# block 1

--- src/rtl/ins_fetch.sv ---
// Instruction fetch/issue sequencer: reads opcode and optional immediate bytes from synchronous
// program memory, presents them to the decoder for one EXEC step, and applies jump/halt results.
module ins_fetch #(
  parameter int unsigned PC_W   = 8,
  parameter int unsigned DATA_W = 8
) (
  input  logic              clk,
  input  logic              rst,
  output logic [PC_W-1:0]   mem_addr,
  output logic              mem_rd,
  input  logic [DATA_W-1:0] mem_rdata,
  output logic [3:0]        ir,
  output logic [3:0]        rf,
  output logic              en,
  output logic [DATA_W-1:0] imm,
  input  logic              jmp_i,
  input  logic              jg_i,
  input  logic              gt_flag,
  input  logic              halt_i,
  input  logic              in_valid,
  output logic [PC_W-1:0]   pc,
  output logic              halted
);

  typedef enum logic [2:0] {
    StFetch,
    StLoad,
    StImmRd,
    StImmLd,
    StExec,
    StHalt
  } state_e;

  localparam logic [3:0] OpJmp  = 4'b1010;
  localparam logic [3:0] OpJg   = 4'b1011;
  localparam logic [3:0] OpMovi = 4'b1110;
  localparam logic [3:0] OpIn1  = 4'b1100;

  state_e              state_q, state_d;
  logic [PC_W-1:0]     pc_q, pc_d;
  logic [3:0]          op_q, op_d;
  logic [3:0]          rf_q, rf_d;
  logic [DATA_W-1:0]   imm_q, imm_d;

  logic two_byte;
  logic in_stall;
  logic take_jump;

  assign two_byte  = (mem_rdata[7:4] == OpJmp) || (mem_rdata[7:4] == OpJg) ||
                     (mem_rdata[7:4] == OpMovi);
  assign in_stall  = (op_q == OpIn1) && !in_valid;
  assign take_jump = jmp_i || (jg_i && gt_flag);

  always_ff @(posedge clk) begin
    if (rst) begin
      state_q <= StFetch;
      pc_q    <= '0;
      op_q    <= '0;
      rf_q    <= '0;
      imm_q   <= '0;
    end else begin
      state_q <= state_d;
      pc_q    <= pc_d;
      op_q    <= op_d;
      rf_q    <= rf_d;
      imm_q   <= imm_d;
    end
  end

  always_comb begin
    state_d = state_q;
    pc_d    = pc_q;
    op_d    = op_q;
    rf_d    = rf_q;
    imm_d   = imm_q;
    case (state_q)
      StFetch: begin
        pc_d    = pc_q + PC_W'(1);
        state_d = StLoad;
      end
      StLoad: begin
        op_d    = mem_rdata[7:4];
        rf_d    = mem_rdata[3:0];
        state_d = two_byte ? StImmRd : StExec;
      end
      StImmRd: begin
        pc_d    = pc_q + PC_W'(1);
        state_d = StImmLd;
      end
      StImmLd: begin
        imm_d   = mem_rdata;
        state_d = StExec;
      end
      StExec: begin
        // Halt takes priority over a simultaneous jump; pc is not reloaded.
        if (in_stall) begin
          state_d = StExec;
        end else if (halt_i) begin
          state_d = StHalt;
        end else begin
          if (take_jump) pc_d = imm_q[PC_W-1:0];
          state_d = StFetch;
        end
      end
      StHalt:  state_d = StHalt;
      default: state_d = StFetch;
    endcase
  end

  // Outputs are forced to reset values combinationally so no read issues in the reset cycle.
  always_comb begin
    mem_rd   = 1'b0;
    en       = 1'b0;
    ir       = 4'b0000;
    halted   = 1'b0;
    mem_addr = rst ? '0 : pc_q;
    if (!rst) begin
      case (state_q)
        StFetch, StImmRd: mem_rd = 1'b1;
        StExec: begin
          en = 1'b1;
          ir = op_q;
        end
        StHalt:  halted = 1'b1;
        default: ;
      endcase
    end
  end

  assign pc  = pc_q;
  assign rf  = rf_q;
  assign imm = imm_q;

endmodule

--- config.mk ---
export PLATFORM = sky130hd
export DESIGN_NAME = ins_fetch
export DESIGN_NICKNAME = d
export VERILOG_FILES = /design/src/rtl/ins_fetch.sv
export SDC_FILE = /design/constraint.sdc
export NUM_CORES = 1
export LEC_CHECK = 0
export ABC_AREA = 1
export CAP_MARGIN = 20
export CORE_MARGIN = 1
export CORE_UTILIZATION = 45
export CTS_CLUSTER_DIAMETER = 80
export DETAILED_ROUTE_END_ITERATION = 12
export PLACE_DENSITY_LB_ADDON = 0.08
export SLEW_MARGIN = 10
export SYNTH_ARGS = -nofsm -noshare
export SYNTH_HDL_FRONTEND = slang
export SYNTH_SLANG_ARGS = --single-unit
--- constraint.sdc ---
create_clock -name clk -period 1.72 [get_ports clk]
set_input_delay 0.258 -clock clk [delete_from_list [all_inputs] [get_ports clk]]
set_output_delay 0.258 -clock clk [all_outputs]
set_load 0.03 [all_outputs]
==> CHANGELOG.md <==
### Metrics

- Status: complete, no violations
- Fin. max-slew vios: 0
- Xor/xnor share of the synthesized area: 0%
- HP Start: rst
- Setup Skew: around 0.0015 ns
- Chip height: around 58 um
- Top-area cell share: a little under two fifths
- GR Util All Layers: 22.2%
- GR Util met1: about 28%
- Final #Nets: 292
- Post-synthesis async set-or-reset flop share: 0%
- Mapped cell area: about 1400 um2
- Met3 Use GR: between 2 and 2.5%
- Placer's final routability congestion estimate: just over 0.8
- Synth Area in Adders: 0.873%
- Yosys cell count: ~220
- Grt ovf: 0
- CP cell instances: nor2_4, buf_4, nand2_1, a21oi_2, buf_4
- Combinational power: between 1000 and 1500 uW
- Critical Path End: mem_rd
- Most frequent cells in the layout: 45 x nor2_1, 37 x nand2_1, 26 x clkdlybuf4s50_1, 26 x buf_4, 24 x dfxtp_1
- Cycle use final: approximately 98%
- DP HPWL: approximately 2700 um
- Power density over the cells: 1060 nW/um2
- Seq. pwr: about 830 uW
- Buffers outside the clock class: 60
- Leading cell kind: logic gates
- Met3 WL post-DR: about 150 um
- DR WL met2: about 1700 um
- Synth Area in Compound Gates: 15.6%
- Worst setup path startpoint: state_q[0]$_SDFF_PP0_
- ClkCell Share: under 10%
- Max power group: combinational cells
- Tightest Hold Check Type: in -> reg
- CP required: between 1 and 1.5 ns
- Wire per inst: between 10 and 15 um
- First-pass GRT wire length: between 5000 and 6000 um
[through the flow]
stage / utilization, % / hold WS [ns] / setup TNS (ns)
floorplan: - / 0.393 / -0.421
global placement: 64.3 / 0.468 / 0
CTS: 65.6 / 0.483 / 0
global route: 66.9 / 0.294 / -0.0373
detailed placement: 64.3 / 0.463 / 0
finish: 66.9 / 0.276 / 0
[timing repair]
item,4_1_cts,5_1_grt
endpoints found under the setup margin,8,7
endpoints found under the hold margin,0,0
resized,6,8
setup buffers,2,2
pin swaps,1,0
hold buffers,0,0
==> block_1/cell_classes.png <==
The bar under the picture is 20 um long. Fill, decap, tap and diode cells in grey.
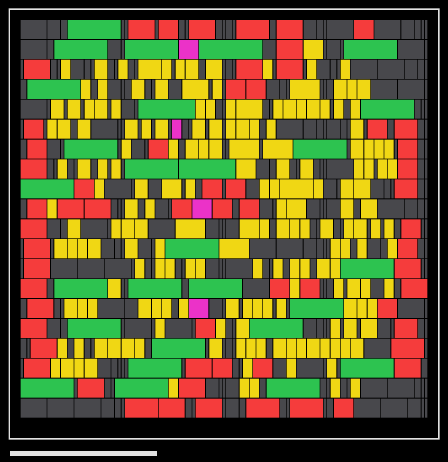
Green marks flip-flops, cells 27. Red marks other buffers and delay cells, cells 60. Magenta marks clock drivers and dummy loads, cells 4. Yellow marks all other logic, cells 184.
final design utilization: 66.9%
post-route cell area: 2030 um2

==> block_1/gate_families.png <==
The bar under the picture is 20 um long.
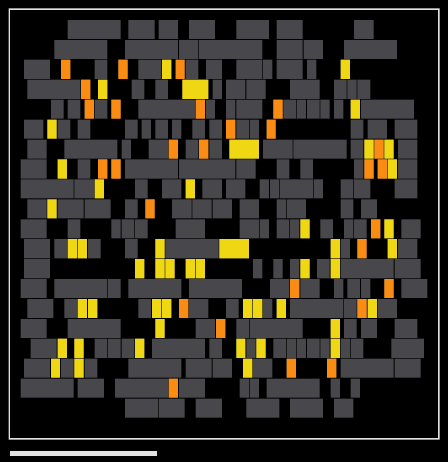
Orange marks inverters, cells 28, where all over the die. Yellow marks NOR gates, cells 48.
Comb area share: 36.9%
final cell count without fillers: 319


# block 2

$ cat src/rtl/multicycle_control_unit.sv
// Multi-cycle controller for the RV32I+M core: sequences fetch, decode, execute,
// memory and write-back with memory handshakes and drives the datapath strobes.
module multicycle_control_unit #(
    parameter int DIV_CYCLES = 8,
    parameter bit ENABLE_M   = 1'b1
) (
    input  logic        clk,
    input  logic        rst,
    output logic        imem_req,
    input  logic        imem_ack,
    input  logic [31:0] imem_rdata,
    output logic        dmem_req,
    output logic        dmem_we,
    input  logic        dmem_ack,
    input  logic        alu_zero,
    output logic [31:0] ir,
    output logic        pc_write,
    output logic [1:0]  pc_sel,
    output logic        reg_write,
    output logic [1:0]  wb_sel,
    output logic        alu_a_pc,
    output logic        alu_src,
    output logic [3:0]  alu_control,
    output logic [2:0]  imm_control,
    output logic        illegal
);

    localparam logic [6:0] OP_R      = 7'b0110011;
    localparam logic [6:0] OP_IMM    = 7'b0010011;
    localparam logic [6:0] OP_LOAD   = 7'b0000011;
    localparam logic [6:0] OP_STORE  = 7'b0100011;
    localparam logic [6:0] OP_BRANCH = 7'b1100011;
    localparam logic [6:0] OP_LUI    = 7'b0110111;
    localparam logic [6:0] OP_AUIPC  = 7'b0010111;
    localparam logic [6:0] OP_JAL    = 7'b1101111;
    localparam logic [6:0] OP_JALR   = 7'b1100111;

    localparam logic [3:0] ALU_ADD = 4'b0000;
    localparam logic [3:0] ALU_AND = 4'b0001;
    localparam logic [3:0] ALU_SUB = 4'b0010;
    localparam logic [3:0] ALU_SLT = 4'b0011;
    localparam logic [3:0] ALU_DIV = 4'b0100;
    localparam logic [3:0] ALU_REM = 4'b0101;
    localparam logic [3:0] ALU_SLL = 4'b0110;
    localparam logic [3:0] ALU_SRL = 4'b0111;
    localparam logic [3:0] ALU_SRA = 4'b1000;

    localparam logic [2:0] IMM_R = 3'b000;
    localparam logic [2:0] IMM_I = 3'b001;
    localparam logic [2:0] IMM_S = 3'b010;
    localparam logic [2:0] IMM_B = 3'b011;
    localparam logic [2:0] IMM_U = 3'b100;
    localparam logic [2:0] IMM_J = 3'b101;

    localparam logic [1:0] PC_PLUS4  = 2'b00;
    localparam logic [1:0] PC_BRANCH = 2'b01;
    localparam logic [1:0] PC_JAL    = 2'b10;
    localparam logic [1:0] PC_JALR   = 2'b11;

    localparam logic [1:0] WB_ALU   = 2'b00;
    localparam logic [1:0] WB_LOAD  = 2'b01;
    localparam logic [1:0] WB_PC4   = 2'b10;
    localparam logic [1:0] WB_UIMM  = 2'b11;

    // The div counter only needs to hold DIV_CYCLES-1.
    localparam int CNT_W = (DIV_CYCLES > 1) ? $clog2(DIV_CYCLES) : 1;
    localparam logic [CNT_W-1:0] DIV_INIT = CNT_W'(DIV_CYCLES - 1);

    typedef enum logic [2:0] {
        S_FETCH,
        S_DECODE,
        S_EXEC,
        S_MEM,
        S_WB,
        S_TRAP
    } state_t;

    typedef enum logic [3:0] {
        C_NONE,
        C_ALU,
        C_DIV,
        C_LOAD,
        C_STORE,
        C_BRANCH,
        C_LUI,
        C_AUIPC,
        C_JAL,
        C_JALR
    } cls_t;

    state_t           state;
    state_t           next_state;
    logic [31:0]      ir_q;
    logic [CNT_W-1:0] div_cnt;

    cls_t       cls;
    logic [3:0] dec_alu;
    logic [2:0] dec_imm;
    logic       dec_src;
    logic       dec_apc;
    logic [1:0] dec_wb;
    logic       dec_beq;
    logic       branch_taken;

    // Instruction class and datapath controls, decoded from the held instruction.
    always_comb begin
        cls     = C_NONE;
        dec_alu = ALU_ADD;
        dec_imm = IMM_R;
        dec_src = 1'b0;
        dec_apc = 1'b0;
        dec_wb  = WB_ALU;
        dec_beq = 1'b0;
        case (ir_q[6:0])
            OP_R: begin
                cls = C_ALU;
                case ({ir_q[31:25], ir_q[14:12]})
                    10'b0000000_000: dec_alu = ALU_ADD;
                    10'b0100000_000: dec_alu = ALU_SUB;
                    10'b0000000_111: dec_alu = ALU_AND;
                    10'b0000000_010: dec_alu = ALU_SLT;
                    10'b0000000_001: dec_alu = ALU_SLL;
                    10'b0000000_101: dec_alu = ALU_SRL;
                    10'b0100000_101: dec_alu = ALU_SRA;
                    10'b0000001_100: begin
                        dec_alu = ALU_DIV;
                        cls     = ENABLE_M ? C_DIV : C_NONE;
                    end
                    10'b0000001_110: begin
                        dec_alu = ALU_REM;
                        cls     = ENABLE_M ? C_DIV : C_NONE;
                    end
                    default: cls = C_NONE;
                endcase
            end
            OP_IMM: begin
                cls     = C_ALU;
                dec_imm = IMM_I;
                dec_src = 1'b1;
                case (ir_q[14:12])
                    3'b000: dec_alu = ALU_ADD;
                    3'b010: dec_alu = ALU_SLT;
                    3'b111: dec_alu = ALU_AND;
                    3'b001: begin
                        dec_alu = ALU_SLL;
                        if (ir_q[31:25] != 7'b0000000) cls = C_NONE;
                    end
                    3'b101: begin
                        if (ir_q[31:25] == 7'b0000000)      dec_alu = ALU_SRL;
                        else if (ir_q[31:25] == 7'b0100000) dec_alu = ALU_SRA;
                        else                                cls = C_NONE;
                    end
                    default: cls = C_NONE;
                endcase
            end
            OP_LOAD: begin
                cls     = C_LOAD;
                dec_imm = IMM_I;
                dec_src = 1'b1;
                dec_wb  = WB_LOAD;
            end
            OP_STORE: begin
                cls     = C_STORE;
                dec_imm = IMM_S;
                dec_src = 1'b1;
            end
            OP_BRANCH: begin
                dec_imm = IMM_B;
                case (ir_q[14:12])
                    3'b000: begin
                        cls     = C_BRANCH;
                        dec_alu = ALU_SUB;
                        dec_beq = 1'b1;
                    end
                    3'b100: begin
                        cls     = C_BRANCH;
                        dec_alu = ALU_SLT;
                    end
                    default: cls = C_NONE;
                endcase
            end
            OP_LUI: begin
                cls     = C_LUI;
                dec_imm = IMM_U;
                dec_wb  = WB_UIMM;
            end
            OP_AUIPC: begin
                cls     = C_AUIPC;
                dec_imm = IMM_U;
                dec_apc = 1'b1;
            end
            OP_JAL: begin
                cls     = C_JAL;
                dec_imm = IMM_J;
                dec_wb  = WB_PC4;
            end
            OP_JALR: begin
                cls     = C_JALR;
                dec_imm = IMM_I;
                dec_src = 1'b1;
                dec_wb  = WB_PC4;
            end
            default: cls = C_NONE;
        endcase
    end

    // beq is taken on a zero difference, blt on a nonzero slt result.
    assign branch_taken = dec_beq ? alu_zero : !alu_zero;

    always_ff @(posedge clk) begin
        if (rst) begin
            state   <= S_FETCH;
            ir_q    <= '0;
            div_cnt <= '0;
        end else begin
            state <= next_state;
            if (state == S_FETCH && imem_ack) begin
                ir_q <= imem_rdata;
            end
            if (state == S_DECODE) begin
                div_cnt <= DIV_INIT;
            end else if (state == S_EXEC && cls == C_DIV && div_cnt != '0) begin
                div_cnt <= div_cnt - CNT_W'(1);
            end
        end
    end

    always_comb begin
        next_state  = state;
        imem_req    = 1'b0;
        dmem_req    = 1'b0;
        dmem_we     = 1'b0;
        pc_write    = 1'b0;
        pc_sel      = PC_PLUS4;
        reg_write   = 1'b0;
        wb_sel      = WB_ALU;
        alu_a_pc    = 1'b0;
        alu_src     = 1'b0;
        alu_control = ALU_ADD;
        imm_control = IMM_R;
        illegal     = 1'b0;
        ir          = ir_q;

        if (state != S_TRAP) begin
            wb_sel      = dec_wb;
            alu_a_pc    = dec_apc;
            alu_src     = dec_src;
            alu_control = dec_alu;
            imm_control = dec_imm;
        end

        case (state)
            S_FETCH: begin
                imem_req = 1'b1;
                if (imem_ack) next_state = S_DECODE;
            end
            S_DECODE: begin
                next_state = (cls == C_NONE) ? S_TRAP : S_EXEC;
            end
            S_EXEC: begin
                case (cls)
                    C_BRANCH: begin
                        pc_write   = 1'b1;
                        pc_sel     = branch_taken ? PC_BRANCH : PC_PLUS4;
                        next_state = S_FETCH;
                    end
                    C_LOAD, C_STORE: next_state = S_MEM;
                    C_DIV: if (div_cnt == '0) next_state = S_WB;
                    default: next_state = S_WB;
                endcase
            end
            S_MEM: begin
                dmem_req = 1'b1;
                dmem_we  = (cls == C_STORE);
                if (dmem_ack) begin
                    if (cls == C_STORE) begin
                        pc_write   = 1'b1;
                        next_state = S_FETCH;
                    end else begin
                        next_state = S_WB;
                    end
                end
            end
            S_WB: begin
                reg_write  = 1'b1;
                pc_write   = 1'b1;
                next_state = S_FETCH;
                if (cls == C_JAL)       pc_sel = PC_JAL;
                else if (cls == C_JALR) pc_sel = PC_JALR;
            end
            S_TRAP: illegal = 1'b1;
            default: next_state = S_FETCH;
        endcase

        // Reset silences every output, including requests in flight.
        if (rst) begin
            imem_req    = 1'b0;
            dmem_req    = 1'b0;
            dmem_we     = 1'b0;
            pc_write    = 1'b0;
            pc_sel      = PC_PLUS4;
            reg_write   = 1'b0;
            wb_sel      = WB_ALU;
            alu_a_pc    = 1'b0;
            alu_src     = 1'b0;
            alu_control = ALU_ADD;
            imm_control = IMM_R;
            illegal     = 1'b0;
            ir          = '0;
        end
    end

endmodule
$ cat config.mk
export PLATFORM = sky130hd
export DESIGN_NAME = multicycle_control_unit
export DESIGN_NICKNAME = d
export VERILOG_FILES = /design/src/rtl/multicycle_control_unit.sv
export SDC_FILE = /design/constraint.sdc
export NUM_CORES = 1
export LEC_CHECK = 0
export CELL_PAD_IN_SITES_DETAIL_PLACEMENT = 1
export CELL_PAD_IN_SITES_GLOBAL_PLACEMENT = 2
export CORE_ASPECT_RATIO = 1.4
export CORE_MARGIN = 3
export CORE_UTILIZATION = 25
export CTS_CLUSTER_SIZE = 25
export DETAILED_ROUTE_END_ITERATION = 10
export PLACE_DENSITY = 0.92
export SLEW_MARGIN = 20
export SYNTH_ARGS = -nofsm -noshare
export SYNTH_HDL_FRONTEND = slang
export SYNTH_SLANG_ARGS = --single-unit
export TNS_END_PERCENT = 50
$ cat constraint.sdc
create_clock -name clk -period 3.7 [get_ports clk]
set_input_delay 0.925 -clock clk [delete_from_list [all_inputs] [get_ports clk]]
set_output_delay 0.925 -clock clk [all_outputs]
set_load 0.05 [all_outputs]
==> block_2/gate_families.png <==
The bar under the picture is 20 um long.
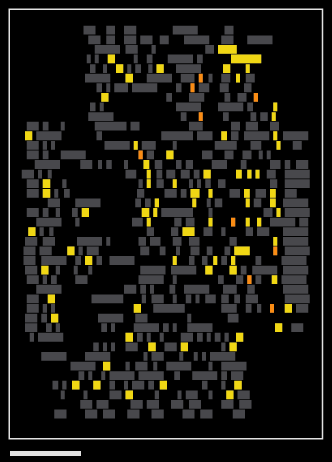
Orange marks inverters, cells 9. Yellow marks NOR gates, cells 74, where all over the die.
Comb area share: 41.2%
final cell count without fillers: 522
Top cell excl fill/tap: nand2_1

==> block_2/final_placement.png <==
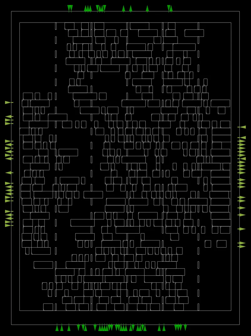
flop count: 38
Tapcell Cnt: 107
final design utilization: 39.7%

==> CHANGELOG.md <==
### Metrics

- Status: complete, no violations
- Top FF cell, synth: dfxtp_1
- Switch share: 33.1%
- Gate power share: between 20 and 30%
- ClkCell Share: ~3.7%
- Most common cell in the netlist: nand2_1
- Max power group: registers
- DRT met1 WL: 3100 um
- Area delta synth->final: 52.6%
- Chip height: 121 um
- Setup violations, final: 0
- VDD IR max: about 0.17 mV
- CTS Root Cell: clkbuf_16
- Hold Crit Endpoint: ir_q[18]$_SDFFE_PP0P_
- Seq. pwr: around 490 uW
- Max frequency: roughly 280 MHz
- Worst-Margin Slew: between 0.6 and 0.7 ns
- EDFF count, synth: 0
- Final worst path period need: approximately 3.5 ns
- Stages on worst setup path: 6
- Met3 Use GR: around 3.1%
- PostCTS Resize Cnt: 0
- Max Used Layer: met4
- Register area share after synthesis: ~32%
- Die W: ~88 um
- Combinational power: between 300 and 400 uW
- Power density over the cells: about 350 nW/um2
- I/O pin total: around 88
- WP data arrival: 2.59 ns
- Antenna Nets Post-Route: 0
- Met2 usage in global routing: approximately a quarter
- Clk power: 400 uW
==> block_2/metal_stack.png <==
The bar under the picture is 20 um long.
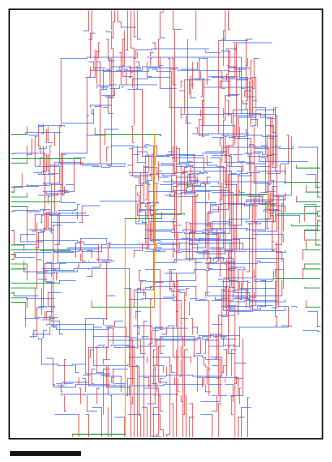
Orange marks met4, wire length 117 um. Green marks met3, wire length 302 um. Red marks met2, wire length 3980 um. Blue marks met1, wire length 3100 um.
WL final: 7510 um
Via Count: 2580

==> kinds of logic (layout without fill, tap and decap cells) <==
group | Yosys count | after routing | share of synthesized area, %
AND/OR/NAND/NOR | 185 | 185 | 40.0
AND-OR/OR-AND | 75 | 75 | 18.9
flip-flops | 38 | 38 | 32.0
buffers and inverters | 35 | 109 | 5.58
XOR/XNOR | 4 | 4 | 1.48
adder cells (fa/ha/maj) | 2 | 2 | 1.05
multiplexers | 2 | 2 | 0.948
==> sequential cells by signal, indices dropped and copies added (netlist names) <==
signal   count
div_cnt      3
ir_q        32
state        3

# block 3

==> block_3/metal_stack.png <==
The bar under the picture is 20 um long.
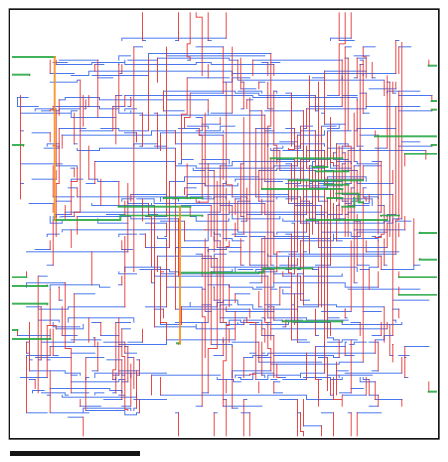
==> block_3/final_placement.png <==
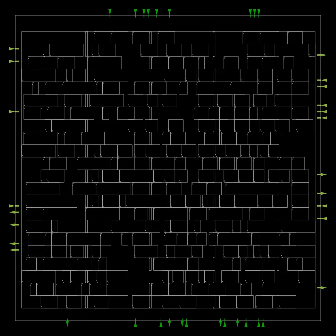
--- config.mk ---
export PLATFORM = sky130hd
export DESIGN_NAME = panda_risc_v_lic_scoreboard
export DESIGN_NICKNAME = d
export VERILOG_FILES = /design/src/rtl/panda_risc_v_lic_scoreboard.sv
export SDC_FILE = /design/constraint.sdc
export NUM_CORES = 1
export LEC_CHECK = 0
export CORE_UTILIZATION = 50
export CTS_CLUSTER_DIAMETER = 50
export DETAILED_ROUTE_END_ITERATION = 12
export PLACE_DENSITY_LB_ADDON = 0.08
export SLEW_MARGIN = 20
export SYNTH_ARGS = -nofsm -noshare
export SYNTH_HDL_FRONTEND = slang
export SYNTH_SLANG_ARGS = --single-unit
--- constraint.sdc ---
create_clock -name clk -period 5 [get_ports clk]
set_input_delay 1.25 -clock clk [delete_from_list [all_inputs] [get_ports clk]]
set_output_delay 1.25 -clock clk [all_outputs]
set_load 0.005 [all_outputs]
--- src/rtl/panda_risc_v_lic_scoreboard.sv ---
// Long-instruction (load/mul/div) scoreboard: tag allocation at dispatch, release at writeback,
// combinational RAW/WAW checks. Optional macro LIC_WB_BYPASS_EN masks a releasing entry from the checks.
module panda_risc_v_lic_scoreboard #(
  parameter int simulation_delay = 1,
  parameter int LIC_DEPTH        = 4
) (
  input  logic       clk,
  input  logic       sys_rst,
  input  logic [4:0] raw_dpc_check_rs1_id,
  output logic       rs1_raw_dpc,
  input  logic [4:0] raw_dpc_check_rs2_id,
  output logic       rs2_raw_dpc,
  input  logic [4:0] raw_dpc_check_rd_id,
  output logic       rd_waw_dpc,
  input  logic [4:0] s_lic_alloc_rd_id,
  input  logic       s_lic_alloc_valid,
  output logic       s_lic_alloc_ready,
  output logic [2:0] s_lic_alloc_tag,
  input  logic [2:0] s_lic_wb_tag,
  input  logic       s_lic_wb_valid,
  output logic [3:0] lic_cnt,
  output logic       lic_empty,
  output logic       lic_err
);

  // The simulation delay has no synthesizable meaning; it is kept only for interface compatibility.
  logic unused_sim_delay;
  assign unused_sim_delay = ^simulation_delay;

  logic [LIC_DEPTH-1:0]      entry_vld_q, entry_vld_d;
  logic [LIC_DEPTH-1:0][4:0] entry_rd_q, entry_rd_d;
  logic [3:0]                lic_cnt_q, lic_cnt_d;
  logic                      lic_err_q, lic_err_d;

  logic [LIC_DEPTH-1:0] wb_mask;
  logic [LIC_DEPTH-1:0] chk_vld;
  logic                 wb_hit;
  logic                 alloc_fire;
  logic                 free_found;

  // Free search and release decode both use the registered vector only.
  always_comb begin
    s_lic_alloc_tag = 3'd0;
    free_found      = 1'b0;
    wb_mask         = '0;
    for (int i = 0; i < LIC_DEPTH; i++) begin
      if (!entry_vld_q[i] && !free_found) begin
        s_lic_alloc_tag = 3'(i);
        free_found      = 1'b1;
      end
      if (s_lic_wb_tag == 3'(i) && entry_vld_q[i])
        wb_mask[i] = s_lic_wb_valid;
    end
  end

  assign s_lic_alloc_ready = ~&entry_vld_q;
  assign alloc_fire        = s_lic_alloc_valid & s_lic_alloc_ready;
  assign wb_hit            = |wb_mask;

`ifdef LIC_WB_BYPASS_EN
  assign chk_vld = entry_vld_q & ~wb_mask;
`else
  assign chk_vld = entry_vld_q;
`endif

  always_comb begin
    rs1_raw_dpc = 1'b0;
    rs2_raw_dpc = 1'b0;
    rd_waw_dpc  = 1'b0;
    for (int i = 0; i < LIC_DEPTH; i++) begin
      if (chk_vld[i] && entry_rd_q[i] == raw_dpc_check_rs1_id && raw_dpc_check_rs1_id != 5'd0)
        rs1_raw_dpc = 1'b1;
      if (chk_vld[i] && entry_rd_q[i] == raw_dpc_check_rs2_id && raw_dpc_check_rs2_id != 5'd0)
        rs2_raw_dpc = 1'b1;
      if (chk_vld[i] && entry_rd_q[i] == raw_dpc_check_rd_id && raw_dpc_check_rd_id != 5'd0)
        rd_waw_dpc = 1'b1;
    end
  end

  always_comb begin
    entry_vld_d = entry_vld_q & ~wb_mask;
    entry_rd_d  = entry_rd_q;
    for (int i = 0; i < LIC_DEPTH; i++) begin
      if (alloc_fire && s_lic_alloc_tag == 3'(i)) begin
        entry_vld_d[i] = 1'b1;
        entry_rd_d[i]  = s_lic_alloc_rd_id;
      end
    end
    unique case ({alloc_fire, wb_hit})
      2'b10:   lic_cnt_d = lic_cnt_q + 4'd1;
      2'b01:   lic_cnt_d = lic_cnt_q - 4'd1;
      default: lic_cnt_d = lic_cnt_q;
    endcase
    // Any strobe that does not hit a live entry (incl. out-of-range tags) is a protocol error.
    lic_err_d = lic_err_q | (s_lic_wb_valid & ~wb_hit);
  end

  always_ff @(posedge clk) begin
    if (sys_rst) begin
      entry_vld_q <= '0;
      entry_rd_q  <= '0;
      lic_cnt_q   <= 4'd0;
      lic_err_q   <= 1'b0;
    end else begin
      entry_vld_q <= entry_vld_d;
      entry_rd_q  <= entry_rd_d;
      lic_cnt_q   <= lic_cnt_d;
      lic_err_q   <= lic_err_d;
    end
  end

  assign lic_cnt   = lic_cnt_q;
  assign lic_empty = (lic_cnt_q == 4'd0);
  assign lic_err   = lic_err_q;

endmodule

==> CHANGELOG.md <==
### Metrics

- Status: complete, no violations
- Fin Hold WS: 0.446 ns
- Core footprint: 3800 um2
- Most frequent CP cell: clkdlybuf4s50_1
- Synthesized flop and latch total: 29
- Tot Pwr: roughly 620 uW
- Seq. pwr: 257 uW
- HP Start: lic_err$_SDFF_PP0_
- FP Core Util: between 50 and 60%
- Wire per inst: about 16 um
- Power density over the cells: approximately 250 nW/um2
- Crit path launch type: input port
- PortBufs: 38
- Fillers: around 350
- NetSw: 157 uW
- Top cells, area: dfxtp_1 28%, xor2_1 22%, mux2i_1 11%
- Stages on worst setup path: 7
- Reg-to-reg endpoint: lic_cnt[2]$_SDFFE_PP0P_
- Setup TNS: 0 ns
- Flop share of the area: 23.4%
- CP Buf/Inv Count: 2
- Synth cell count leaders: 51 x xor2_1, 29 x dfxtp_1, 24 x nor2_1, 23 x mux2i_1
- Worst setup path startpoint: raw_dpc_check_rd_id[3]
- Non-clock buffer share: approximately 15%
- Max FFs per register: 20
- Dominant comb cell: XOR/XNOR gates
## Picture notes: block_3/metal_stack.png
Orange marks met4, wire length 46.2 um. Green marks met3, wire length 208 um. Blue marks met1, wire length 2380 um. Red marks met2, wire length 2270 um.
Via Count: 1718
WL final: 4900 um

## Picture notes: block_3/final_placement.png
flop count: 29
FP Rows: 22

==> cells in the final DEF (no fill, tap or decap), drive strengths merged, types with 4 or more instances in the layout <==
master         instances
nor2                  25
xnor2                 13
xor2                  51
nand3                 13
o21ai                  7
nor4                  13
dfxtp                 29
clkbuf                 6
mux2i                 23
nand4                  4
clkdlybuf4s50         38
a21oi                  7
==> layer usage <==
metal  up-vias  track usage (%)  wire, um
met5         -                0         0
met4         0             7.71        46
met3         5             5.86       208
met2        50             37.9      2270
met1       813             33.8      2380
li1        850                -         -

# block 4

==> block_4/metal_stack.png <==
The bar under the picture is 20 um long.
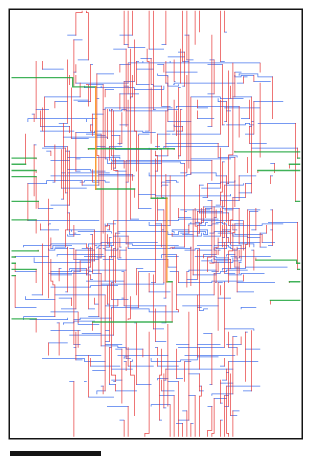
==> block_4/cell_classes.png <==
The bar under the picture is 20 um long. Fill, decap, tap and diode cells in grey.
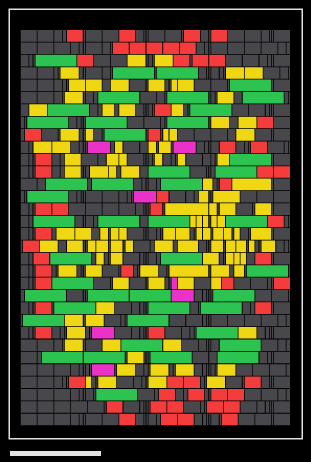
==> block_4/final_placement.png <==
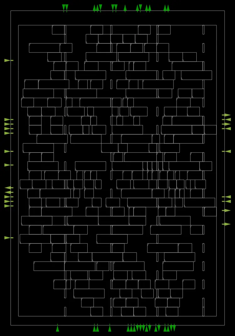
<file path="src/rtl/snell_pkg.sv">
// Shared types for the snell_law front-end sequencer:
// FSM state encoding and the order of the datapath load phases.
package snell_pkg;

    localparam int DATA_W_DEF = 7;

    typedef enum logic [2:0] {
        IDLE,
        LOAD_N2,
        LOAD_T1,
        LOAD_T2,
        CALC,
        RESULT
    } state_t;

    // Entry phase for a full load, entry phase when n2 is reused
    localparam state_t FIRST_LOAD = LOAD_N2;
    localparam state_t SKIP_LOAD  = LOAD_T1;

    function automatic state_t next_phase(input state_t s);
        state_t n;
        n = CALC;
        unique case (s)
            LOAD_N2: n = LOAD_T1;
            LOAD_T1: n = LOAD_T2;
            LOAD_T2: n = CALC;
            default: n = CALC;
        endcase
        return n;
    endfunction

endpackage

</file>
<file path="src/rtl/snell_law_sequencer.sv">
// Front-end controller that loads operands into the snell_law datapath
// through one-hot strobes, then captures and presents its result.
module snell_law_sequencer
    import snell_pkg::*;
#(
    parameter int DATA_W      = DATA_W_DEF,
    parameter int HOLD_CYCLES = 1,
    parameter int RESULT_LAT  = 2
) (
    input  logic              clk,
    input  logic              rst,
    input  logic              in_valid,
    output logic              in_ready,
    input  logic [DATA_W-1:0] in_n2,
    input  logic [DATA_W-1:0] in_t1,
    input  logic [DATA_W-1:0] in_t2,
    input  logic              in_skip_n2,
    output logic              res_valid,
    input  logic              res_ready,
    output logic [DATA_W-1:0] res_data,
    output logic              busy,
    output logic              dp_n2_sel,
    output logic              dp_t1_sel,
    output logic              dp_t2_sel,
    output logic              dp_out_sel,
    output logic [DATA_W-1:0] dp_input,
    input  logic [DATA_W-1:0] dp_output
);

    localparam int MAX_HL = (HOLD_CYCLES > RESULT_LAT) ? HOLD_CYCLES : RESULT_LAT;
    localparam int CNT_W  = $clog2(MAX_HL) + 1;

    localparam logic [CNT_W-1:0] HOLD_LAST = CNT_W'(HOLD_CYCLES - 1);
    localparam logic [CNT_W-1:0] CALC_LAST = CNT_W'(RESULT_LAT - 1);
    localparam logic [CNT_W-1:0] CNT_MAX   = '1;

    state_t            r_state;
    logic [CNT_W-1:0]  r_cnt;
    logic [DATA_W-1:0] r_n2;
    logic [DATA_W-1:0] r_t1;
    logic [DATA_W-1:0] r_t2;
    logic              r_n2_sel;
    logic              r_t1_sel;
    logic              r_t2_sel;
    logic              r_out_sel;
    logic [DATA_W-1:0] r_dp_input;
    logic              r_res_valid;
    logic [DATA_W-1:0] r_res_data;

    state_t            w_next;
    logic              w_accept;
    logic              w_done;
    logic [DATA_W-1:0] w_n2;
    logic [DATA_W-1:0] w_t1;
    logic [DATA_W-1:0] w_t2;

    assign w_accept = (r_state == IDLE) && in_valid;
    assign w_done   = (r_cnt == ((r_state == CALC) ? CALC_LAST : HOLD_LAST));

    // On the accept edge the operands are not yet latched; bypass them
    assign w_n2 = (r_state == IDLE) ? in_n2 : r_n2;
    assign w_t1 = (r_state == IDLE) ? in_t1 : r_t1;
    assign w_t2 = (r_state == IDLE) ? in_t2 : r_t2;

    always_comb begin
        w_next = r_state;
        unique case (r_state)
            IDLE: begin
                if (w_accept) w_next = in_skip_n2 ? SKIP_LOAD : FIRST_LOAD;
            end
            LOAD_N2, LOAD_T1, LOAD_T2: begin
                if (w_done) w_next = next_phase(r_state);
            end
            CALC: begin
                if (w_done) w_next = RESULT;
            end
            RESULT: begin
                if (r_res_valid && res_ready) w_next = IDLE;
            end
            default: w_next = IDLE;
        endcase
    end

    always_ff @(posedge clk or posedge rst) begin
        if (rst) begin
            r_state     <= IDLE;
            r_cnt       <= '0;
            r_n2        <= '0;
            r_t1        <= '0;
            r_t2        <= '0;
            r_n2_sel    <= 1'b0;
            r_t1_sel    <= 1'b0;
            r_t2_sel    <= 1'b0;
            r_out_sel   <= 1'b0;
            r_dp_input  <= '0;
            r_res_valid <= 1'b0;
            r_res_data  <= '0;
        end else begin
            r_state <= w_next;
            if (w_next != r_state) r_cnt <= '0;
            else if (r_cnt != CNT_MAX) r_cnt <= r_cnt + 1'b1;

            if (w_accept) begin
                r_n2 <= in_n2;
                r_t1 <= in_t1;
                r_t2 <= in_t2;
            end

            // Outputs are decoded from the next state so they are registered
            r_n2_sel    <= (w_next == LOAD_N2);
            r_t1_sel    <= (w_next == LOAD_T1);
            r_t2_sel    <= (w_next == LOAD_T2);
            r_out_sel   <= (w_next == CALC);
            r_res_valid <= (w_next == RESULT);

            unique case (w_next)
                LOAD_N2: r_dp_input <= w_n2;
                LOAD_T1: r_dp_input <= w_t1;
                LOAD_T2: r_dp_input <= w_t2;
                default: r_dp_input <= '0;
            endcase

            if ((r_state == CALC) && (w_next == RESULT)) r_res_data <= dp_output;
        end
    end

    assign in_ready   = (r_state == IDLE);
    assign busy       = (r_state != IDLE);
    assign dp_n2_sel  = r_n2_sel;
    assign dp_t1_sel  = r_t1_sel;
    assign dp_t2_sel  = r_t2_sel;
    assign dp_out_sel = r_out_sel;
    assign dp_input   = r_dp_input;
    assign res_valid  = r_res_valid;
    assign res_data   = r_res_data;

endmodule
</file>
<file path="config.mk">
export PLATFORM = sky130hd
export DESIGN_NAME = snell_law_sequencer
export DESIGN_NICKNAME = d
export VERILOG_FILES = /design/src/rtl/snell_pkg.sv /design/src/rtl/snell_law_sequencer.sv
export SDC_FILE = /design/constraint.sdc
export NUM_CORES = 1
export LEC_CHECK = 0
export CAP_MARGIN = 15
export CORE_ASPECT_RATIO = 1.5
export CORE_MARGIN = 2
export CORE_UTILIZATION = 40
export CTS_CLUSTER_SIZE = 25
export DETAILED_ROUTE_END_ITERATION = 12
export PLACE_DENSITY = 0.63
export SLEW_MARGIN = 20
export SYNTH_ARGS = -nofsm -noshare
export SYNTH_HDL_FRONTEND = slang
export SYNTH_SLANG_ARGS = --single-unit
</file>
<file path="constraint.sdc">
create_clock -name clk -period 2.5 [get_ports clk]
set_input_delay 0.25 -clock clk [delete_from_list [all_inputs] [get_ports clk]]
set_output_delay 0.25 -clock clk [all_outputs]
set_load 0.01 [all_outputs]
</file>
==> CHANGELOG.md <==
### Metrics

- DP HPWL: 3370 um
- Switch share: about a third
- Status: complete, no violations
- Worst reg-to-reg setup slack: around 0.56 ns
- DRT Pass-1 Iters: 4
- Seq. pwr: approximately 1300 uW
- Chip height: 94.1 um
- Combinational power: around 1900 uW
- Top cells, area: dfrtp_1 52%, mux2_2 18%, mux2i_1 7.4%
- Top cell excl fill/tap: clkdlybuf4s50_1
- Met3 WL post-DR: about 160 um
- Area after DPL: 2780 um2
- Setup Skew: about 0.0043 ns
- Reg-to-reg endpoint: dp_input[0]$_DFF_PP0_
- Post-synth cell types: 35
- Worst setup path startpoint: r_state[1]$_DFF_PP0_
- Cell count of the worst reg-to-reg path: 5
- PostCTS Resize Cnt: 0
- I/O pin total: 54
- Vias in the first global route: 1490
- Clock buf count: 7
- Critical Path End: in_ready
- Final #Nets: ~260
- Die W: between 60 and 70 um
- Max Used Layer: met4
- Grt ovf: 0
- PortBufs: 53
- Met3 Use GR: under 10%
- Cycle use final: a little over four fifths
- Pin count of the biggest net entering global routing: 22
- Slew HR: 70.4%
- Most frequent cells in the layout: 53 x clkdlybuf4s50_1, 45 x dfrtp_1, 35 x mux2_2
- Stages on worst setup path: 2
- Placer's final routability congestion estimate: 0.877
- Sink Count: about 45
- Tot Pwr: roughly 3600 uW
- P_int: 2330 uW
- Ant. Diodes: 0
- Maximum fanout along the worst path: 8
- Clk pwr share: approximately 12%
- GR Util met1: 19.6%
- Reg2reg start: r_state[1]$_DFF_PP0_
- Worst-Margin Slew: around 0.44 ns
- Met2 usage in global routing: 27.9%
- Tightest Hold Check Type: in -> async
- Tapcell Cnt: about 70
- Tool warnings: 26
- Leading cell kind: sequential cells
- CP peak stage delay: 0.62 ns
- Yosys warns: 0
- Post-CTS Hold Buffers: 0
- Setup violations, final: 0
- Fin. max-slew vios: 0
- Cells after DPL: between 200 and 300
- LEAKAGE: approximately 0.0012 uW
- CP cell instances: nor3_4, clkdlybuf4s50_1
- Max power group: combinational cells
Notes on block_4/metal_stack.png above:
Green marks met3, wire length 165 um. Orange marks met4, wire length 40.8 um. Blue marks met1, wire length 1830 um. Red marks met2, wire length 2460 um.
GR Util All Layers: 16.2%
wire per inst: 15.5 um
WL final: 4490 um
Via Count: 1471

Notes on block_4/cell_classes.png above:
Red marks other buffers and delay cells, cells 59. Yellow marks all other logic, cells 111. Green marks flip-flops, cells 45. Magenta marks clock drivers and dummy loads, cells 7.
final design utilization: 55.4%
FP Rows: 32
post-route cell area: 2860 um2
core footprint: 5160 um2

Notes on block_4/final_placement.png above:
flop count: 45
flop share of the area: 39.4%
final cell count without fillers: 290
fillers: 478

cell families (layout without fill, tap and decap cells):
group	count (synthesis)	count (layout)	synth area share [%]
AOI/OAI and AO/OA	22	22	7.51
xor gates and xnor gates	2	2	0.809
adders and majority gates	1	1	0.578
buffers and inverters	13	70	3.29
DFF	45	45	52.0
muxes	51	51	25.6
and+or+nand+nor	31	31	10.2
synth_stat cells, types with 2 or more instances:
cell type and number:
dfrtp_1 45, mux2_2 35, mux2i_1 16, nor3_1 8
a22oi_1 7, o21ai_1 7, buf_2 6, nor2_1 5
inv_1 4, nand2_1 3, a21o_1 2, buf_4 2
nand2b_1 2, o21ai_0 2

# block 5

==> block_5/gate_families.png <==
The bar under the picture is 20 um long.
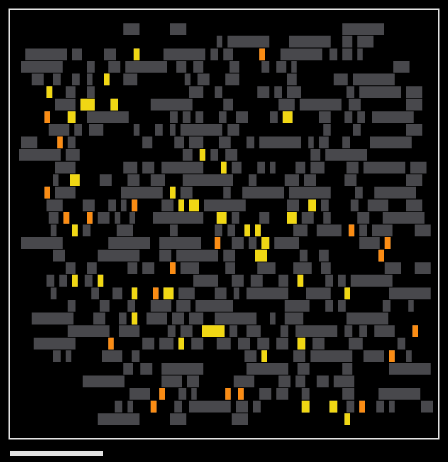
==> block_5/metal_stack.png <==
The bar under the picture is 20 um long.
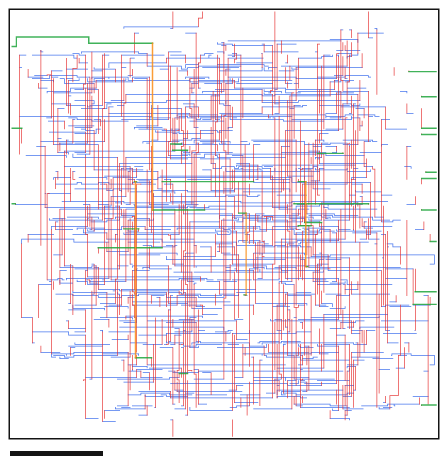
--- src/rtl/div_restoring.sv ---
// 16/8 unsigned restoring divider: operands arrive as three bytes (A, Q, M),
// remainder then quotient leave on outbus with done high for those two cycles.
module div_restoring (
   input  logic       clk,
   input  logic       rst_n,
   input  logic       enable,
   input  logic [7:0] inbus,
   output logic [7:0] outbus,
   output logic       done
);

   localparam logic [2:0] S_IDLE   = 3'd0;
   localparam logic [2:0] S_LOAD_A = 3'd1;
   localparam logic [2:0] S_LOAD_Q = 3'd2;
   localparam logic [2:0] S_LOAD_M = 3'd3;
   localparam logic [2:0] S_DIVIDE = 3'd4;
   localparam logic [2:0] S_OUT_R  = 3'd5;
   localparam logic [2:0] S_OUT_Q  = 3'd6;

   logic [2:0] state_q, state_d;
   logic [8:0] a_q, a_d;
   logic [7:0] q_q, q_d;
   logic [7:0] m_q, m_d;
   logic [3:0] cnt_q, cnt_d;
   logic       err_q, err_d;
   logic [7:0] outbus_q, outbus_d;
   logic       done_q, done_d;

   // Control vector decoded from the current state, kept for hierarchical probing.
   logic [7:0] c;

   logic [8:0] a_sh;
   logic [7:0] q_sh;
   logic [8:0] t;

   assign a_sh = {a_q[7:0], q_q[7]};
   assign q_sh = {q_q[6:0], 1'b0};
   assign t    = a_sh - {1'b0, m_q};

   always_comb begin
      c      = 8'h00;
      c[0]   = (state_q == S_LOAD_A);
      c[1]   = (state_q == S_LOAD_Q);
      c[2]   = (state_q == S_LOAD_M);
      c[3]   = (state_q == S_DIVIDE);
      c[4]   = (state_q == S_DIVIDE);
      c[5]   = (state_q == S_DIVIDE);
      c[6]   = (state_q == S_OUT_R);
      c[7]   = (state_q == S_OUT_Q);
   end

   always_comb begin
      state_d = state_q;
      a_d     = a_q;
      q_d     = q_q;
      m_d     = m_q;
      cnt_d   = cnt_q;
      err_d   = err_q;
      case (state_q)
         S_IDLE: begin
            if (enable) state_d = S_LOAD_A;
         end
         S_LOAD_A: begin
            a_d     = {1'b0, inbus};
            err_d   = 1'b0;
            state_d = S_LOAD_Q;
         end
         S_LOAD_Q: begin
            q_d     = inbus;
            state_d = S_LOAD_M;
         end
         S_LOAD_M: begin
            m_d   = inbus;
            cnt_d = 4'd8;
            // A >= M means the quotient cannot fit in 8 bits.
            if ((inbus == 8'h00) || (a_q >= {1'b0, inbus})) begin
               err_d   = 1'b1;
               state_d = S_OUT_R;
            end else begin
               state_d = S_DIVIDE;
            end
         end
         S_DIVIDE: begin
            if (t[8]) begin
               a_d = a_sh;
               q_d = q_sh;
            end else begin
               a_d = t;
               q_d = {q_q[6:0], 1'b1};
            end
            cnt_d = cnt_q - 4'd1;
            if (cnt_q == 4'd1) state_d = S_OUT_R;
         end
         S_OUT_R: state_d = S_OUT_Q;
         S_OUT_Q: state_d = S_IDLE;
         default: state_d = S_IDLE;
      endcase
   end

   // Result registers follow the state by one edge.
   always_comb begin
      outbus_d = 8'h00;
      done_d   = 1'b0;
      if (state_q == S_OUT_R) begin
         outbus_d = err_q ? 8'hFF : a_q[7:0];
         done_d   = 1'b1;
      end else if (state_q == S_OUT_Q) begin
         outbus_d = err_q ? 8'hFF : q_q;
         done_d   = 1'b1;
      end
   end

   always_ff @(posedge clk or negedge rst_n) begin
      if (!rst_n) begin
         state_q  <= S_IDLE;
         a_q      <= 9'd0;
         q_q      <= 8'd0;
         m_q      <= 8'd0;
         cnt_q    <= 4'd0;
         err_q    <= 1'b0;
         outbus_q <= 8'h00;
         done_q   <= 1'b0;
      end else begin
         state_q  <= state_d;
         a_q      <= a_d;
         q_q      <= q_d;
         m_q      <= m_d;
         cnt_q    <= cnt_d;
         err_q    <= err_d;
         outbus_q <= outbus_d;
         done_q   <= done_d;
      end
   end

   assign outbus = outbus_q;
   assign done   = done_q;

endmodule

--- config.mk ---
export PLATFORM = sky130hd
export DESIGN_NAME = div_restoring
export DESIGN_NICKNAME = d
export VERILOG_FILES = /design/src/rtl/div_restoring.sv
export SDC_FILE = /design/constraint.sdc
export NUM_CORES = 1
export LEC_CHECK = 0
export CELL_PAD_IN_SITES_DETAIL_PLACEMENT = 1
export CELL_PAD_IN_SITES_GLOBAL_PLACEMENT = 2
export CORE_UTILIZATION = 33
export CTS_BUF_LIST = sky130_fd_sc_hd__clkbuf_16
export DETAILED_ROUTE_END_ITERATION = 7
export PLACE_DENSITY_LB_ADDON = 0.1
export SETUP_SLACK_MARGIN = 0.1
export SLEW_MARGIN = 20
export SYNTH_ARGS = -nofsm -noshare
export SYNTH_HDL_FRONTEND = slang
export SYNTH_SLANG_ARGS = --single-unit
--- constraint.sdc ---
create_clock -name clk -period 2.8 [get_ports clk]
set_input_delay 0.28 -clock clk [delete_from_list [all_inputs] [get_ports clk]]
set_output_delay 0.28 -clock clk [all_outputs]
set_load 0.02 [all_outputs]
==> CHANGELOG.md <==
### Metrics

- Fin Hold WS: -0.0115 ns
- Crit path kind: reg -> reg
- Status: finished, violations left
- Cell count of the worst reg-to-reg path: 14
- Hold Vio Cnt, Final: 8
- Area after DPL: about 3100 um2
- Final worst path period need: between 2 and 3 ns
- WP data arrival: between 2 and 3 ns
- DRT Pass-1 Iters: 4
- Pin count of the biggest net entering global routing: around 43
- Failing checks: negative hold slack
- Yosys warns: 0
- Drc violations: 0
- Area delta synth->final: 26.2%
- Core footprint: slightly below 8000 um2
- CP Buf/Inv Count: 1
- Most common cell in the netlist: dfrtp_1
- Synthesized instance count: around 310
Notes on block_5/gate_families.png above:
Yellow marks NOR gates, cells 35. Orange marks inverters, cells 21.
Top cell excl fill/tap: dfrtp_1
final cell count without fillers: 451
Comb area share: 45.9%

Notes on block_5/metal_stack.png above:
Green marks met3, wire length 165 um. Orange marks met4, wire length 110 um. Red marks met2, wire length 4160 um. Blue marks met1, wire length 4590 um.
WL final: 9030 um
GR Util All Layers: 22.7%
Via Count: 2529
wire per inst: 20.0 um

-- power breakdown --
group	internal (uW)	total, uW	switching (uW)
registers	885	1210	327
logic	1460	3240	1780
clock network	513	772	259
total	2850	5220	2370
-- cell families (layout without fill, tap and decap cells) --
logic type	count (synthesis)	after routing	synth area share (%)
fa+ha+maj	20	20	9.53
xor+xnor	2	2	0.648
mux	2	2	0.786
simple gates	70	70	12.3
compound gates	138	138	32.0
buf+inv	40	75	5.92
flops	42	42	38.9

# block 6

$ cat src/rtl/regfile_wb_arbiter.sv
// Shares the register-file write port between ALU and load write-back, and tracks loads still in flight.
// Latency: the write port is registered, so it fires one cycle after the grant. Scoreboard bits change one cycle after the issue or the return.
// Backpressure: alu_ready/mem_ready are combinational round-robin grants. An ALU write stalls while its rd has a load in flight. A load return is never stalled.
module regfile_wb_arbiter #(
    parameter int XLEN = 32,
    parameter int AW   = 5
) (
    input  logic                 clk,
    input  logic                 reset,
    input  logic                 alu_valid,
    output logic                 alu_ready,
    input  logic [AW-1:0]        alu_rd,
    input  logic [XLEN-1:0]      alu_data,
    input  logic                 mem_valid,
    output logic                 mem_ready,
    input  logic [AW-1:0]        mem_rd,
    input  logic [XLEN-1:0]      mem_data,
    input  logic                 issue_valid,
    output logic                 issue_ready,
    input  logic [AW-1:0]        issue_rd,
    input  logic [AW-1:0]        rs1,
    input  logic [AW-1:0]        rs2,
    output logic                 rs1_busy,
    output logic                 rs2_busy,
    output logic [(2**AW)-1:0]   pending,
    output logic                 rf_write_enable,
    output logic [AW-1:0]        rf_write_reg,
    output logic [XLEN-1:0]      rf_write_data
);

    localparam int NREG = 2**AW;

    // 1 when the most recent grant went to the load path.
    logic            last_mem;
    logic            alu_elig;
    logic            mem_elig;
    logic            grant_alu;
    logic            grant_mem;
    logic            issue_xfer;
    logic [NREG-1:0] pending_nxt;

    // Eligibility and round-robin grant. The ALU waits on a pending rd so it cannot overtake the load (WAW).
    always_comb begin
        alu_elig    = alu_valid && ((alu_rd == '0) || !pending[alu_rd]);
        mem_elig    = mem_valid;
        grant_alu   = alu_elig && (!mem_elig || last_mem);
        grant_mem   = mem_elig && (!alu_elig || !last_mem);
        alu_ready   = grant_alu;
        mem_ready   = grant_mem;
        issue_ready = !pending[issue_rd] || (grant_mem && (mem_rd == issue_rd));
        issue_xfer  = issue_valid && issue_ready;
        rs1_busy    = pending[rs1];
        rs2_busy    = pending[rs2];
    end

    // Next scoreboard value. The set is applied after the clear, so a same-cycle re-issue keeps the bit.
    always_comb begin
        pending_nxt = pending;
        if (grant_mem) begin
            pending_nxt[mem_rd] = 1'b0;
        end
        if (issue_xfer && (issue_rd != '0)) begin
            pending_nxt[issue_rd] = 1'b1;
        end
        pending_nxt[0] = 1'b0;
    end

    // Registered write port, scoreboard and round-robin pointer.
    always_ff @(posedge clk or posedge reset) begin
        if (reset) begin
            pending         <= '0;
            last_mem        <= 1'b1;
            rf_write_enable <= 1'b0;
            rf_write_reg    <= '0;
            rf_write_data   <= '0;
        end else begin
            pending <= pending_nxt;
            if (grant_alu) begin
                last_mem <= 1'b0;
            end else if (grant_mem) begin
                last_mem <= 1'b1;
            end
            if (grant_alu && (alu_rd != '0)) begin
                rf_write_enable <= 1'b1;
                rf_write_reg    <= alu_rd;
                rf_write_data   <= alu_data;
            end else if (grant_mem && (mem_rd != '0)) begin
                rf_write_enable <= 1'b1;
                rf_write_reg    <= mem_rd;
                rf_write_data   <= mem_data;
            end else begin
                rf_write_enable <= 1'b0;
            end
        end
    end

endmodule

$ cat config.mk
export PLATFORM = sky130hd
export DESIGN_NAME = regfile_wb_arbiter
export DESIGN_NICKNAME = d
export VERILOG_FILES = /design/src/rtl/regfile_wb_arbiter.sv
export SDC_FILE = /design/constraint.sdc
export NUM_CORES = 1
export LEC_CHECK = 0
export ABC_AREA = 1
export CAP_MARGIN = 20
export CORE_MARGIN = 2
export CORE_UTILIZATION = 35
export CTS_BUF_LIST = sky130_fd_sc_hd__clkbuf_4 sky130_fd_sc_hd__clkbuf_8 sky130_fd_sc_hd__clkbuf_16
export CTS_CLUSTER_SIZE = 16
export DETAILED_ROUTE_END_ITERATION = 12
export PLACE_DENSITY_LB_ADDON = 0.05
export REMOVE_ABC_BUFFERS = 1
export SLEW_MARGIN = 40
export SYNTH_ARGS = -nofsm -noshare
export SYNTH_HDL_FRONTEND = slang
export SYNTH_SLANG_ARGS = --single-unit
$ cat constraint.sdc
create_clock -name clk -period 2.7 [get_ports clk]
set_input_delay 0.81 -clock clk [delete_from_list [all_inputs] [get_ports clk]]
set_output_delay 0.81 -clock clk [all_outputs]
set_load 0.1 [all_outputs]
==> CHANGELOG.md <==
### Metrics

- Multiplexer share: 0%
- Clock tree buffer depth: 2
- Max power group: combinational cells
- TritonCTS Buffers: 9
- DRT Pass-1 Iters: 5
- Setup ws final: -0.201 ns
- Clk pwr share: 18.8%
- Fillers: 1360
- Mapped cell area: between 5000 and 6000 um2
- Vias in the first global route: approximately 6500
- Final #Nets: ~1100
- Setup violations, final: 5
- Multi-input gate area: 3070 um2
- Chip Area, Yosys: slightly above 5000 um2
- GR Util All Layers: between 20% and 30%
- Failing checks: negative setup slack
- Unrepaired setup endpoints after global routing: true
- WP data arrival: 2.09 ns
- Status: finished, violations left
- Non-clock buffer share: between 30% and 40%
- Leading cell kind: logic gates
- Vias per cell: about 5.4
- Slew HR: between 60% and 70%
- Maximum fanout along the worst path: 9
[layer usage]
metal | vias to the layer above | part of all wire, % | wire length (um) | global-route usage, %
met5 | - | 0 | 0 | 0
met4 | 0 | 2.4 | 518 | 8.59
met3 | 45 | 8.3 | 1810 | 6.40
met2 | 303 | 46 | 10000 | 45.0
met1 | 3121 | 44 | 9590 | 37.4
li1 | 3171 | - | - | -
[repair_timing]
item | in CTS | in global routing
setup endpoints to repair | 74 | 46
pin swaps | 31 | 28
cloned | 2 | 0
buffers inserted | 23 | 2
resized | 166 | 49
==> block_6/met4.png <==
The bar under the picture is 20 um long.
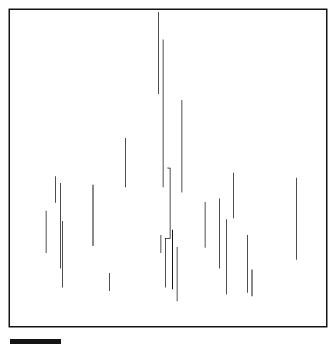
The layer carries 518 um of wire. The longest straight run is 57.8 um. The layer holds 2.4% of the routed length. The wires run mostly vertical.
WL final: 21900 um
Via Count: 6640

==> block_6/cell_classes.png <==
The bar under the picture is 20 um long. Fill, decap, tap and diode cells in grey.
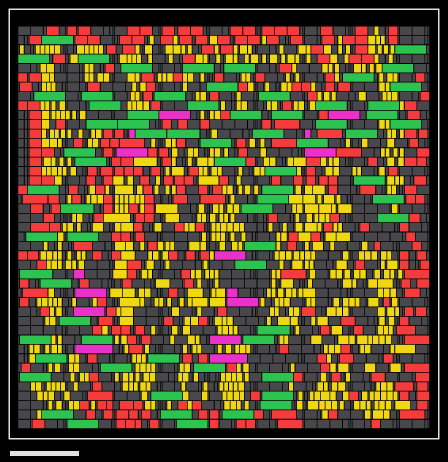
Red marks other buffers and delay cells, cells 295. Magenta marks clock drivers and dummy loads, cells 15. Yellow marks all other logic, cells 679. Green marks flip-flops, cells 70.
FP Rows: 43
core footprint: 14000 um2
final design utilization: 59.4%
flop share of the area: 21.1%


# block 7

==> block_7/metal_stack.png <==
The bar under the picture is 20 um long.
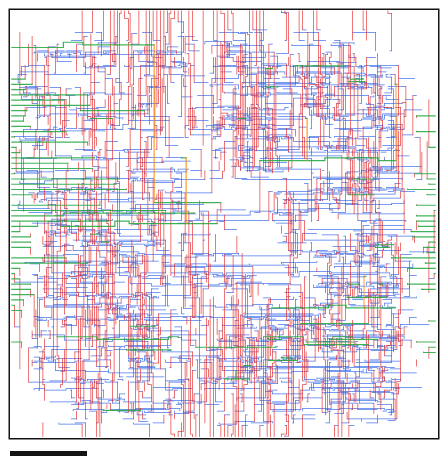
==> block_7/final_placement.png <==
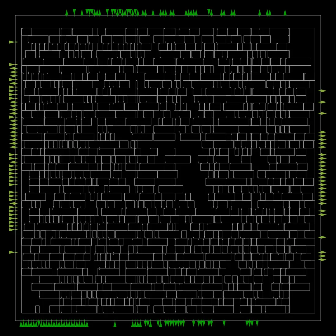
**src/rtl/ddr_axi_wr_sink.sv**
```systemverilog
// rtl/ddr_axi_wr_sink.sv - AXI4 write-channel slave that turns each burst into native single-cycle RAM writes
module ddr_axi_wr_sink #(
    parameter int ID_WIDTH       = 3,
    parameter int ADDR_WIDTH     = 32,
    parameter int DATA_WIDTH     = 16,
    parameter int RAM_ADDR_WIDTH = 10,
    parameter logic [ADDR_WIDTH-1:0] ADDR_MASK = 32'h00001fff
) (
    input  logic                      S_AXI_ACLK,
    input  logic                      S_AXI_ARESETN,
    input  logic [ID_WIDTH-1:0]       AWID,
    input  logic [ADDR_WIDTH-1:0]     AWADDR,
    input  logic [7:0]                AWLEN,
    input  logic [2:0]                AWSIZE,
    input  logic [1:0]                AWBURST,
    input  logic                      AWVALID,
    output logic                      AWREADY,
    input  logic [DATA_WIDTH-1:0]     WDATA,
    input  logic [DATA_WIDTH/8-1:0]   WSTRB,
    input  logic                      WLAST,
    input  logic                      WVALID,
    output logic                      WREADY,
    output logic [ID_WIDTH-1:0]       BID,
    output logic [1:0]                BRESP,
    output logic                      BVALID,
    input  logic                      BREADY,
    output logic                      RAM_WEN,
    output logic [RAM_ADDR_WIDTH-1:0] RAM_WADDR,
    output logic [DATA_WIDTH-1:0]     RAM_WDATA,
    output logic [DATA_WIDTH/8-1:0]   RAM_WSTRB,
    output logic [31:0]               BURST_COUNT,
    output logic [31:0]               ERR_COUNT
);

    localparam logic [2:0] SIZE_LOG2 = 3'($clog2(DATA_WIDTH / 8));

    typedef enum logic [1:0] {IDLE, DATA, RESP} state_t;

    state_t                    state, state_nxt;
    logic                      live;
    logic [ID_WIDTH-1:0]       id_q;
    logic [7:0]                len_q;
    logic [7:0]                beat_cnt;
    logic                      fixed_q;
    logic                      err_q;
    logic [RAM_ADDR_WIDTH-1:0] addr_q;
    logic                      aw_hs, w_hs, b_hs, at_len, w_end;

    assign aw_hs  = AWVALID && AWREADY;
    assign w_hs   = WVALID && WREADY;
    assign b_hs   = BVALID && BREADY;
    assign at_len = (beat_cnt == len_q);
    assign w_end  = w_hs && (WLAST || at_len);

    // live keeps AWREADY low through reset and raises it on the first edge after release
    always_ff @(posedge S_AXI_ACLK) begin
        if (!S_AXI_ARESETN) begin
            state <= IDLE;
            live  <= 1'b0;
        end else begin
            state <= state_nxt;
            live  <= 1'b1;
        end
    end

    always_comb begin
        state_nxt = state;
        case (state)
            IDLE:    if (aw_hs) state_nxt = DATA;
            DATA:    if (w_end) state_nxt = RESP;
            RESP:    if (b_hs)  state_nxt = IDLE;
            default: state_nxt = IDLE;
        endcase
    end

    always_comb begin
        AWREADY = 1'b0;
        WREADY  = 1'b0;
        BVALID  = 1'b0;
        case (state)
            IDLE:    AWREADY = live;
            DATA:    WREADY  = 1'b1;
            RESP:    BVALID  = 1'b1;
            default: ;
        endcase
        BID   = id_q;
        BRESP = (state == RESP && err_q) ? 2'b10 : 2'b00;
    end

    always_ff @(posedge S_AXI_ACLK) begin
        if (!S_AXI_ARESETN) begin
            id_q        <= '0;
            len_q       <= '0;
            beat_cnt    <= '0;
            fixed_q     <= 1'b0;
            err_q       <= 1'b0;
            addr_q      <= '0;
            RAM_WEN     <= 1'b0;
            RAM_WADDR   <= '0;
            RAM_WDATA   <= '0;
            RAM_WSTRB   <= '0;
            BURST_COUNT <= '0;
            ERR_COUNT   <= '0;
        end else begin
            RAM_WEN <= 1'b0;
            if (aw_hs) begin
                id_q     <= AWID;
                len_q    <= AWLEN;
                fixed_q  <= (AWBURST == 2'b00);
                err_q    <= AWBURST[1] || (AWSIZE != SIZE_LOG2);
                beat_cnt <= '0;
                addr_q   <= RAM_ADDR_WIDTH'((AWADDR & ADDR_MASK) >> SIZE_LOG2);
            end
            if (w_hs) begin
                // flagged bursts still drain their beats but never touch the RAM
                if (!err_q) begin
                    RAM_WEN   <= 1'b1;
                    RAM_WADDR <= addr_q;
                    RAM_WDATA <= WDATA;
                    RAM_WSTRB <= WSTRB;
                end
                addr_q   <= addr_q + RAM_ADDR_WIDTH'(fixed_q ? 0 : 1);
                beat_cnt <= beat_cnt + 8'd1;
                if (WLAST != at_len) begin
                    err_q <= 1'b1;
                end
            end
            if (b_hs) begin
                BURST_COUNT <= BURST_COUNT + 32'd1;
                if (err_q) begin
                    ERR_COUNT <= ERR_COUNT + 32'd1;
                end
            end
        end
    end

endmodule

```
**config.mk**
```make
export PLATFORM = sky130hd
export DESIGN_NAME = ddr_axi_wr_sink
export DESIGN_NICKNAME = d
export VERILOG_FILES = /design/src/rtl/ddr_axi_wr_sink.sv
export SDC_FILE = /design/constraint.sdc
export NUM_CORES = 1
export LEC_CHECK = 0
export CAP_MARGIN = 20
export CORE_MARGIN = 2
export CORE_UTILIZATION = 51
export DETAILED_ROUTE_END_ITERATION = 10
export GPL_ROUTABILITY_DRIVEN = 0
export PLACE_DENSITY_LB_ADDON = 0.2
export SKIP_LAST_GASP = 1
export SYNTH_ARGS = -nofsm -noshare
export SYNTH_HDL_FRONTEND = slang
export SYNTH_SLANG_ARGS = --single-unit
```
**constraint.sdc**
```tcl
create_clock -name S_AXI_ACLK -period 5.55 [get_ports S_AXI_ACLK]
set_clock_uncertainty 0.15 [all_clocks]
set_input_delay 0.8325 -clock S_AXI_ACLK [delete_from_list [all_inputs] [get_ports S_AXI_ACLK]]
set_output_delay 0.8325 -clock S_AXI_ACLK [all_outputs]
set_load 0.03 [all_outputs]
```
==> CHANGELOG.md <==
### Metrics

- Fin. max-slew vios: 0
- Hold Vio Cnt, Final: 0
- Chip height: between 100 and 150 um
- Setup violations, final: 0
- PostCTS Resize Cnt: 0
- Worst reg-to-reg setup slack: slightly below 3 ns
- EDFF count, synth: 0
- CP top delay family: buffers and inverters
- CTS Root Cell: clkbuf_16
- Die W: ~110 um
- Yosys warns: 0
- Tightest Hold Check Type: reg -> reg
- H-tree depth: 4
- Cell count of the worst reg-to-reg path: 4
- CP cell instances: nor2b_1, and2_1, clkdlybuf4s50_1
- Reg-to-reg endpoint: RAM_WADDR[3]$_SDFFE_PN0P_
- Reg2reg start: state[0]$_SDFFE_PN0P_
- Unrepaired setup endpoints after global routing: false
- Antenna Nets Post-Route: 0
- Most frequent cells in the layout: 149 x clkdlybuf4s50_1, 128 x nand2_1, 127 x dfxtp_1
- Critical Path End: BRESP[1]
- FP Core Util: between 50 and 60%
- WP data arrival: between 2 and 2.5 ns
- Final worst path period need: 3.31 ns
- Synthesized instance count: 705
- Tot Pwr: ~2200 uW
- Cell accounting for the most synthesized area: dfxtp_1
- Clk pwr share: slightly above 50%
- P_int: about 1700 uW
- Worst-Margin Slew: between 1 and 1.5 ns
- Synth Area in Adders: 1.29%
- Register area share after synthesis: 43.8%
- Top FF cell, synth: dfxtp_1
- Seq. pwr: 941 uW
- Slew HR: 29.9%
- Initial antenna violation count: 0
- LEAKAGE: between 0.002 and 0.003 uW
- Pin count of the biggest net entering global routing: ~65
- Crit path launch type: flop
- Final #Nets: a little over 900
- Status: complete, no violations
- Post-CTS Hold Buffers: 0
- 1st-iter DRT viols: around 320
- Combinational power: 139 uW
- Met3 WL post-DR: between 1000 and 1500 um
- CP peak stage delay: about 0.7 ns
- Number of max-cap violations: 0
- Power density over the cells: around 280 nW/um2
- Synthesized flop and latch total: around 130
- Post-CTS setup buffer count: 0
- Setup ws final: 2.24 ns
- Top cells, area: dfxtp_1 44%, nand2_1 8.3%, a21oi_1 7.8%
- CTS tree: built
- Worst setup path startpoint: state[1]$_SDFFE_PN0P_
- Cells after DPL: about 950
- Mapped cell area: slightly below 6000 um2
- Stages on worst setup path: 3
About block_7/metal_stack.png:
Green marks met3, wire length 1040 um. Orange marks met4, wire length 107 um. Red marks met2, wire length 7720 um. Blue marks met1, wire length 6480 um.
wire per inst: 15.6 um
GR Util All Layers: 25.0%
WL final: 15300 um
Via Count: 5746

About block_7/final_placement.png:
FP Rows: 38
core footprint: 11000 um2
flop count: 127
Tapcell Cnt: 140

## layout make-up
cell class	instances	area, um2	share of cell area [%]
multi-input combinational	516	3030	38.1
sequential	127	2540	31.9
timing repair buffer	154	1540	19.4
clock buffer	22	494	6.21
tap	140	175	2.20
clock inverter	9	108	1.35
inverter	17	65.1	0.817
## registers in the layout (all words and copies together), names as in the netlist
register,count
BID,3
beat_cnt,8
len_q,8
state,2
live,1
RAM_WDATA,16
ERR_COUNT,32
addr_q,10
fixed_q,1
RAM_WADDR,10
err_q,1
BURST_COUNT,32
RAM_WEN,1
RAM_WSTRB,2

# block 8

==> block_8/gate_families.png <==
The bar under the picture is 20 um long.
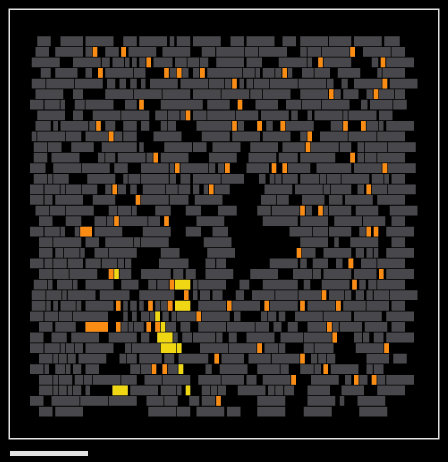
[src/rtl/imem_pkg.sv]
// ============================================================================
// Module : imem_pkg
// Brief  : Shared state encoding and default widths for the imem controller.
// Rev    : 1.0
// ============================================================================
`default_nettype none

package imem_pkg;

  typedef enum logic [1:0] {
    BOOT = 2'd0,
    RUN  = 2'd1
  } state_t;

  localparam int c_addr_width   = 32;
  localparam int c_data_width   = 32;
  localparam int c_word_bits    = 18;
  localparam int c_starve_limit = 8;

endpackage

`default_nettype wire

[src/rtl/imem_starve_cnt.sv]
// ============================================================================
// Module : imem_starve_cnt
// Brief  : Saturating count of consecutive denied loader cycles.
// Rev    : 1.0
// ============================================================================
`default_nettype none

module imem_starve_cnt #(
  parameter int LIMIT = 8
) (
  input  logic clk,
  input  logic rst,
  input  logic inc,
  input  logic clr,
  output logic sat
);

  localparam int c_w = $clog2(LIMIT + 1);
  localparam logic [c_w-1:0] c_limit = c_w'(LIMIT);

  logic [c_w-1:0] r_cnt;

  always_ff @(posedge clk) begin
    if (rst || clr) begin
      r_cnt <= '0;
    end else if (inc && (r_cnt != c_limit)) begin
      r_cnt <= r_cnt + 1'b1;
    end
  end

  assign sat = (r_cnt == c_limit);

endmodule

`default_nettype wire

[src/rtl/imem_ctrl.sv]
// ============================================================================
// Module : imem_ctrl
// Brief  : Instruction-memory arbiter between fetch and loader, BOOT/RUN FSM.
//          Optional macro IMEM_CTRL_MISALIGN_TRAP_EN traps misaligned fetches.
// Rev    : 1.0
// ============================================================================
`default_nettype none

module imem_ctrl
  import imem_pkg::*;
#(
  parameter int ADDR_WIDTH   = c_addr_width,
  parameter int DATA_WIDTH   = c_data_width,
  parameter int WORD_BITS    = c_word_bits,
  parameter int STARVE_LIMIT = c_starve_limit
) (
  input  logic                  clk,
  input  logic                  rst,
  input  logic                  boot_done,
  input  logic                  f_req,
  input  logic [ADDR_WIDTH-1:0] f_addr,
  output logic                  f_gnt,
  output logic                  f_valid,
  output logic [DATA_WIDTH-1:0] f_inst,
  output logic                  f_misalign,
  input  logic                  l_req,
  input  logic                  l_we,
  input  logic [ADDR_WIDTH-1:0] l_addr,
  input  logic [DATA_WIDTH-1:0] l_wdata,
  output logic                  l_gnt,
  output logic                  l_valid,
  output logic [DATA_WIDTH-1:0] l_rdata,
  output logic                  m_en,
  output logic                  m_we,
  output logic [WORD_BITS-1:0]  m_addr,
  output logic [DATA_WIDTH-1:0] m_wdata,
  input  logic [DATA_WIDTH-1:0] m_rdata,
  output logic [1:0]            state
);

  state_t                r_state;
  logic                  r_f_pend;
  logic                  r_l_pend;
  logic                  r_mis;
  logic [DATA_WIDTH-1:0] r_f_hold;
  logic [DATA_WIDTH-1:0] r_l_hold;

  logic w_run;
  logic w_sat;
  logic w_force;
  logic w_f_gnt;
  logic w_l_gnt;
  logic w_f_mis;

  assign w_run   = (r_state == RUN);
  assign w_force = w_run & w_sat & l_req;

  // Fetch wins in RUN unless the loader has waited long enough.
  assign w_f_gnt = ~rst & w_run & f_req & ~w_force;
  assign w_l_gnt = ~rst & l_req & (~w_run | w_force | ~f_req);

`ifdef IMEM_CTRL_MISALIGN_TRAP_EN
  assign w_f_mis = w_f_gnt & (f_addr[1:0] != 2'b00);
`else
  assign w_f_mis = 1'b0;
`endif

  assign f_gnt   = w_f_gnt;
  assign l_gnt   = w_l_gnt;
  assign m_en    = w_l_gnt | (w_f_gnt & ~w_f_mis);
  assign m_we    = w_l_gnt & l_we;
  assign m_addr  = w_l_gnt ? l_addr[WORD_BITS+1:2] : f_addr[WORD_BITS+1:2];
  assign m_wdata = l_wdata;

  imem_starve_cnt #(
    .LIMIT (STARVE_LIMIT)
  ) u_starve (
    .clk (clk),
    .rst (rst),
    .inc (w_run & l_req & ~w_l_gnt),
    .clr (w_l_gnt | ~l_req),
    .sat (w_sat)
  );

  always_ff @(posedge clk) begin
    if (rst) begin
      r_state  <= BOOT;
      r_f_pend <= 1'b0;
      r_l_pend <= 1'b0;
      r_mis    <= 1'b0;
      r_f_hold <= '0;
      r_l_hold <= '0;
    end else begin
      if ((r_state == BOOT) && boot_done) begin
        r_state <= RUN;
      end
      r_f_pend <= w_f_gnt & ~w_f_mis;
      r_l_pend <= w_l_gnt & ~l_we;
      r_mis    <= w_f_mis;
      if (r_f_pend) r_f_hold <= m_rdata;
      if (r_l_pend) r_l_hold <= m_rdata;
    end
  end

  // Gating with rst kills a read that was in flight when reset arrived.
  assign f_valid    = r_f_pend & ~rst;
  assign l_valid    = r_l_pend & ~rst;
  assign f_inst     = f_valid ? m_rdata : r_f_hold;
  assign l_rdata    = l_valid ? m_rdata : r_l_hold;
  assign f_misalign = r_mis;
  assign state      = r_state;

  generate
    if (ADDR_WIDTH > WORD_BITS + 2) begin : g_unused_hi
      logic w_unused_hi;
      assign w_unused_hi = ^{f_addr[ADDR_WIDTH-1:WORD_BITS+2],
                             l_addr[ADDR_WIDTH-1:WORD_BITS+2]};
    end
  endgenerate

  logic w_unused_lo;
  assign w_unused_lo = ^{f_addr[1:0], l_addr[1:0]};

endmodule

`default_nettype wire

[config.mk]
export PLATFORM = sky130hd
export DESIGN_NAME = imem_ctrl
export DESIGN_NICKNAME = d
export VERILOG_FILES = /design/src/rtl/imem_pkg.sv /design/src/rtl/imem_starve_cnt.sv /design/src/rtl/imem_ctrl.sv
export SDC_FILE = /design/constraint.sdc
export NUM_CORES = 1
export LEC_CHECK = 0
export ABC_AREA = 1
export CORE_MARGIN = 5
export CORE_UTILIZATION = 34
export DETAILED_ROUTE_END_ITERATION = 12
export GPL_TIMING_DRIVEN = 1
export PLACE_DENSITY_LB_ADDON = 0.15
export SKIP_CTS_REPAIR_TIMING = 1
export SYNTH_ARGS = -nofsm -noshare
export SYNTH_HDL_FRONTEND = slang
export SYNTH_SLANG_ARGS = --single-unit
[constraint.sdc]
create_clock -name clk -period 2 [get_ports clk]
set_input_delay 0.4 -clock clk [delete_from_list [all_inputs] [get_ports clk]]
set_output_delay 0.4 -clock clk [all_outputs]
set_load 0.1 [all_outputs]
==> CHANGELOG.md <==
### Metrics

- LEAKAGE: 0.00315 uW
- Setup ws final: -0.156 ns
- 1st-iter DRT viols: between 100 and 150
- Chip height: ~110 um
- CP endpoint kind: primary output
- Synth Area in Adders: less than 1%
- Top cells, area: dfxtp_1 42%, o21ai_0 19%, nand2_1 14%
- Most frequent cells in the layout: 96 x buf_12, 71 x inv_1, 71 x clkdlybuf4s50_1
- TritonCTS Buffers: 9
- P_int: 2770 uW
- NetSw: approximately 1700 uW
- Stages on worst setup path: 9
- Clk latency of the worst-skew pair: between 0.3 and 0.4 ns
- Final design utilization: ~78%
- CP required: between 1.5 and 2 ns
- Failing checks: negative setup slack
- HP Start: rst
- WP data arrival: 1.76 ns
- Setup violations, final: 20
- Status: finished, violations left
- Most frequent CP cell: nand2_4
- Setup Skew: between 0.01 and 0.015 ns
- Clk pwr share: a little over a quarter
- Max power group: combinational cells
- Top-area cell share: about two fifths
## Picture notes: block_8/gate_families.png
Orange marks inverters, cells 78. Yellow marks NOR gates, cells 11.
Comb area share: 30.2%
final cell count without fillers: 800

## final cells by class
class | instances | area [um2]
repair buffers | 215 | 3180
clock inverters | 4 | 53.8
well taps | 133 | 166
flip-flops and latches | 71 | 1430
fillers | 635 | 2190
clock buffers | 12 | 155
multi-input cells | 287 | 2290
repair inverters | 1 | 8.76
inverters | 77 | 302
## per-layer routing
layer  GRT usage [%]  up-vias  wire length [um]
met5               0        -                 0
li1                -     1839                 -
met4            6.50        0               297
met3            8.91       23              1190
met1            19.1     1777              4520
met2            31.1      154              6800

# block 9

[config.mk]
export PLATFORM = sky130hd
export DESIGN_NAME = pipe_stage_skid_flat
export DESIGN_NICKNAME = d
export VERILOG_FILES = /design/src/rtl/pipe_stage_skid_if.sv /design/src/rtl/pipe_stage_skid.sv /design/src/flat_wrapper.sv
export SDC_FILE = /design/constraint.sdc
export NUM_CORES = 1
export LEC_CHECK = 0
export ABC_AREA = 1
export CAP_MARGIN = 20
export CORE_UTILIZATION = 49
export DETAILED_ROUTE_END_ITERATION = 16
export GPL_TIMING_DRIVEN = 1
export PLACE_DENSITY = 0.89
export SETUP_SLACK_MARGIN = 0.05
export SLEW_MARGIN = 20
export SYNTH_ARGS = -nofsm -noshare
export SYNTH_HDL_FRONTEND = slang
export SYNTH_SLANG_ARGS = --single-unit
[constraint.sdc]
create_clock -name clk -period 12 [get_ports clk]
set_input_delay 2.4 -clock clk [delete_from_list [all_inputs] [get_ports clk]]
set_output_delay 2.4 -clock clk [all_outputs]
set_load 0.005 [all_outputs]
[src/rtl/pipe_stage_skid_if.sv]
// -----------------------------------------------------------------------------
// pipe_stage_skid_if
// Purpose : one valid/ready pipeline channel carrying a pipeline slot
//           (payload, PC, exception code, branch-delay flag).
// Signals :
//   valid  producer -> consumer  slot valid
//   ready  consumer -> producer  consumer can accept
//   data   producer -> consumer  payload (DATA_W bits)
//   pc     producer -> consumer  PC of the slot
//   exc    producer -> consumer  exception code, 0 = none (EXC_W bits)
//   bd     producer -> consumer  slot sits in a branch delay slot
// Modports: master = producer side, slave = consumer side.
// -----------------------------------------------------------------------------
interface pipe_stage_skid_if #(
   parameter int DATA_W = 128,
   parameter int EXC_W  = 5
);
   logic              valid;
   logic              ready;
   logic [DATA_W-1:0] data;
   logic [31:0]       pc;
   logic [EXC_W-1:0]  exc;
   logic              bd;

   modport master (output valid, data, pc, exc, bd, input  ready);
   modport slave  (input  valid, data, pc, exc, bd, output ready);
endinterface

[src/rtl/pipe_stage_skid.sv]
// -----------------------------------------------------------------------------
// pipe_stage_skid
// Purpose : generic pipeline-stage register with a valid/ready handshake and a
//           2-entry skid buffer (main output register + one overflow register).
//           Merges a locally detected exception on capture, supports a flush
//           that leaves a bubble carrying a chosen PC/BD, and counts stall
//           cycles with a saturating counter.
// Ports   :
//   clk        rising-edge clock
//   reset      asynchronous, active-high reset
//   in_if      upstream channel (slave): valid/data/pc/exc/bd in, ready out
//              (ready is a flop, low only while both entries are occupied)
//   out_if     downstream channel (master): valid/data/pc/exc/bd out, ready in
//   local_exc  exception raised at this boundary, used when upstream has none
//   flush      kill every held slot; wins over accept/emit in the same cycle
//   flush_pc   PC shown on the bubble that follows a flush
//   flush_bd   BD flag shown on the bubble that follows a flush
//   stall_cnt  cycles with out valid & !out ready, saturating
// -----------------------------------------------------------------------------
module pipe_stage_skid #(
   parameter int          DATA_W   = 128,
   parameter int          EXC_W    = 5,
   parameter logic [31:0] PC_RESET = 32'h0000_3000,
   parameter int          CNT_W    = 16
) (
   input  logic              clk,
   input  logic              reset,
   pipe_stage_skid_if.slave  in_if,
   pipe_stage_skid_if.master out_if,
   input  logic [EXC_W-1:0]  local_exc,
   input  logic              flush,
   input  logic [31:0]       flush_pc,
   input  logic              flush_bd,
   output logic [CNT_W-1:0]  stall_cnt
);

   typedef enum logic [1:0] {
      ST_EMPTY = 2'd0,  // nothing held, bubble on the output
      ST_ONE   = 2'd1,  // main register holds the output slot
      ST_TWO   = 2'd2   // main and skid both full, upstream blocked
   } state_e;

   typedef struct packed {
      logic [DATA_W-1:0] data;
      logic [31:0]       pc;
      logic [EXC_W-1:0]  exc;
      logic              bd;
   } slot_t;

   state_e           state_q, state_d;
   slot_t            main_q, main_d;
   slot_t            skid_q;
   slot_t            in_slot;
   logic             skid_load;
   logic             in_ready_q, in_ready_d;
   logic [CNT_W-1:0] stall_q, stall_d;
   logic             out_valid;
   logic             accept;
   logic             emit;

   assign out_valid = (state_q != ST_EMPTY);
   assign accept    = in_if.valid & in_ready_q;
   assign emit      = out_valid & out_if.ready;

   // Incoming slot with the exception merge applied: an upstream code always
   // wins over one raised at this boundary.
   always_comb begin
      in_slot.data = in_if.data;
      in_slot.pc   = in_if.pc;
      in_slot.exc  = (in_if.exc != '0) ? in_if.exc : local_exc;
      in_slot.bd   = in_if.bd;
   end

   always_comb begin
      // NOTE: every signal written here gets a default first, so no branch can infer a latch.
      state_d   = state_q;
      main_d    = main_q;
      skid_load = 1'b0;

      if (flush) begin
         state_d     = ST_EMPTY;
         main_d.data = '0;
         main_d.pc   = flush_pc;
         main_d.exc  = '0;
         main_d.bd   = flush_bd;
      end else begin
         case (state_q)
            ST_EMPTY: begin
               if (accept) begin
                  state_d = ST_ONE;
                  main_d  = in_slot;
               end
            end
            ST_ONE: begin
               if (accept && emit) begin
                  main_d = in_slot;
               end else if (accept) begin
                  state_d   = ST_TWO;
                  skid_load = 1'b1;
               end else if (emit) begin
                  // Bubble: payload and exception clear, PC/BD stay for EPC use.
                  state_d     = ST_EMPTY;
                  main_d.data = '0;
                  main_d.exc  = '0;
               end
            end
            ST_TWO: begin
               if (emit) begin
                  state_d = ST_ONE;
                  main_d  = skid_q;
               end
            end
            default: state_d = ST_EMPTY;
         endcase
      end

      // Registered ready: computed from the next state so it is low exactly
      // while the skid holds a slot, with no path from out_if.ready.
      in_ready_d = (state_d != ST_TWO);

      stall_d = stall_q;
      if (out_valid && !out_if.ready && (stall_q != '1)) begin
         stall_d = stall_q + CNT_W'(1);
      end
   end

   // NOTE: sequential state uses non-blocking assignments so every flop samples pre-edge values.
   always_ff @(posedge clk or posedge reset) begin
      if (reset) begin
         state_q     <= ST_EMPTY;
         main_q.data <= '0;
         main_q.pc   <= PC_RESET;
         main_q.exc  <= '0;
         main_q.bd   <= 1'b0;
         in_ready_q  <= 1'b1;
         stall_q     <= '0;
      end else begin
         state_q    <= state_d;
         main_q     <= main_d;
         in_ready_q <= in_ready_d;
         stall_q    <= stall_d;
      end
   end

   // NOTE: the skid register needs no reset; it is only read in ST_TWO, which is entered only when it is loaded.
   always_ff @(posedge clk) begin
      if (skid_load) begin
         skid_q <= in_slot;
      end
   end

   assign in_if.ready  = in_ready_q;
   assign out_if.valid = out_valid;
   assign out_if.data  = main_q.data;
   assign out_if.pc    = main_q.pc;
   assign out_if.exc   = main_q.exc;
   assign out_if.bd    = main_q.bd;
   assign stall_cnt    = stall_q;

endmodule
[src/flat_wrapper.sv]
// flat-port wrapper written by rule: the top's interface ports become plain ports
module pipe_stage_skid_flat 
#(
   parameter int          DATA_W   = 128,
   parameter int          EXC_W    = 5,
   parameter logic [31:0] PC_RESET = 32'h0000_3000,
   parameter int          CNT_W    = 16
)
  (clk, reset, local_exc, flush, flush_pc, flush_bd, stall_cnt, in_if_valid, in_if_data, in_if_pc, in_if_exc, in_if_bd, in_if_ready, out_if_valid, out_if_data, out_if_pc, out_if_exc, out_if_bd, out_if_ready);
  pipe_stage_skid_if #(.DATA_W(DATA_W), .EXC_W(EXC_W)) in_if_i ();
  pipe_stage_skid_if #(.DATA_W(DATA_W), .EXC_W(EXC_W)) out_if_i ();
  input  logic clk;
  input  logic reset;
  input  logic [EXC_W-1:0] local_exc;
  input  logic flush;
  input  logic [31:0] flush_pc;
  input  logic flush_bd;
  output logic [CNT_W-1:0] stall_cnt;
  input wire logic [$bits(in_if_i.valid)-1:0] in_if_valid;
  input wire logic [$bits(in_if_i.data)-1:0] in_if_data;
  input wire logic [$bits(in_if_i.pc)-1:0] in_if_pc;
  input wire logic [$bits(in_if_i.exc)-1:0] in_if_exc;
  input wire logic [$bits(in_if_i.bd)-1:0] in_if_bd;
  output wire logic [$bits(in_if_i.ready)-1:0] in_if_ready;
  output wire logic [$bits(out_if_i.valid)-1:0] out_if_valid;
  output wire logic [$bits(out_if_i.data)-1:0] out_if_data;
  output wire logic [$bits(out_if_i.pc)-1:0] out_if_pc;
  output wire logic [$bits(out_if_i.exc)-1:0] out_if_exc;
  output wire logic [$bits(out_if_i.bd)-1:0] out_if_bd;
  input wire logic [$bits(out_if_i.ready)-1:0] out_if_ready;
  assign in_if_i.valid = in_if_valid;
  assign in_if_i.data = in_if_data;
  assign in_if_i.pc = in_if_pc;
  assign in_if_i.exc = in_if_exc;
  assign in_if_i.bd = in_if_bd;
  assign in_if_ready = in_if_i.ready;
  assign out_if_valid = out_if_i.valid;
  assign out_if_data = out_if_i.data;
  assign out_if_pc = out_if_i.pc;
  assign out_if_exc = out_if_i.exc;
  assign out_if_bd = out_if_i.bd;
  assign out_if_i.ready = out_if_ready;
  pipe_stage_skid #(.DATA_W(DATA_W), .EXC_W(EXC_W), .PC_RESET(PC_RESET), .CNT_W(CNT_W)) u_core (.clk(clk), .reset(reset), .in_if(in_if_i), .out_if(out_if_i), .local_exc(local_exc), .flush(flush), .flush_pc(flush_pc), .flush_bd(flush_bd), .stall_cnt(stall_cnt));
endmodule
==> CHANGELOG.md <==
### Metrics

- CP required: approximately 12 ns
- Gate power share: between 20% and 30%
- DIE AREA: 31500 um2
- Top cells, area: edfxtp_1 33%, dfrtp_1 30%, nand2_1 25%
- EDFF count, synth: 166
- Clock buf count: slightly above 50
- Area after DPL: roughly 19000 um2
- Final worst path period need: between 4 and 5 ns
- Final #Nets: about 2200
- GR peak layer: met2
- Met2 usage in global routing: ~44%
- Combinational Gates: between 1000 and 1500
- First-pass GRT wire length: roughly 65000 um
- Area delta synth->final: 35.3%
- Buffers outside the clock class: around 400
- Clk latency of the worst-skew pair: approximately 0.52 ns
- Placer's final routability congestion estimate: approximately 0.9
- Final cell count without fillers: ~2400
- Layout cells sized above 1: ~4.2%
- Tightest Hold Check Type: reg -> reg
- Worst reg-to-reg setup slack: 8.82 ns
- Synth Area per Inst: just over 9 um2
- Status: complete, no violations
- Synthesized flop and latch total: about 350
- Number of max-cap violations: 0
- Power density over the cells: 162 nW/um2
- Non-clock buffer share: between 10% and 20%
- DP HPWL: 26600 um
- Met3 WL post-DR: 3420 um
- Vias in the first global route: around 13000
- P_int: roughly 2400 uW
- I/O pin total: roughly 390
- CP Buf/Inv Count: 3
- Fillers: ~2100
- Pin count of the biggest net entering global routing: ~110
- Post-CTS Hold Buffers: 0
- Chip height: about 180 um
- Max FFs per register: approximately 170
- CP peak stage delay: 0.87 ns
- Setup TNS: 0 ns
- Fin Hold WS: about 0.47 ns
- Comb area share: approximately a quarter
- CTS Root Cell: clkbuf_16
- Xor/xnor share of the synthesized area: less than 1%
- Antenna Nets Post-Route: 0
- Worst-Margin Slew: about 1.1 ns
- Clk power: about 1200 uW
- Initial antenna violation count: 2
- Reg2reg start: u_core.state_q[0]$_DFF_PP0_
- H-tree depth: 2
- TritonCTS Buffers: 37
- Cells after DPL: around 2400
- Top reg by flops: u_core.skid_q
- Register area share after synthesis: 63.8%
- Vias per cell: approximately 5.2
- Top cell excl fill/tap: nand2_1
- Post-synthesis async set-or-reset flop share: 52.7%
- Tot Pwr: roughly 3300 uW
[worst max-delay path by stage]
stage / to / slack (ns) / depth (start not counted)
after floorplan: u_core.skid_q[0]$_DFFE_PP_ / 1.61 / 4
after global placement: u_core.skid_q[163]$_DFFE_PP_ / 6.86 / 6
after detailed placement: u_core.skid_q[39]$_DFFE_PP_ / 6.76 / 6
after CTS: u_core.skid_q[4]$_DFFE_PP_ / 7.30 / 6
after global routing: u_core.out_if.data[66]$_DFFE_PP0P_ / 7.09 / 9
final: u_core.skid_q[4]$_DFFE_PP_ / 7.29 / 6
==> block_9/final_placement.png <==
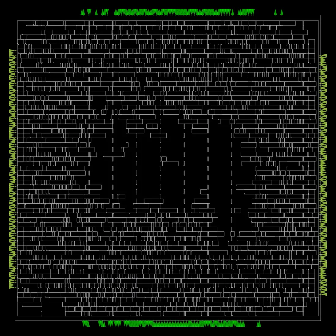
flop share of the area: 47.1%
core footprint: 30000 um2
Tapcell Cnt: 390
FP Rows: 63
flop count: 351

==> block_9/met4.png <==
The bar under the picture is 50 um long.
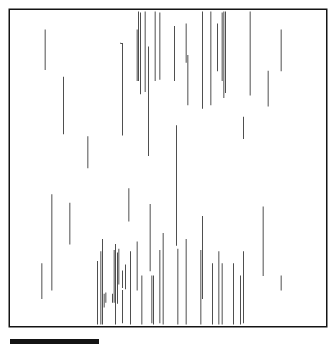
The longest straight run is 67.3 um. The layer holds 5.0% of the routed length.
WL final: 41600 um
Via Count: 12600

==> block_9/cell_classes.png <==
The bar under the picture is 50 um long. Fill, decap, tap and diode cells in grey.
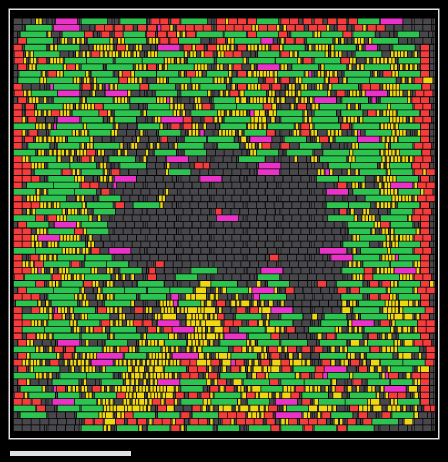
Red marks other buffers and delay cells, cells 402. Yellow marks all other logic, cells 1207. Green marks flip-flops, cells 351. Magenta marks clock drivers and dummy loads, cells 68.
final design utilization: 68.1%
post-route cell area: 20400 um2


# block 10

**config.mk**
```make
export PLATFORM = sky130hd
export DESIGN_NAME = wb_port_arbiter
export DESIGN_NICKNAME = d
export VERILOG_FILES = /design/src/rtl/wb_port_arbiter_pkg.sv /design/src/rtl/wb_port_arbiter_fifo.sv /design/src/rtl/wb_port_arbiter.sv
export SDC_FILE = /design/constraint.sdc
export NUM_CORES = 1
export LEC_CHECK = 0
export ABC_CLOCK_PERIOD_IN_PS = 4300
export CORE_AREA = 2 2 130 132
export DETAILED_ROUTE_END_ITERATION = 10
export DIE_AREA = 0 0 132 134
export GPL_TIMING_DRIVEN = 0
export PLACE_DENSITY = 0.59
export SLEW_MARGIN = 15
export SYNTH_ARGS = -nofsm -noshare
export SYNTH_HDL_FRONTEND = slang
export SYNTH_HIERARCHICAL = 1
export SYNTH_SLANG_ARGS = --single-unit
```
**constraint.sdc**
```tcl
create_clock -name clk -period 4.3 [get_ports clk]
set_clock_uncertainty 0.2 [all_clocks]
set_input_delay 1.075 -clock clk [delete_from_list [all_inputs] [get_ports clk]]
set_output_delay 1.075 -clock clk [all_outputs]
set_load 0.02 [all_outputs]
```
**src/rtl/wb_port_arbiter_pkg.sv**
```systemverilog
// Shared types for the register-file write-port arbiter.
// Latency: n/a (types and default widths only).
// Backpressure: n/a.
package wb_arb_pkg;

    localparam int WB_DATA_W = 32;
    localparam int WB_ADDR_W = 5;

    typedef struct packed {
        logic [WB_ADDR_W-1:0] rd;
        logic [WB_DATA_W-1:0] data;
    } wb_req_t;

    typedef enum logic [1:0] {
        GNT_NONE,
        GNT_PIPE,
        GNT_AUX,
        GNT_AUX_FORCED
    } grant_e;

endpackage

```
**src/rtl/wb_port_arbiter_fifo.sv**
```systemverilog
// Small synchronous FIFO holding aux write requests until the port is free.
// Latency: push in cycle N is visible at head in N+1; pop takes effect at the edge.
// Backpressure: full blocks push (push while full is dropped); pop while empty is ignored.
module wb_arb_fifo
    import wb_arb_pkg::*;
#(
    parameter int  DEPTH = 2,
    parameter type T     = wb_req_t
) (
    input  logic clk,
    input  logic reset,
    input  logic push,
    input  T     push_dat,
    input  logic pop,
    output logic full,
    output logic empty,
    output T     head
);

    // Extra pointer bit distinguishes full from empty when the indices wrap.
    localparam int PTR_W = $clog2(DEPTH) + 1;

    T                 mem [DEPTH];
    logic [PTR_W-1:0] wr_ptr;
    logic [PTR_W-1:0] rd_ptr;

    assign empty = (wr_ptr == rd_ptr);
    assign full  = (wr_ptr[PTR_W-1] != rd_ptr[PTR_W-1]) &&
                   (wr_ptr[PTR_W-2:0] == rd_ptr[PTR_W-2:0]);
    assign head  = mem[rd_ptr[PTR_W-2:0]];

    // Pointer update; reset discards all queued entries.
    always_ff @(posedge clk) begin
        if (reset) begin
            wr_ptr <= '0;
            rd_ptr <= '0;
        end else begin
            if (push && !full) wr_ptr <= wr_ptr + PTR_W'(1);
            if (pop && !empty) rd_ptr <= rd_ptr + PTR_W'(1);
        end
    end

    // Storage write; contents need no reset since the pointers gate visibility.
    always_ff @(posedge clk) begin
        if (push && !full) mem[wr_ptr[PTR_W-2:0]] <= push_dat;
    end

endmodule

```
**src/rtl/wb_port_arbiter.sv**
```systemverilog
// Shares the single register-file write port between pipeline writeback and a buffered aux requester.
// Latency: grant in cycle N -> rf_* in N+1; aux enqueue in N -> earliest write visible in N+2.
// Backpressure: aux_ready = !full; with WB_ARB_STARVE_GUARD_EN, pipe_stall holds WB for one forced aux drain.
module wb_port_arbiter
    import wb_arb_pkg::*;
#(
    parameter int DATA_W       = WB_DATA_W,
    parameter int ADDR_W       = WB_ADDR_W,
    parameter int FIFO_DEPTH   = 2,
    parameter int STARVE_LIMIT = 8
) (
    input  logic              clk,
    input  logic              reset,
    input  logic              pipe_we,
    input  logic [ADDR_W-1:0] pipe_rd,
    input  logic [DATA_W-1:0] pipe_data,
    output logic              pipe_stall,
    input  logic              aux_valid,
    output logic              aux_ready,
    input  logic [ADDR_W-1:0] aux_rd,
    input  logic [DATA_W-1:0] aux_data,
    output logic              rf_we,
    output logic [ADDR_W-1:0] rf_waddr,
    output logic [DATA_W-1:0] rf_wdata,
    output logic              aux_pending
);

    typedef struct packed {
        logic [ADDR_W-1:0] rd;
        logic [DATA_W-1:0] data;
    } req_t;

    req_t   aux_req;
    req_t   head;
    logic   fifo_full;
    logic   fifo_empty;
    logic   fifo_push;
    logic   fifo_pop;
    logic   forced;
    grant_e grant;

    assign aux_req     = '{rd: aux_rd, data: aux_data};
    assign fifo_push   = aux_valid && !fifo_full;
    assign fifo_pop    = (grant == GNT_AUX) || (grant == GNT_AUX_FORCED);
    assign aux_ready   = !fifo_full;
    assign aux_pending = !fifo_empty;

    wb_arb_fifo #(
        .DEPTH (FIFO_DEPTH),
        .T     (req_t)
    ) u_fifo (
        .clk      (clk),
        .reset    (reset),
        .push     (fifo_push),
        .push_dat (aux_req),
        .pop      (fifo_pop),
        .full     (fifo_full),
        .empty    (fifo_empty),
        .head     (head)
    );

`ifdef WB_ARB_STARVE_GUARD_EN
    logic [7:0] starve_cnt;

    assign forced     = !fifo_empty && (starve_cnt == 8'(STARVE_LIMIT));
    assign pipe_stall = pipe_we && forced;

    // Count cycles the aux head loses to the pipeline; saturate at the limit.
    always_ff @(posedge clk) begin
        if (reset) begin
            starve_cnt <= '0;
        end else if (fifo_empty || fifo_pop) begin
            starve_cnt <= '0;
        end else if (grant == GNT_PIPE && starve_cnt != 8'(STARVE_LIMIT)) begin
            starve_cnt <= starve_cnt + 8'd1;
        end
    end
`else
    logic unused_starve_limit;

    assign unused_starve_limit = ^8'(STARVE_LIMIT);
    assign forced              = 1'b0;
    assign pipe_stall          = 1'b0;
`endif

    // Grant priority: forced aux drain, then pipeline, then opportunistic aux.
    always_comb begin
        grant = GNT_NONE;
        if (forced) begin
            grant = GNT_AUX_FORCED;
        end else if (pipe_we) begin
            grant = GNT_PIPE;
        end else if (!fifo_empty) begin
            grant = GNT_AUX;
        end
    end

    // Register the granted write; x0 targets are consumed without asserting rf_we.
    always_ff @(posedge clk) begin
        if (reset) begin
            rf_we    <= 1'b0;
            rf_waddr <= '0;
            rf_wdata <= '0;
        end else begin
            unique case (grant)
                GNT_PIPE: begin
                    rf_we    <= (pipe_rd != '0);
                    rf_waddr <= pipe_rd;
                    rf_wdata <= pipe_data;
                end
                GNT_AUX, GNT_AUX_FORCED: begin
                    rf_we    <= (head.rd != '0);
                    rf_waddr <= head.rd;
                    rf_wdata <= head.data;
                end
                default: begin
                    rf_we    <= 1'b0;
                end
            endcase
        end
    end

endmodule

```
==> block_10/met4.png <==
The bar under the picture is 50 um long.
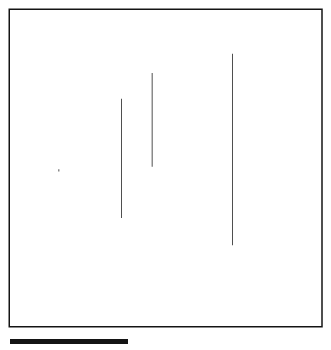
The wires run mostly vertical. The layer carries 171 um of wire.
Via Count: 2977
WL final: 10700 um

==> CHANGELOG.md <==
### Metrics

- NetSw: 1000 uW
- Grt ovf: 0
- CTS Root Cell: clkbuf_16
- Top-area cell share: a little under half
- P_int: 2890 uW
- CP Buf/Inv Count: 5
- Yosys warns: 6
- PostCTS Resize Cnt: 0
- Synth Area in Adders: 0%
- Hold Crit Endpoint: u_fifo/rd_ptr[1]$_SDFFE_PP0P_
- Placer's final routability congestion estimate: ~0.73
- Synthesized instance count: ~320
- Slowest CP cell: clkdlybuf4s50_1
- Comb area share: 23.1%
- Top cells, area: edfxtp_1 46%, dfxtp_1 18%, mux2_2 15%
- Crit path launch type: flop
- DIE AREA: roughly 18000 um2
- Combinational power: between 1000 and 1500 uW
- Setup violations, final: 0
- Most frequent CP cell: buf_6
- Max FFs per register: 74
- Die W: around 130 um
- Initial antenna violation count: 1
- Register area: 3080 um2
- Antenna Nets Post-Route: 0
- Status: complete, no violations
- DP HPWL: 7470 um
- Setup TNS: 0 ns
- Cells after DPL: 659
- Maximum fanout along the worst path: 10
- Synthesized flop and latch total: roughly 120
- Setup WS pre-CTS: roughly 0.8 ns
- Wire per inst: roughly 16 um
- Final #Nets: 536
- Chip height: roughly 130 um
- Clk pwr share: a little under two fifths
- Core footprint: 16300 um2
- 1st-iter DRT viols: between 100 and 150
- Post-synth cell types: 26
- Flop count: 117
- Drc violations: 0
- CTS tree: built
- FP Core Util: 29.4%
- Area delta synth->final: 44.1%
- Multiplexer share: 26.1%
- HP Start: u_fifo/wr_ptr[1]$_SDFFE_PP0P_
- Tightest Hold Check Type: reg -> reg
- Cell count of the worst reg-to-reg path: 7
- Hold depth: 2
- Unrepaired setup endpoints after global routing: false
- H-tree depth: 4
- First-pass GRT wire length: roughly 16000 um
- TritonCTS Buffers: 17
- Synth Area per Inst: ~15 um2
- Seq. pwr: ~1400 uW
- LEAKAGE: ~0.0026 uW
- CP endpoint kind: primary output
- CP peak stage delay: approximately 0.53 ns
- PortBufs: ~120
- Register area share after synthesis: between 60 and 70%
- Pin count of the biggest net entering global routing: 21
- Combinational Gates: 181
- I/O pin total: ~120
- Fin. max-slew vios: 0
- Synth cell count leaders: 74 x edfxtp_1, 66 x mux2_2, 44 x nor2_1, 43 x dfxtp_1, 39 x mux2i_1
- Critical Path End: aux_pending
- Final cell count without fillers: 691
- EDFF count, synth: around 74
==> block_10/cell_classes.png <==
The bar under the picture is 50 um long. Fill, decap, tap and diode cells in grey.
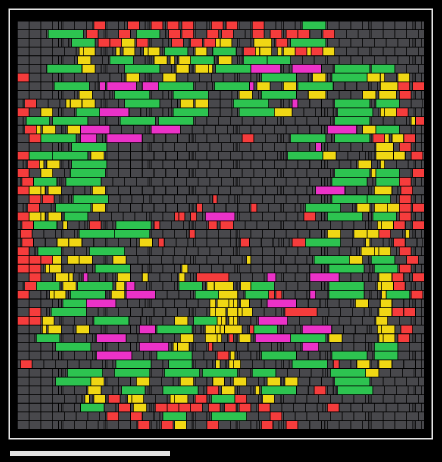
Magenta marks clock drivers and dummy loads, cells 32. Green marks flip-flops, cells 117. Red marks other buffers and delay cells, cells 138. Yellow marks all other logic, cells 184.
final design utilization: 42.4%
FP Rows: 47

## layer usage
| layer | up-vias | part of all wire, % | track usage, % |
|---|---|---|---|
| li1 | 1449 | - | - |
| met3 | 13 | 4.8 | 4.16 |
| met1 | 1431 | 44 | 14.4 |
| met5 | - | 0.12 | 0 |
| met4 | 2 | 1.6 | 5.43 |
| met2 | 82 | 50 | 21.1 |
## stage by stage
step	total power, uW	hold slack [ns]
2_1_floorplan	2110	0.326
3_3_place_gp	2450	0.344
3_5_place_dp	2500	0.375
4_1_cts	3960	0.386
5_1_grt	4090	0.409
6_report	3890	0.384

# block 11

==> block_11/registers.png <==
The bar under the picture is 20 um long. Other sequential cells in the stronger grey, the rest of the logic in the fainter grey.
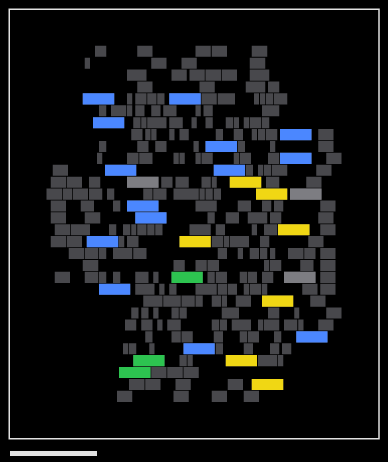
[src/rtl/clock_pkg.sv]
// Shared types and helpers for the BCD time-of-day datapath.
package clock_pkg;

  typedef logic [3:0] bcd_digit_t;
  // [1] tens digit, [0] units digit
  typedef logic [1:0][3:0] bcd_field_t;

  typedef struct packed {
    bcd_field_t hh;
    bcd_field_t mm;
    bcd_field_t ss;
  } time_bcd_t;

  localparam bcd_field_t SEC_MAX  = 8'h59;
  localparam bcd_field_t MIN_MAX  = 8'h59;
  localparam bcd_field_t HOUR_MAX = 8'h23;

  // Both digits decimal and the field no larger than max. Once both digits are
  // decimal, a plain vector compare orders BCD values correctly.
  function automatic logic bcd_valid(input bcd_field_t field, input bcd_field_t max);
    return (field[1] <= 4'd9) && (field[0] <= 4'd9) && (field <= max);
  endfunction

endpackage

[src/rtl/bcd_field_counter.sv]
// One two-digit BCD field that wraps from MAX to 00. Load beats increment.
// carry_out flags an increment that wraps this cycle. next_out exposes the
// next-state value so the parent can register its outputs without extra latency.
module bcd_field_counter
  import clock_pkg::*;
#(
  parameter bcd_field_t MAX = SEC_MAX
) (
  input  logic       clk_in,
  input  logic       reset_n,
  input  logic       inc_in,
  input  logic       load_in,
  input  bcd_field_t load_val_in,
  output bcd_field_t next_out,
  output logic       carry_out
);

  bcd_field_t r_field;
  bcd_field_t w_field_inc;
  bcd_field_t w_field_d;

  // BCD increment with the wrap detected on the BCD value, then load/inc select.
  always_comb begin
    w_field_inc = r_field;
    if (r_field == MAX) begin
      w_field_inc = '0;
    end else if (r_field[0] == 4'd9) begin
      w_field_inc[1] = r_field[1] + 4'd1;
      w_field_inc[0] = 4'd0;
    end else begin
      w_field_inc[0] = r_field[0] + 4'd1;
    end

    w_field_d = r_field;
    if (load_in) begin
      w_field_d = load_val_in;
    end else if (inc_in) begin
      w_field_d = w_field_inc;
    end
  end

  // Field register with synchronous active-low reset.
  always_ff @(posedge clk_in) begin
    if (!reset_n) begin
      r_field <= '0;
    end else begin
      r_field <= w_field_d;
    end
  end

  assign next_out  = w_field_d;
  assign carry_out = inc_in && !load_in && (r_field == MAX);

endmodule

[src/rtl/time_of_day_counter.sv]
// BCD hh:mm:ss time-of-day counter. Internal time is always 24h; the 12h view
// is only an output mapping. Prescaler, event priority and output mapping
// live here; the three fields are bcd_field_counter instances.
module time_of_day_counter
  import clock_pkg::*;
#(
  parameter bit          MODE_24H      = 1'b1,
  parameter int unsigned TICKS_PER_SEC = 1
) (
  input  logic        clk_in,
  input  logic        reset_n,
  input  logic        tick_in,
  input  logic        load_in,
  input  logic [23:0] time_in,
  input  logic        inc_min_in,
  input  logic        inc_hour_in,
  output logic [23:0] time_out,
  output logic        pm_out,
  output logic        minute_strobe_out,
  output logic        day_strobe_out,
  output logic        load_err_out
);

  localparam int unsigned PRESC_W = (TICKS_PER_SEC > 1) ? $clog2(TICKS_PER_SEC) : 1;
  localparam logic [PRESC_W-1:0] PRESC_LAST = PRESC_W'(TICKS_PER_SEC - 1);

  // 24h BCD hour to 12h BCD hour: 00->12, 13..19 -> 01..07, 20/21 -> 08/09,
  // 22/23 -> 10/11. Subtracting 0x12 is exact except across the tens boundary.
  function automatic bcd_field_t hh_to_12h(input bcd_field_t hh);
    bcd_field_t res;
    res = hh;
    if (hh == 8'h00) begin
      res = 8'h12;
    end else if ((hh == 8'h20) || (hh == 8'h21)) begin
      res = hh - 8'h18;
    end else if (hh > 8'h12) begin
      res = hh - 8'h12;
    end
    return res;
  endfunction

  logic [PRESC_W-1:0] r_presc;
  logic [23:0]        r_time_out;
  logic               r_pm;
  logic               r_min_strobe;
  logic               r_day_strobe;
  logic               r_load_err;

  time_bcd_t  w_time_in;
  logic       w_load_ok;
  logic       w_do_load;
  logic       w_do_inc;
  logic       w_do_tick;
  logic       w_sec_event;
  logic       w_min_bump;
  logic       w_ss_carry;
  logic       w_mm_carry;
  logic       w_hh_carry;
  bcd_field_t w_ss_d;
  bcd_field_t w_mm_d;
  bcd_field_t w_hh_d;

  assign w_time_in = time_in;
  assign w_load_ok = bcd_valid(w_time_in.hh, HOUR_MAX) &&
                     bcd_valid(w_time_in.mm, MIN_MAX) &&
                     bcd_valid(w_time_in.ss, SEC_MAX);

  // Priority: load > buttons > tick. An invalid load still swallows the cycle.
  assign w_do_load   = load_in && w_load_ok;
  assign w_do_inc    = !load_in && (inc_hour_in || inc_min_in);
  assign w_do_tick   = !load_in && !inc_hour_in && !inc_min_in && tick_in;
  assign w_sec_event = w_do_tick && (r_presc == PRESC_LAST);
  assign w_min_bump  = w_do_inc && inc_min_in;

  bcd_field_counter #(.MAX(SEC_MAX)) u_ss (
    .clk_in      (clk_in),
    .reset_n     (reset_n),
    .inc_in      (w_sec_event),
    .load_in     (w_do_load || w_min_bump),
    .load_val_in (w_do_load ? w_time_in.ss : bcd_field_t'(8'h00)),
    .next_out    (w_ss_d),
    .carry_out   (w_ss_carry)
  );

  // Button increments never carry: mm_carry and hh_carry only feed the tick path.
  bcd_field_counter #(.MAX(MIN_MAX)) u_mm (
    .clk_in      (clk_in),
    .reset_n     (reset_n),
    .inc_in      ((w_sec_event && w_ss_carry) || w_min_bump),
    .load_in     (w_do_load),
    .load_val_in (w_time_in.mm),
    .next_out    (w_mm_d),
    .carry_out   (w_mm_carry)
  );

  bcd_field_counter #(.MAX(HOUR_MAX)) u_hh (
    .clk_in      (clk_in),
    .reset_n     (reset_n),
    .inc_in      ((w_sec_event && w_ss_carry && w_mm_carry) || (w_do_inc && inc_hour_in)),
    .load_in     (w_do_load),
    .load_val_in (w_time_in.hh),
    .next_out    (w_hh_d),
    .carry_out   (w_hh_carry)
  );

  // Tick prescaler; realigned by a valid load or a minute button press.
  always_ff @(posedge clk_in) begin
    if (!reset_n) begin
      r_presc <= '0;
    end else if (w_do_load || w_min_bump) begin
      r_presc <= '0;
    end else if (w_do_tick) begin
      if (r_presc == PRESC_LAST) begin
        r_presc <= '0;
      end else begin
        r_presc <= r_presc + PRESC_W'(1);
      end
    end
  end

  // Registered outputs: mapped time, pm flag, strobes and load error pulse.
  always_ff @(posedge clk_in) begin
    if (!reset_n) begin
      r_time_out   <= MODE_24H ? 24'h000000 : 24'h120000;
      r_pm         <= 1'b0;
      r_min_strobe <= 1'b0;
      r_day_strobe <= 1'b0;
      r_load_err   <= 1'b0;
    end else begin
      r_time_out   <= {(MODE_24H ? w_hh_d : hh_to_12h(w_hh_d)), w_mm_d, w_ss_d};
      r_pm         <= !MODE_24H && (w_hh_d >= 8'h12);
      r_min_strobe <= w_sec_event && w_ss_carry;
      r_day_strobe <= w_sec_event && w_ss_carry && w_mm_carry && w_hh_carry;
      r_load_err   <= load_in && !w_load_ok;
    end
  end

  assign time_out          = r_time_out;
  assign pm_out            = r_pm;
  assign minute_strobe_out = r_min_strobe;
  assign day_strobe_out    = r_day_strobe;
  assign load_err_out      = r_load_err;

endmodule

[config.mk]
export PLATFORM = sky130hd
export DESIGN_NAME = time_of_day_counter
export DESIGN_NICKNAME = d
export VERILOG_FILES = /design/src/rtl/clock_pkg.sv /design/src/rtl/bcd_field_counter.sv /design/src/rtl/time_of_day_counter.sv
export SDC_FILE = /design/constraint.sdc
export NUM_CORES = 1
export LEC_CHECK = 0
export CAP_MARGIN = 20
export CORE_ASPECT_RATIO = 1.2
export CORE_MARGIN = 8
export CORE_UTILIZATION = 31
export DETAILED_ROUTE_END_ITERATION = 8
export GPL_TIMING_DRIVEN = 0
export HOLD_SLACK_MARGIN = 0.15
export SYNTH_ARGS = -nofsm -noshare
export SYNTH_HDL_FRONTEND = slang
export SYNTH_SLANG_ARGS = --single-unit
[constraint.sdc]
create_clock -name clk_in -period 7.4 [get_ports clk_in]
set_input_delay 1.85 -clock clk_in [delete_from_list [all_inputs] [get_ports clk_in]]
set_output_delay 1.85 -clock clk_in [all_outputs]
set_load 0.02 [all_outputs]
==> CHANGELOG.md <==
### Metrics

- Status: complete, no violations
- Post-synth cell types: around 52
- Cycle use final: 56.0%
- Tot Pwr: roughly 280 uW
- Top-area cell share: 31.2%
- Crit path launch type: input port
- Combinational power: around 45 uW
- Most frequent cells in the layout: 56 x clkdlybuf4s50_1, 27 x dfxtp_1, 17 x a21oi_1
- Die W: between 80 and 90 um
- Top FF cell, synth: dfxtp_1
- First-pass GRT wire length: 9080 um
- Layout cells sized above 1: 7.04%
- Vias per cell: 5.34
- Post-route cell area: 2420 um2
- H-tree depth: 1
- GR Util met1: between 15 and 20%
- EDFF count, synth: 0
- Tightest Hold Check Type: reg -> reg
- Setup TNS: 0 ns
- Clk pwr share: around a third
- Initial antenna violation count: 0
- Slew HR: between 60% and 70%
- DRT Pass-1 Iters: 4
- Area delta synth->final: 39.8%
- Area after DPL: between 2000 and 2500 um2
- DR WL met2: between 2000 and 3000 um
- Syn nets: 252
- HP Start: time_out[15]$_SDFFE_PN0P_
- Worst setup path startpoint: load_in
- CP cell instances: clkdlybuf4s50_1, or4b_1, buf_6, nor3_4, a31oi_1, buf_6, or4b_1, a211oi_1
- Setup violations, final: 0
- WL final: 5350 um
- Cells after DPL: ~330
- Register area share after synthesis: between 30% and 40%
- Wire per inst: between 15 and 20 um
- Post-synthesis async set-or-reset flop share: 0%
- Synthesized flop and latch total: 27
- CP top delay family: simple AND/OR/NAND/NOR gates
- Cell count of the worst reg-to-reg path: 7
- Reg-to-reg endpoint: u_hh.r_field[2]$_SDFFE_PN0P_
- I/O pin total: about 58
- CP required: approximately 7.6 ns
- Worst-Margin Slew: 0.578 ns
About block_11/registers.png:
Yellow marks u_hh.r_field, sequential cells 7. Blue marks time_out, sequential cells 14. Green marks u_mm.r_field, sequential cells 3.
Another 3 sequential cells are not coloured.
Seq. pwr: 150 uW
final design utilization: 43.9%
flop share of the area: 22.3%
register area: 541 um2

cell families (layout without fill, tap and decap cells):
| group | after synthesis | count (layout) | synth area share [%] |
|---|---|---|---|
| buffers and inverters | 19 | 79 | 5.28 |
| XOR/XNOR | 2 | 2 | 1.01 |
| other | 1 | 1 | 0.217 |
| multiplexers | 1 | 1 | 0.578 |
| flip-flops | 27 | 27 | 31.2 |
| AND-OR/OR-AND | 65 | 65 | 25.4 |
| AND/OR/NAND/NOR | 83 | 83 | 27.6 |
| adder cells (fa/ha/maj) | 12 | 12 | 8.68 |

# block 12

`src/rtl/ysyx_23060203_pkg.sv`:
```
// Shared definitions for the ysyx_23060203 instruction-fetch path:
// opcode constants, the fetch-queue entry layout and immediate decoders.
package ysyx_23060203_pkg;

    localparam logic [6:0] OP_BRANCH = 7'b1100011;
    localparam logic [6:0] OP_JAL    = 7'b1101111;

    // One fetch-queue slot: where the word came from, the word, and
    // whether the fetch stage redirected after it (predicted taken).
    typedef struct packed {
        logic [31:0] pc;
        logic [31:0] inst;
        logic        pred;
    } fq_entry_t;

    // B-type immediate, sign-extended, bit 0 always zero.
    function automatic logic [31:0] imm_b(input logic [31:0] inst);
        return {{20{inst[31]}}, inst[7], inst[30:25], inst[11:8], 1'b0};
    endfunction

    // J-type immediate, sign-extended, bit 0 always zero.
    function automatic logic [31:0] imm_j(input logic [31:0] inst);
        return {{12{inst[31]}}, inst[19:12], inst[20], inst[30:21], 1'b0};
    endfunction

    // Conditional branch major opcode; the low two bits are not decoded.
    function automatic logic is_branch(input logic [31:0] inst);
        logic [6:0] op;
        op = OP_BRANCH;
        return (inst[6:2] == op[6:2]);
    endfunction

endpackage

```
`src/rtl/ysyx_23060203_ifu_fifo.sv`:
```
// Circular fetch queue. Storage is reset to zero; a clear only rewinds
// the pointers so stale entries are never visible (count gates validity).
module ysyx_23060203_ifu_fifo
    import ysyx_23060203_pkg::*;
#(
    parameter int DEPTH = 4,
    localparam int PTR_W = $clog2(DEPTH),
    localparam int CNT_W = PTR_W + 1
) (
    input  logic             clock,
    input  logic             reset,
    input  logic             clr,
    input  logic             enq,
    input  fq_entry_t        enq_data,
    input  logic             deq,
    output fq_entry_t        head_data,
    output logic             full,
    output logic             empty,
    output logic [CNT_W-1:0] count
);

    fq_entry_t        mem_r [DEPTH];
    logic [PTR_W-1:0] head_r;
    logic [PTR_W-1:0] tail_r;
    logic [CNT_W-1:0] count_r;
    logic             enq_ok_s;
    logic             deq_ok_s;

    assign full      = (count_r == CNT_W'(DEPTH));
    assign empty     = (count_r == {CNT_W{1'b0}});
    assign count     = count_r;
    assign head_data = mem_r[head_r];

    // Refuse pushes into a full queue unless a pop frees the slot this cycle.
    always_comb begin
        enq_ok_s = enq & (~full | deq);
        deq_ok_s = deq & ~empty;
    end

    // Entry storage; written only at the tail on an accepted push.
    always_ff @(posedge clock) begin
        if (reset) begin
            for (int i = 0; i < DEPTH; i++) begin
                mem_r[i] <= {$bits(fq_entry_t){1'b0}};
            end
        end else if (enq_ok_s && !clr) begin
            mem_r[tail_r] <= enq_data;
        end else begin
            mem_r[tail_r] <= mem_r[tail_r];
        end
    end

    // Pointer and occupancy bookkeeping; pointers wrap naturally at DEPTH.
    always_ff @(posedge clock) begin
        if (reset) begin
            head_r  <= {PTR_W{1'b0}};
            tail_r  <= {PTR_W{1'b0}};
            count_r <= {CNT_W{1'b0}};
        end else if (clr) begin
            head_r  <= {PTR_W{1'b0}};
            tail_r  <= {PTR_W{1'b0}};
            count_r <= {CNT_W{1'b0}};
        end else begin
            if (enq_ok_s) begin
                tail_r <= tail_r + PTR_W'(1'b1);
            end else begin
                tail_r <= tail_r;
            end
            if (deq_ok_s) begin
                head_r <= head_r + PTR_W'(1'b1);
            end else begin
                head_r <= head_r;
            end
            case ({enq_ok_s, deq_ok_s})
                2'b10:   count_r <= count_r + CNT_W'(1'b1);
                2'b01:   count_r <= count_r - CNT_W'(1'b1);
                default: count_r <= count_r;
            endcase
        end
    end

endmodule

```
`src/rtl/ysyx_23060203_ifu_fq.sv`:
```
// Instruction fetch unit with a small fetch queue and static branch
// prediction (backward conditional branches predicted taken).
// Optional feature macro: YSYX_23060203_IFU_JAL_PRED_EN -- when defined,
// JAL is also redirected at fetch time to its target.
module ysyx_23060203_ifu_fq
    import ysyx_23060203_pkg::*;
#(
    parameter int          FQ_DEPTH = 4,
    parameter logic [31:0] RESET_PC = 32'h8000_0000
) (
    input  logic        clock,
    input  logic        reset,
    output logic [31:0] ic_addr,
    input  logic        ic_hit,
    input  logic [31:0] ic_inst,
    input  logic        jump_flush,
    input  logic [31:0] jump_dnpc,
    input  logic        cs_flush,
    input  logic [31:0] cs_dnpc,
    input  logic        out_ready,
    output logic        out_valid,
    output logic [31:0] out_pc,
    output logic [31:0] out_inst,
    output logic        out_pred
);

    localparam int CNT_W = $clog2(FQ_DEPTH) + 1;

    logic [31:0]      fetch_pc_r;
    logic             flush_r;
    logic [31:0]      dnpc_r;

    logic             flush_s;
    logic [31:0]      dnpc_s;
    logic [31:0]      pred_pc_s;
    logic             pred_taken_s;
    logic             enq_s;
    logic             deq_s;
    fq_entry_t        enq_data_s;
    fq_entry_t        head_s;
    logic             fifo_full_s;
    logic             fifo_empty_s;
    logic [CNT_W-1:0] fifo_count_s;

    // Redirect merge: a CSR/trap redirect outranks an EXU jump.
    always_comb begin
        flush_s = jump_flush | cs_flush;
        if (cs_flush) begin
            dnpc_s = cs_dnpc;
        end else begin
            dnpc_s = jump_dnpc;
        end
    end

    // Static next-pc prediction from the word arriving from the ICache.
    always_comb begin
        pred_taken_s = 1'b0;
        pred_pc_s    = fetch_pc_r + 32'd4;
        if (is_branch(ic_inst) && ic_inst[31]) begin
            pred_taken_s = 1'b1;
            pred_pc_s    = fetch_pc_r + imm_b(ic_inst);
        end
`ifdef YSYX_23060203_IFU_JAL_PRED_EN
        else if (ic_inst[6:0] == OP_JAL) begin
            pred_taken_s = 1'b1;
            pred_pc_s    = fetch_pc_r + imm_j(ic_inst);
        end
`endif
        else begin
            pred_taken_s = 1'b0;
            pred_pc_s    = fetch_pc_r + 32'd4;
        end
    end

    // Queue handshake: nothing moves in a redirect cycle, and nothing is
    // pushed while a redirect is still waiting for the refill to land.
    always_comb begin
        deq_s           = out_ready & ~fifo_empty_s & ~flush_s;
        enq_s           = ic_hit & ~flush_s & ~flush_r & (~fifo_full_s | deq_s);
        enq_data_s.pc   = fetch_pc_r;
        enq_data_s.inst = ic_inst;
        enq_data_s.pred = pred_taken_s;
    end

    // Fetch pointer and pending-redirect state.
    always_ff @(posedge clock) begin
        if (reset) begin
            fetch_pc_r <= RESET_PC;
            flush_r    <= 1'b0;
            dnpc_r     <= 32'h0000_0000;
        end else if (flush_s) begin
            if (ic_hit) begin
                fetch_pc_r <= dnpc_s;
                flush_r    <= 1'b0;
                dnpc_r     <= dnpc_r;
            end else begin
                // ICache is mid-refill: keep its address stable until it
                // answers, then jump to the remembered target.
                fetch_pc_r <= fetch_pc_r;
                flush_r    <= 1'b1;
                dnpc_r     <= dnpc_s;
            end
        end else if (flush_r) begin
            if (ic_hit) begin
                fetch_pc_r <= dnpc_r;
                flush_r    <= 1'b0;
            end else begin
                fetch_pc_r <= fetch_pc_r;
                flush_r    <= 1'b1;
            end
        end else if (enq_s) begin
            fetch_pc_r <= pred_pc_s;
        end else begin
            fetch_pc_r <= fetch_pc_r;
        end
    end

    ysyx_23060203_ifu_fifo #(
        .DEPTH (FQ_DEPTH)
    ) u_fifo (
        .clock     (clock),
        .reset     (reset),
        .clr       (flush_s),
        .enq       (enq_s),
        .enq_data  (enq_data_s),
        .deq       (deq_s),
        .head_data (head_s),
        .full      (fifo_full_s),
        .empty     (fifo_empty_s),
        .count     (fifo_count_s)
    );

    assign ic_addr   = fetch_pc_r;
    assign out_valid = (fifo_count_s != {CNT_W{1'b0}}) & ~flush_s;
    assign out_pc    = head_s.pc;
    assign out_inst  = head_s.inst;
    assign out_pred  = head_s.pred;

endmodule

```
`config.mk`:
```
export PLATFORM = sky130hd
export DESIGN_NAME = ysyx_23060203_ifu_fq
export DESIGN_NICKNAME = d
export VERILOG_FILES = /design/src/rtl/ysyx_23060203_pkg.sv /design/src/rtl/ysyx_23060203_ifu_fifo.sv /design/src/rtl/ysyx_23060203_ifu_fq.sv
export SDC_FILE = /design/constraint.sdc
export NUM_CORES = 1
export LEC_CHECK = 0
export CAP_MARGIN = 0
export CORE_ASPECT_RATIO = 0.5
export CORE_MARGIN = 1
export CORE_UTILIZATION = 36
export DETAILED_ROUTE_END_ITERATION = 7
export PLACE_DENSITY = 0.64
export SLEW_MARGIN = 20
export SYNTH_ARGS = -nofsm -noshare
export SYNTH_HDL_FRONTEND = slang
export SYNTH_HIERARCHICAL = 1
export SYNTH_SLANG_ARGS = --single-unit
```
`constraint.sdc`:
```
create_clock -name clock -period 27.6 [get_ports clock]
set_clock_uncertainty 0.2 [all_clocks]
set_input_delay 5.52 -clock clock [delete_from_list [all_inputs] [get_ports clock]]
set_output_delay 5.52 -clock clock [all_outputs]
set_load 0.05 [all_outputs]
```
==> block_12/cell_classes.png <==
The bar under the picture is 100 um long. Fill, decap, tap and diode cells in grey.
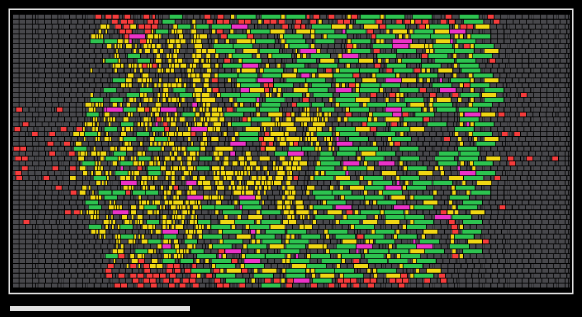
Magenta marks clock drivers and dummy loads, cells 63. Green marks flip-flops, cells 334. Yellow marks all other logic, cells 1041. Red marks other buffers and delay cells, cells 228.
core footprint: 47300 um2
flop share of the area: 44.0%

==> block_12/met4.png <==
The bar under the picture is 100 um long.
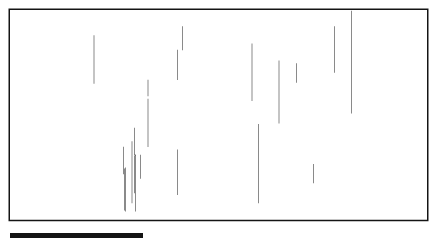
12 nets have wire on it. The layer holds 1.4% of the routed length. The longest straight run is 76.8 um.
Via Count: 12200
WL final: 48400 um

## power breakdown
part           leakage (uW)  switching, uW  total [uW]  internal, uW
logic               0.00380            102         164          62.1
registers           0.00328           15.9         578           562
clock network      0.000541            196         458           262
total               0.00762            314        1200           886
## cells by family after synthesis
| kind of cell | after synthesis | share of synthesized area, % |
|---|---|---|
| adder cells (fa/ha/maj) | 34 | 2.53 |
| buffers and inverters | 116 | 3.10 |
| AND-OR/OR-AND | 265 | 10.6 |
| flip-flops | 334 | 53.4 |
| AND/OR/NAND/NOR | 573 | 18.1 |
| multiplexers | 93 | 10.0 |
| XOR/XNOR | 46 | 2.31 |
==> CHANGELOG.md <==
### Metrics

- Clock buf count: 50
- Combinational Gates: roughly 1000
- Antenna Nets Post-Route: 0
- Worst setup path startpoint: jump_flush
- GR Util All Layers: 19.3%
- Fillers: between 4000 and 5000
- Post-synth cell types: slightly above 80
- Non-clock buffer share: about a tenth
- Stages on worst setup path: 7
- GR peak layer: met2
- CTS tree: built
- CP peak stage delay: roughly 0.70 ns
- CTS Root Cell: clkbuf_16
- Met2 usage in global routing: about a third
- Status: complete, no violations
- Crit path kind: in -> out
- First-pass GRT wire length: between 70000 and 80000 um
- Unrepaired setup endpoints after global routing: false
- Top cell excl fill/tap: edfxtp_1
- Register area share after synthesis: a little over half
- Reg-to-reg endpoint: u_fifo/mem_r[3][47]$_DFFE_PP_
- Setup WS pre-CTS: about 14 ns
- Slowest CP cell: clkdlybuf4s50_1
- 1st-iter DRT viols: 1022
- Most frequent cells in the layout: 260 x edfxtp_1, 257 x and2_1, 197 x clkdlybuf4s50_1
- Most common cell in the netlist: edfxtp_1
- Cell count of the worst reg-to-reg path: 9
- Max frequency: 75.1 MHz
- Area delta synth->final: 21.4%
- Setup ws final: ~14 ns
- Synthesized instance count: about 1500
- Vias in the first global route: approximately 12000
- Crit path launch type: input port


==> screenshots <==
Routed metal, one colour a layer.
image #1
The bar under the picture is 50 um long.
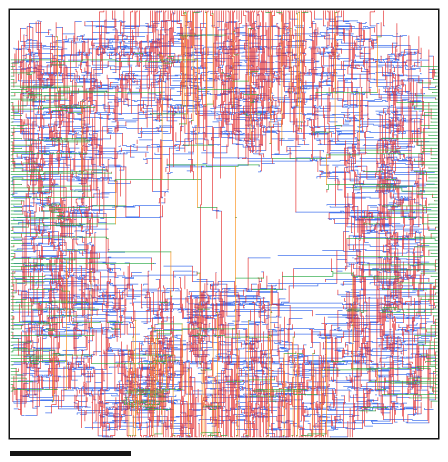
image #2
The bar under the picture is 20 um long.
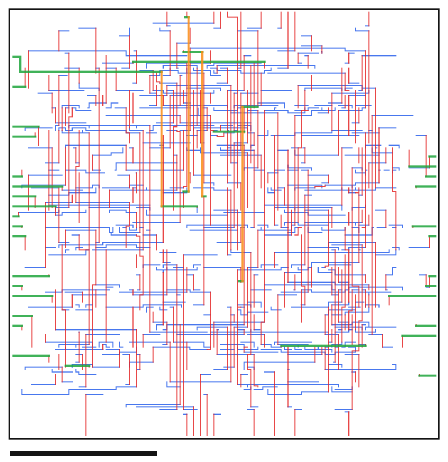
image #3
The bar under the picture is 20 um long.
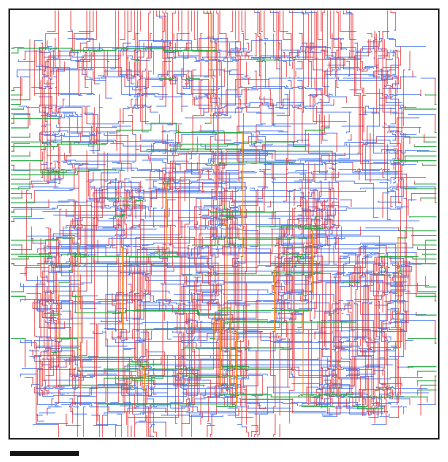
image #4
The bar under the picture is 50 um long.
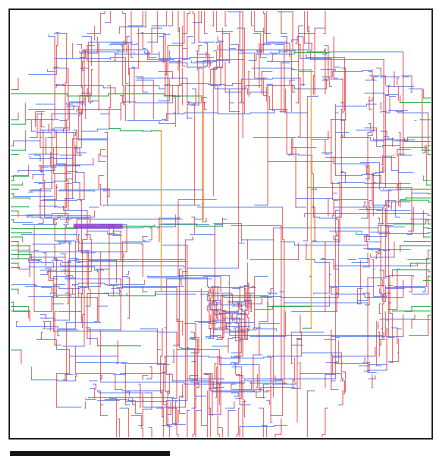
image #5
The bar under the picture is 20 um long.
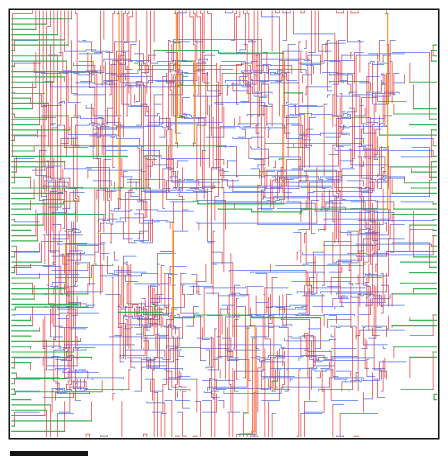
image #6
The bar under the picture is 100 um long.
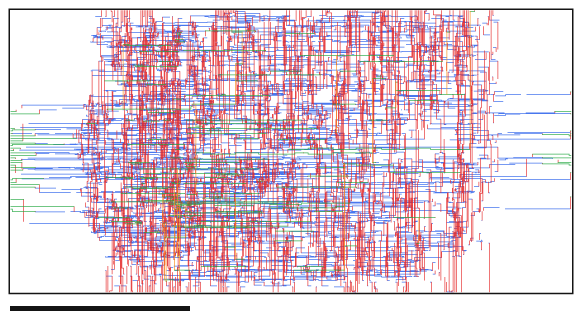
block 8 -> image #5
block 1 -> image #2
block 12 -> image #6
block 6 -> image #3
block 10 -> image #4
block 9 -> image #1


## Gallery

Logic cells by family.
panel A
The bar under the picture is 20 um long.
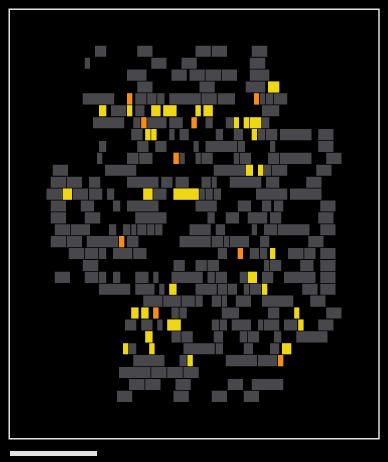
panel B
The bar under the picture is 20 um long.
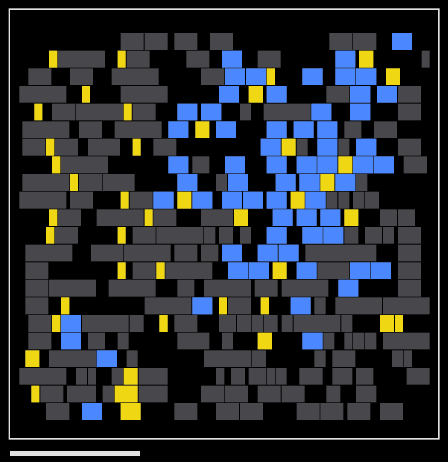
panel C
The bar under the picture is 20 um long.
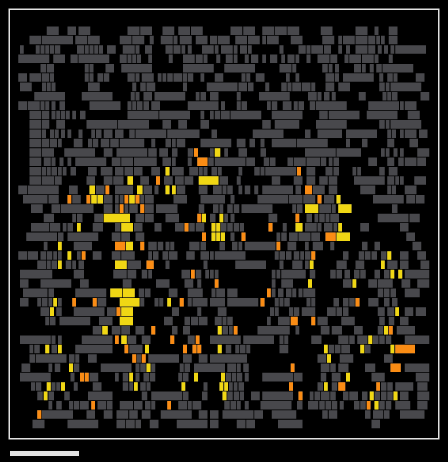
panel D
The bar under the picture is 100 um long.
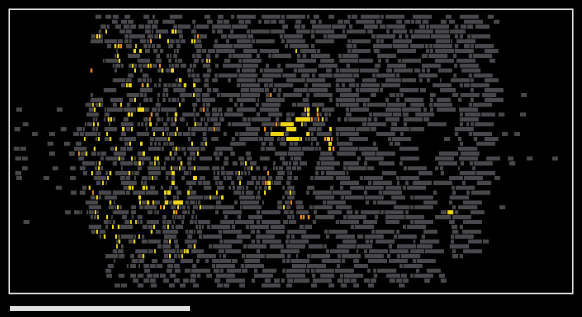
panel E
The bar under the picture is 20 um long.
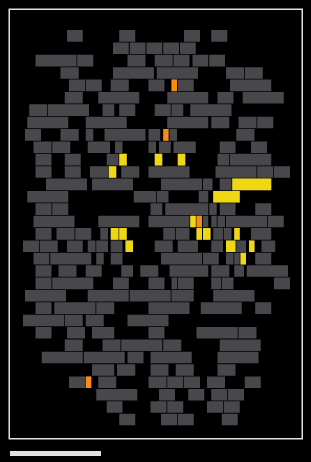
panel F
The bar under the picture is 50 um long.
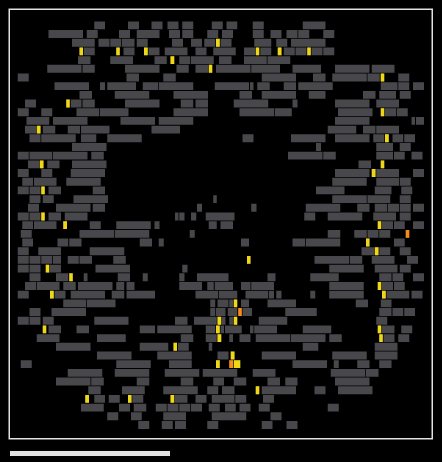
panel A -> block 11
panel C -> block 6
panel B -> block 3
panel D -> block 12
panel E -> block 4
panel F -> block 10
The one with the smallest die is panel B.

No activity file was given, so power comes from the tool's default toggle rates.
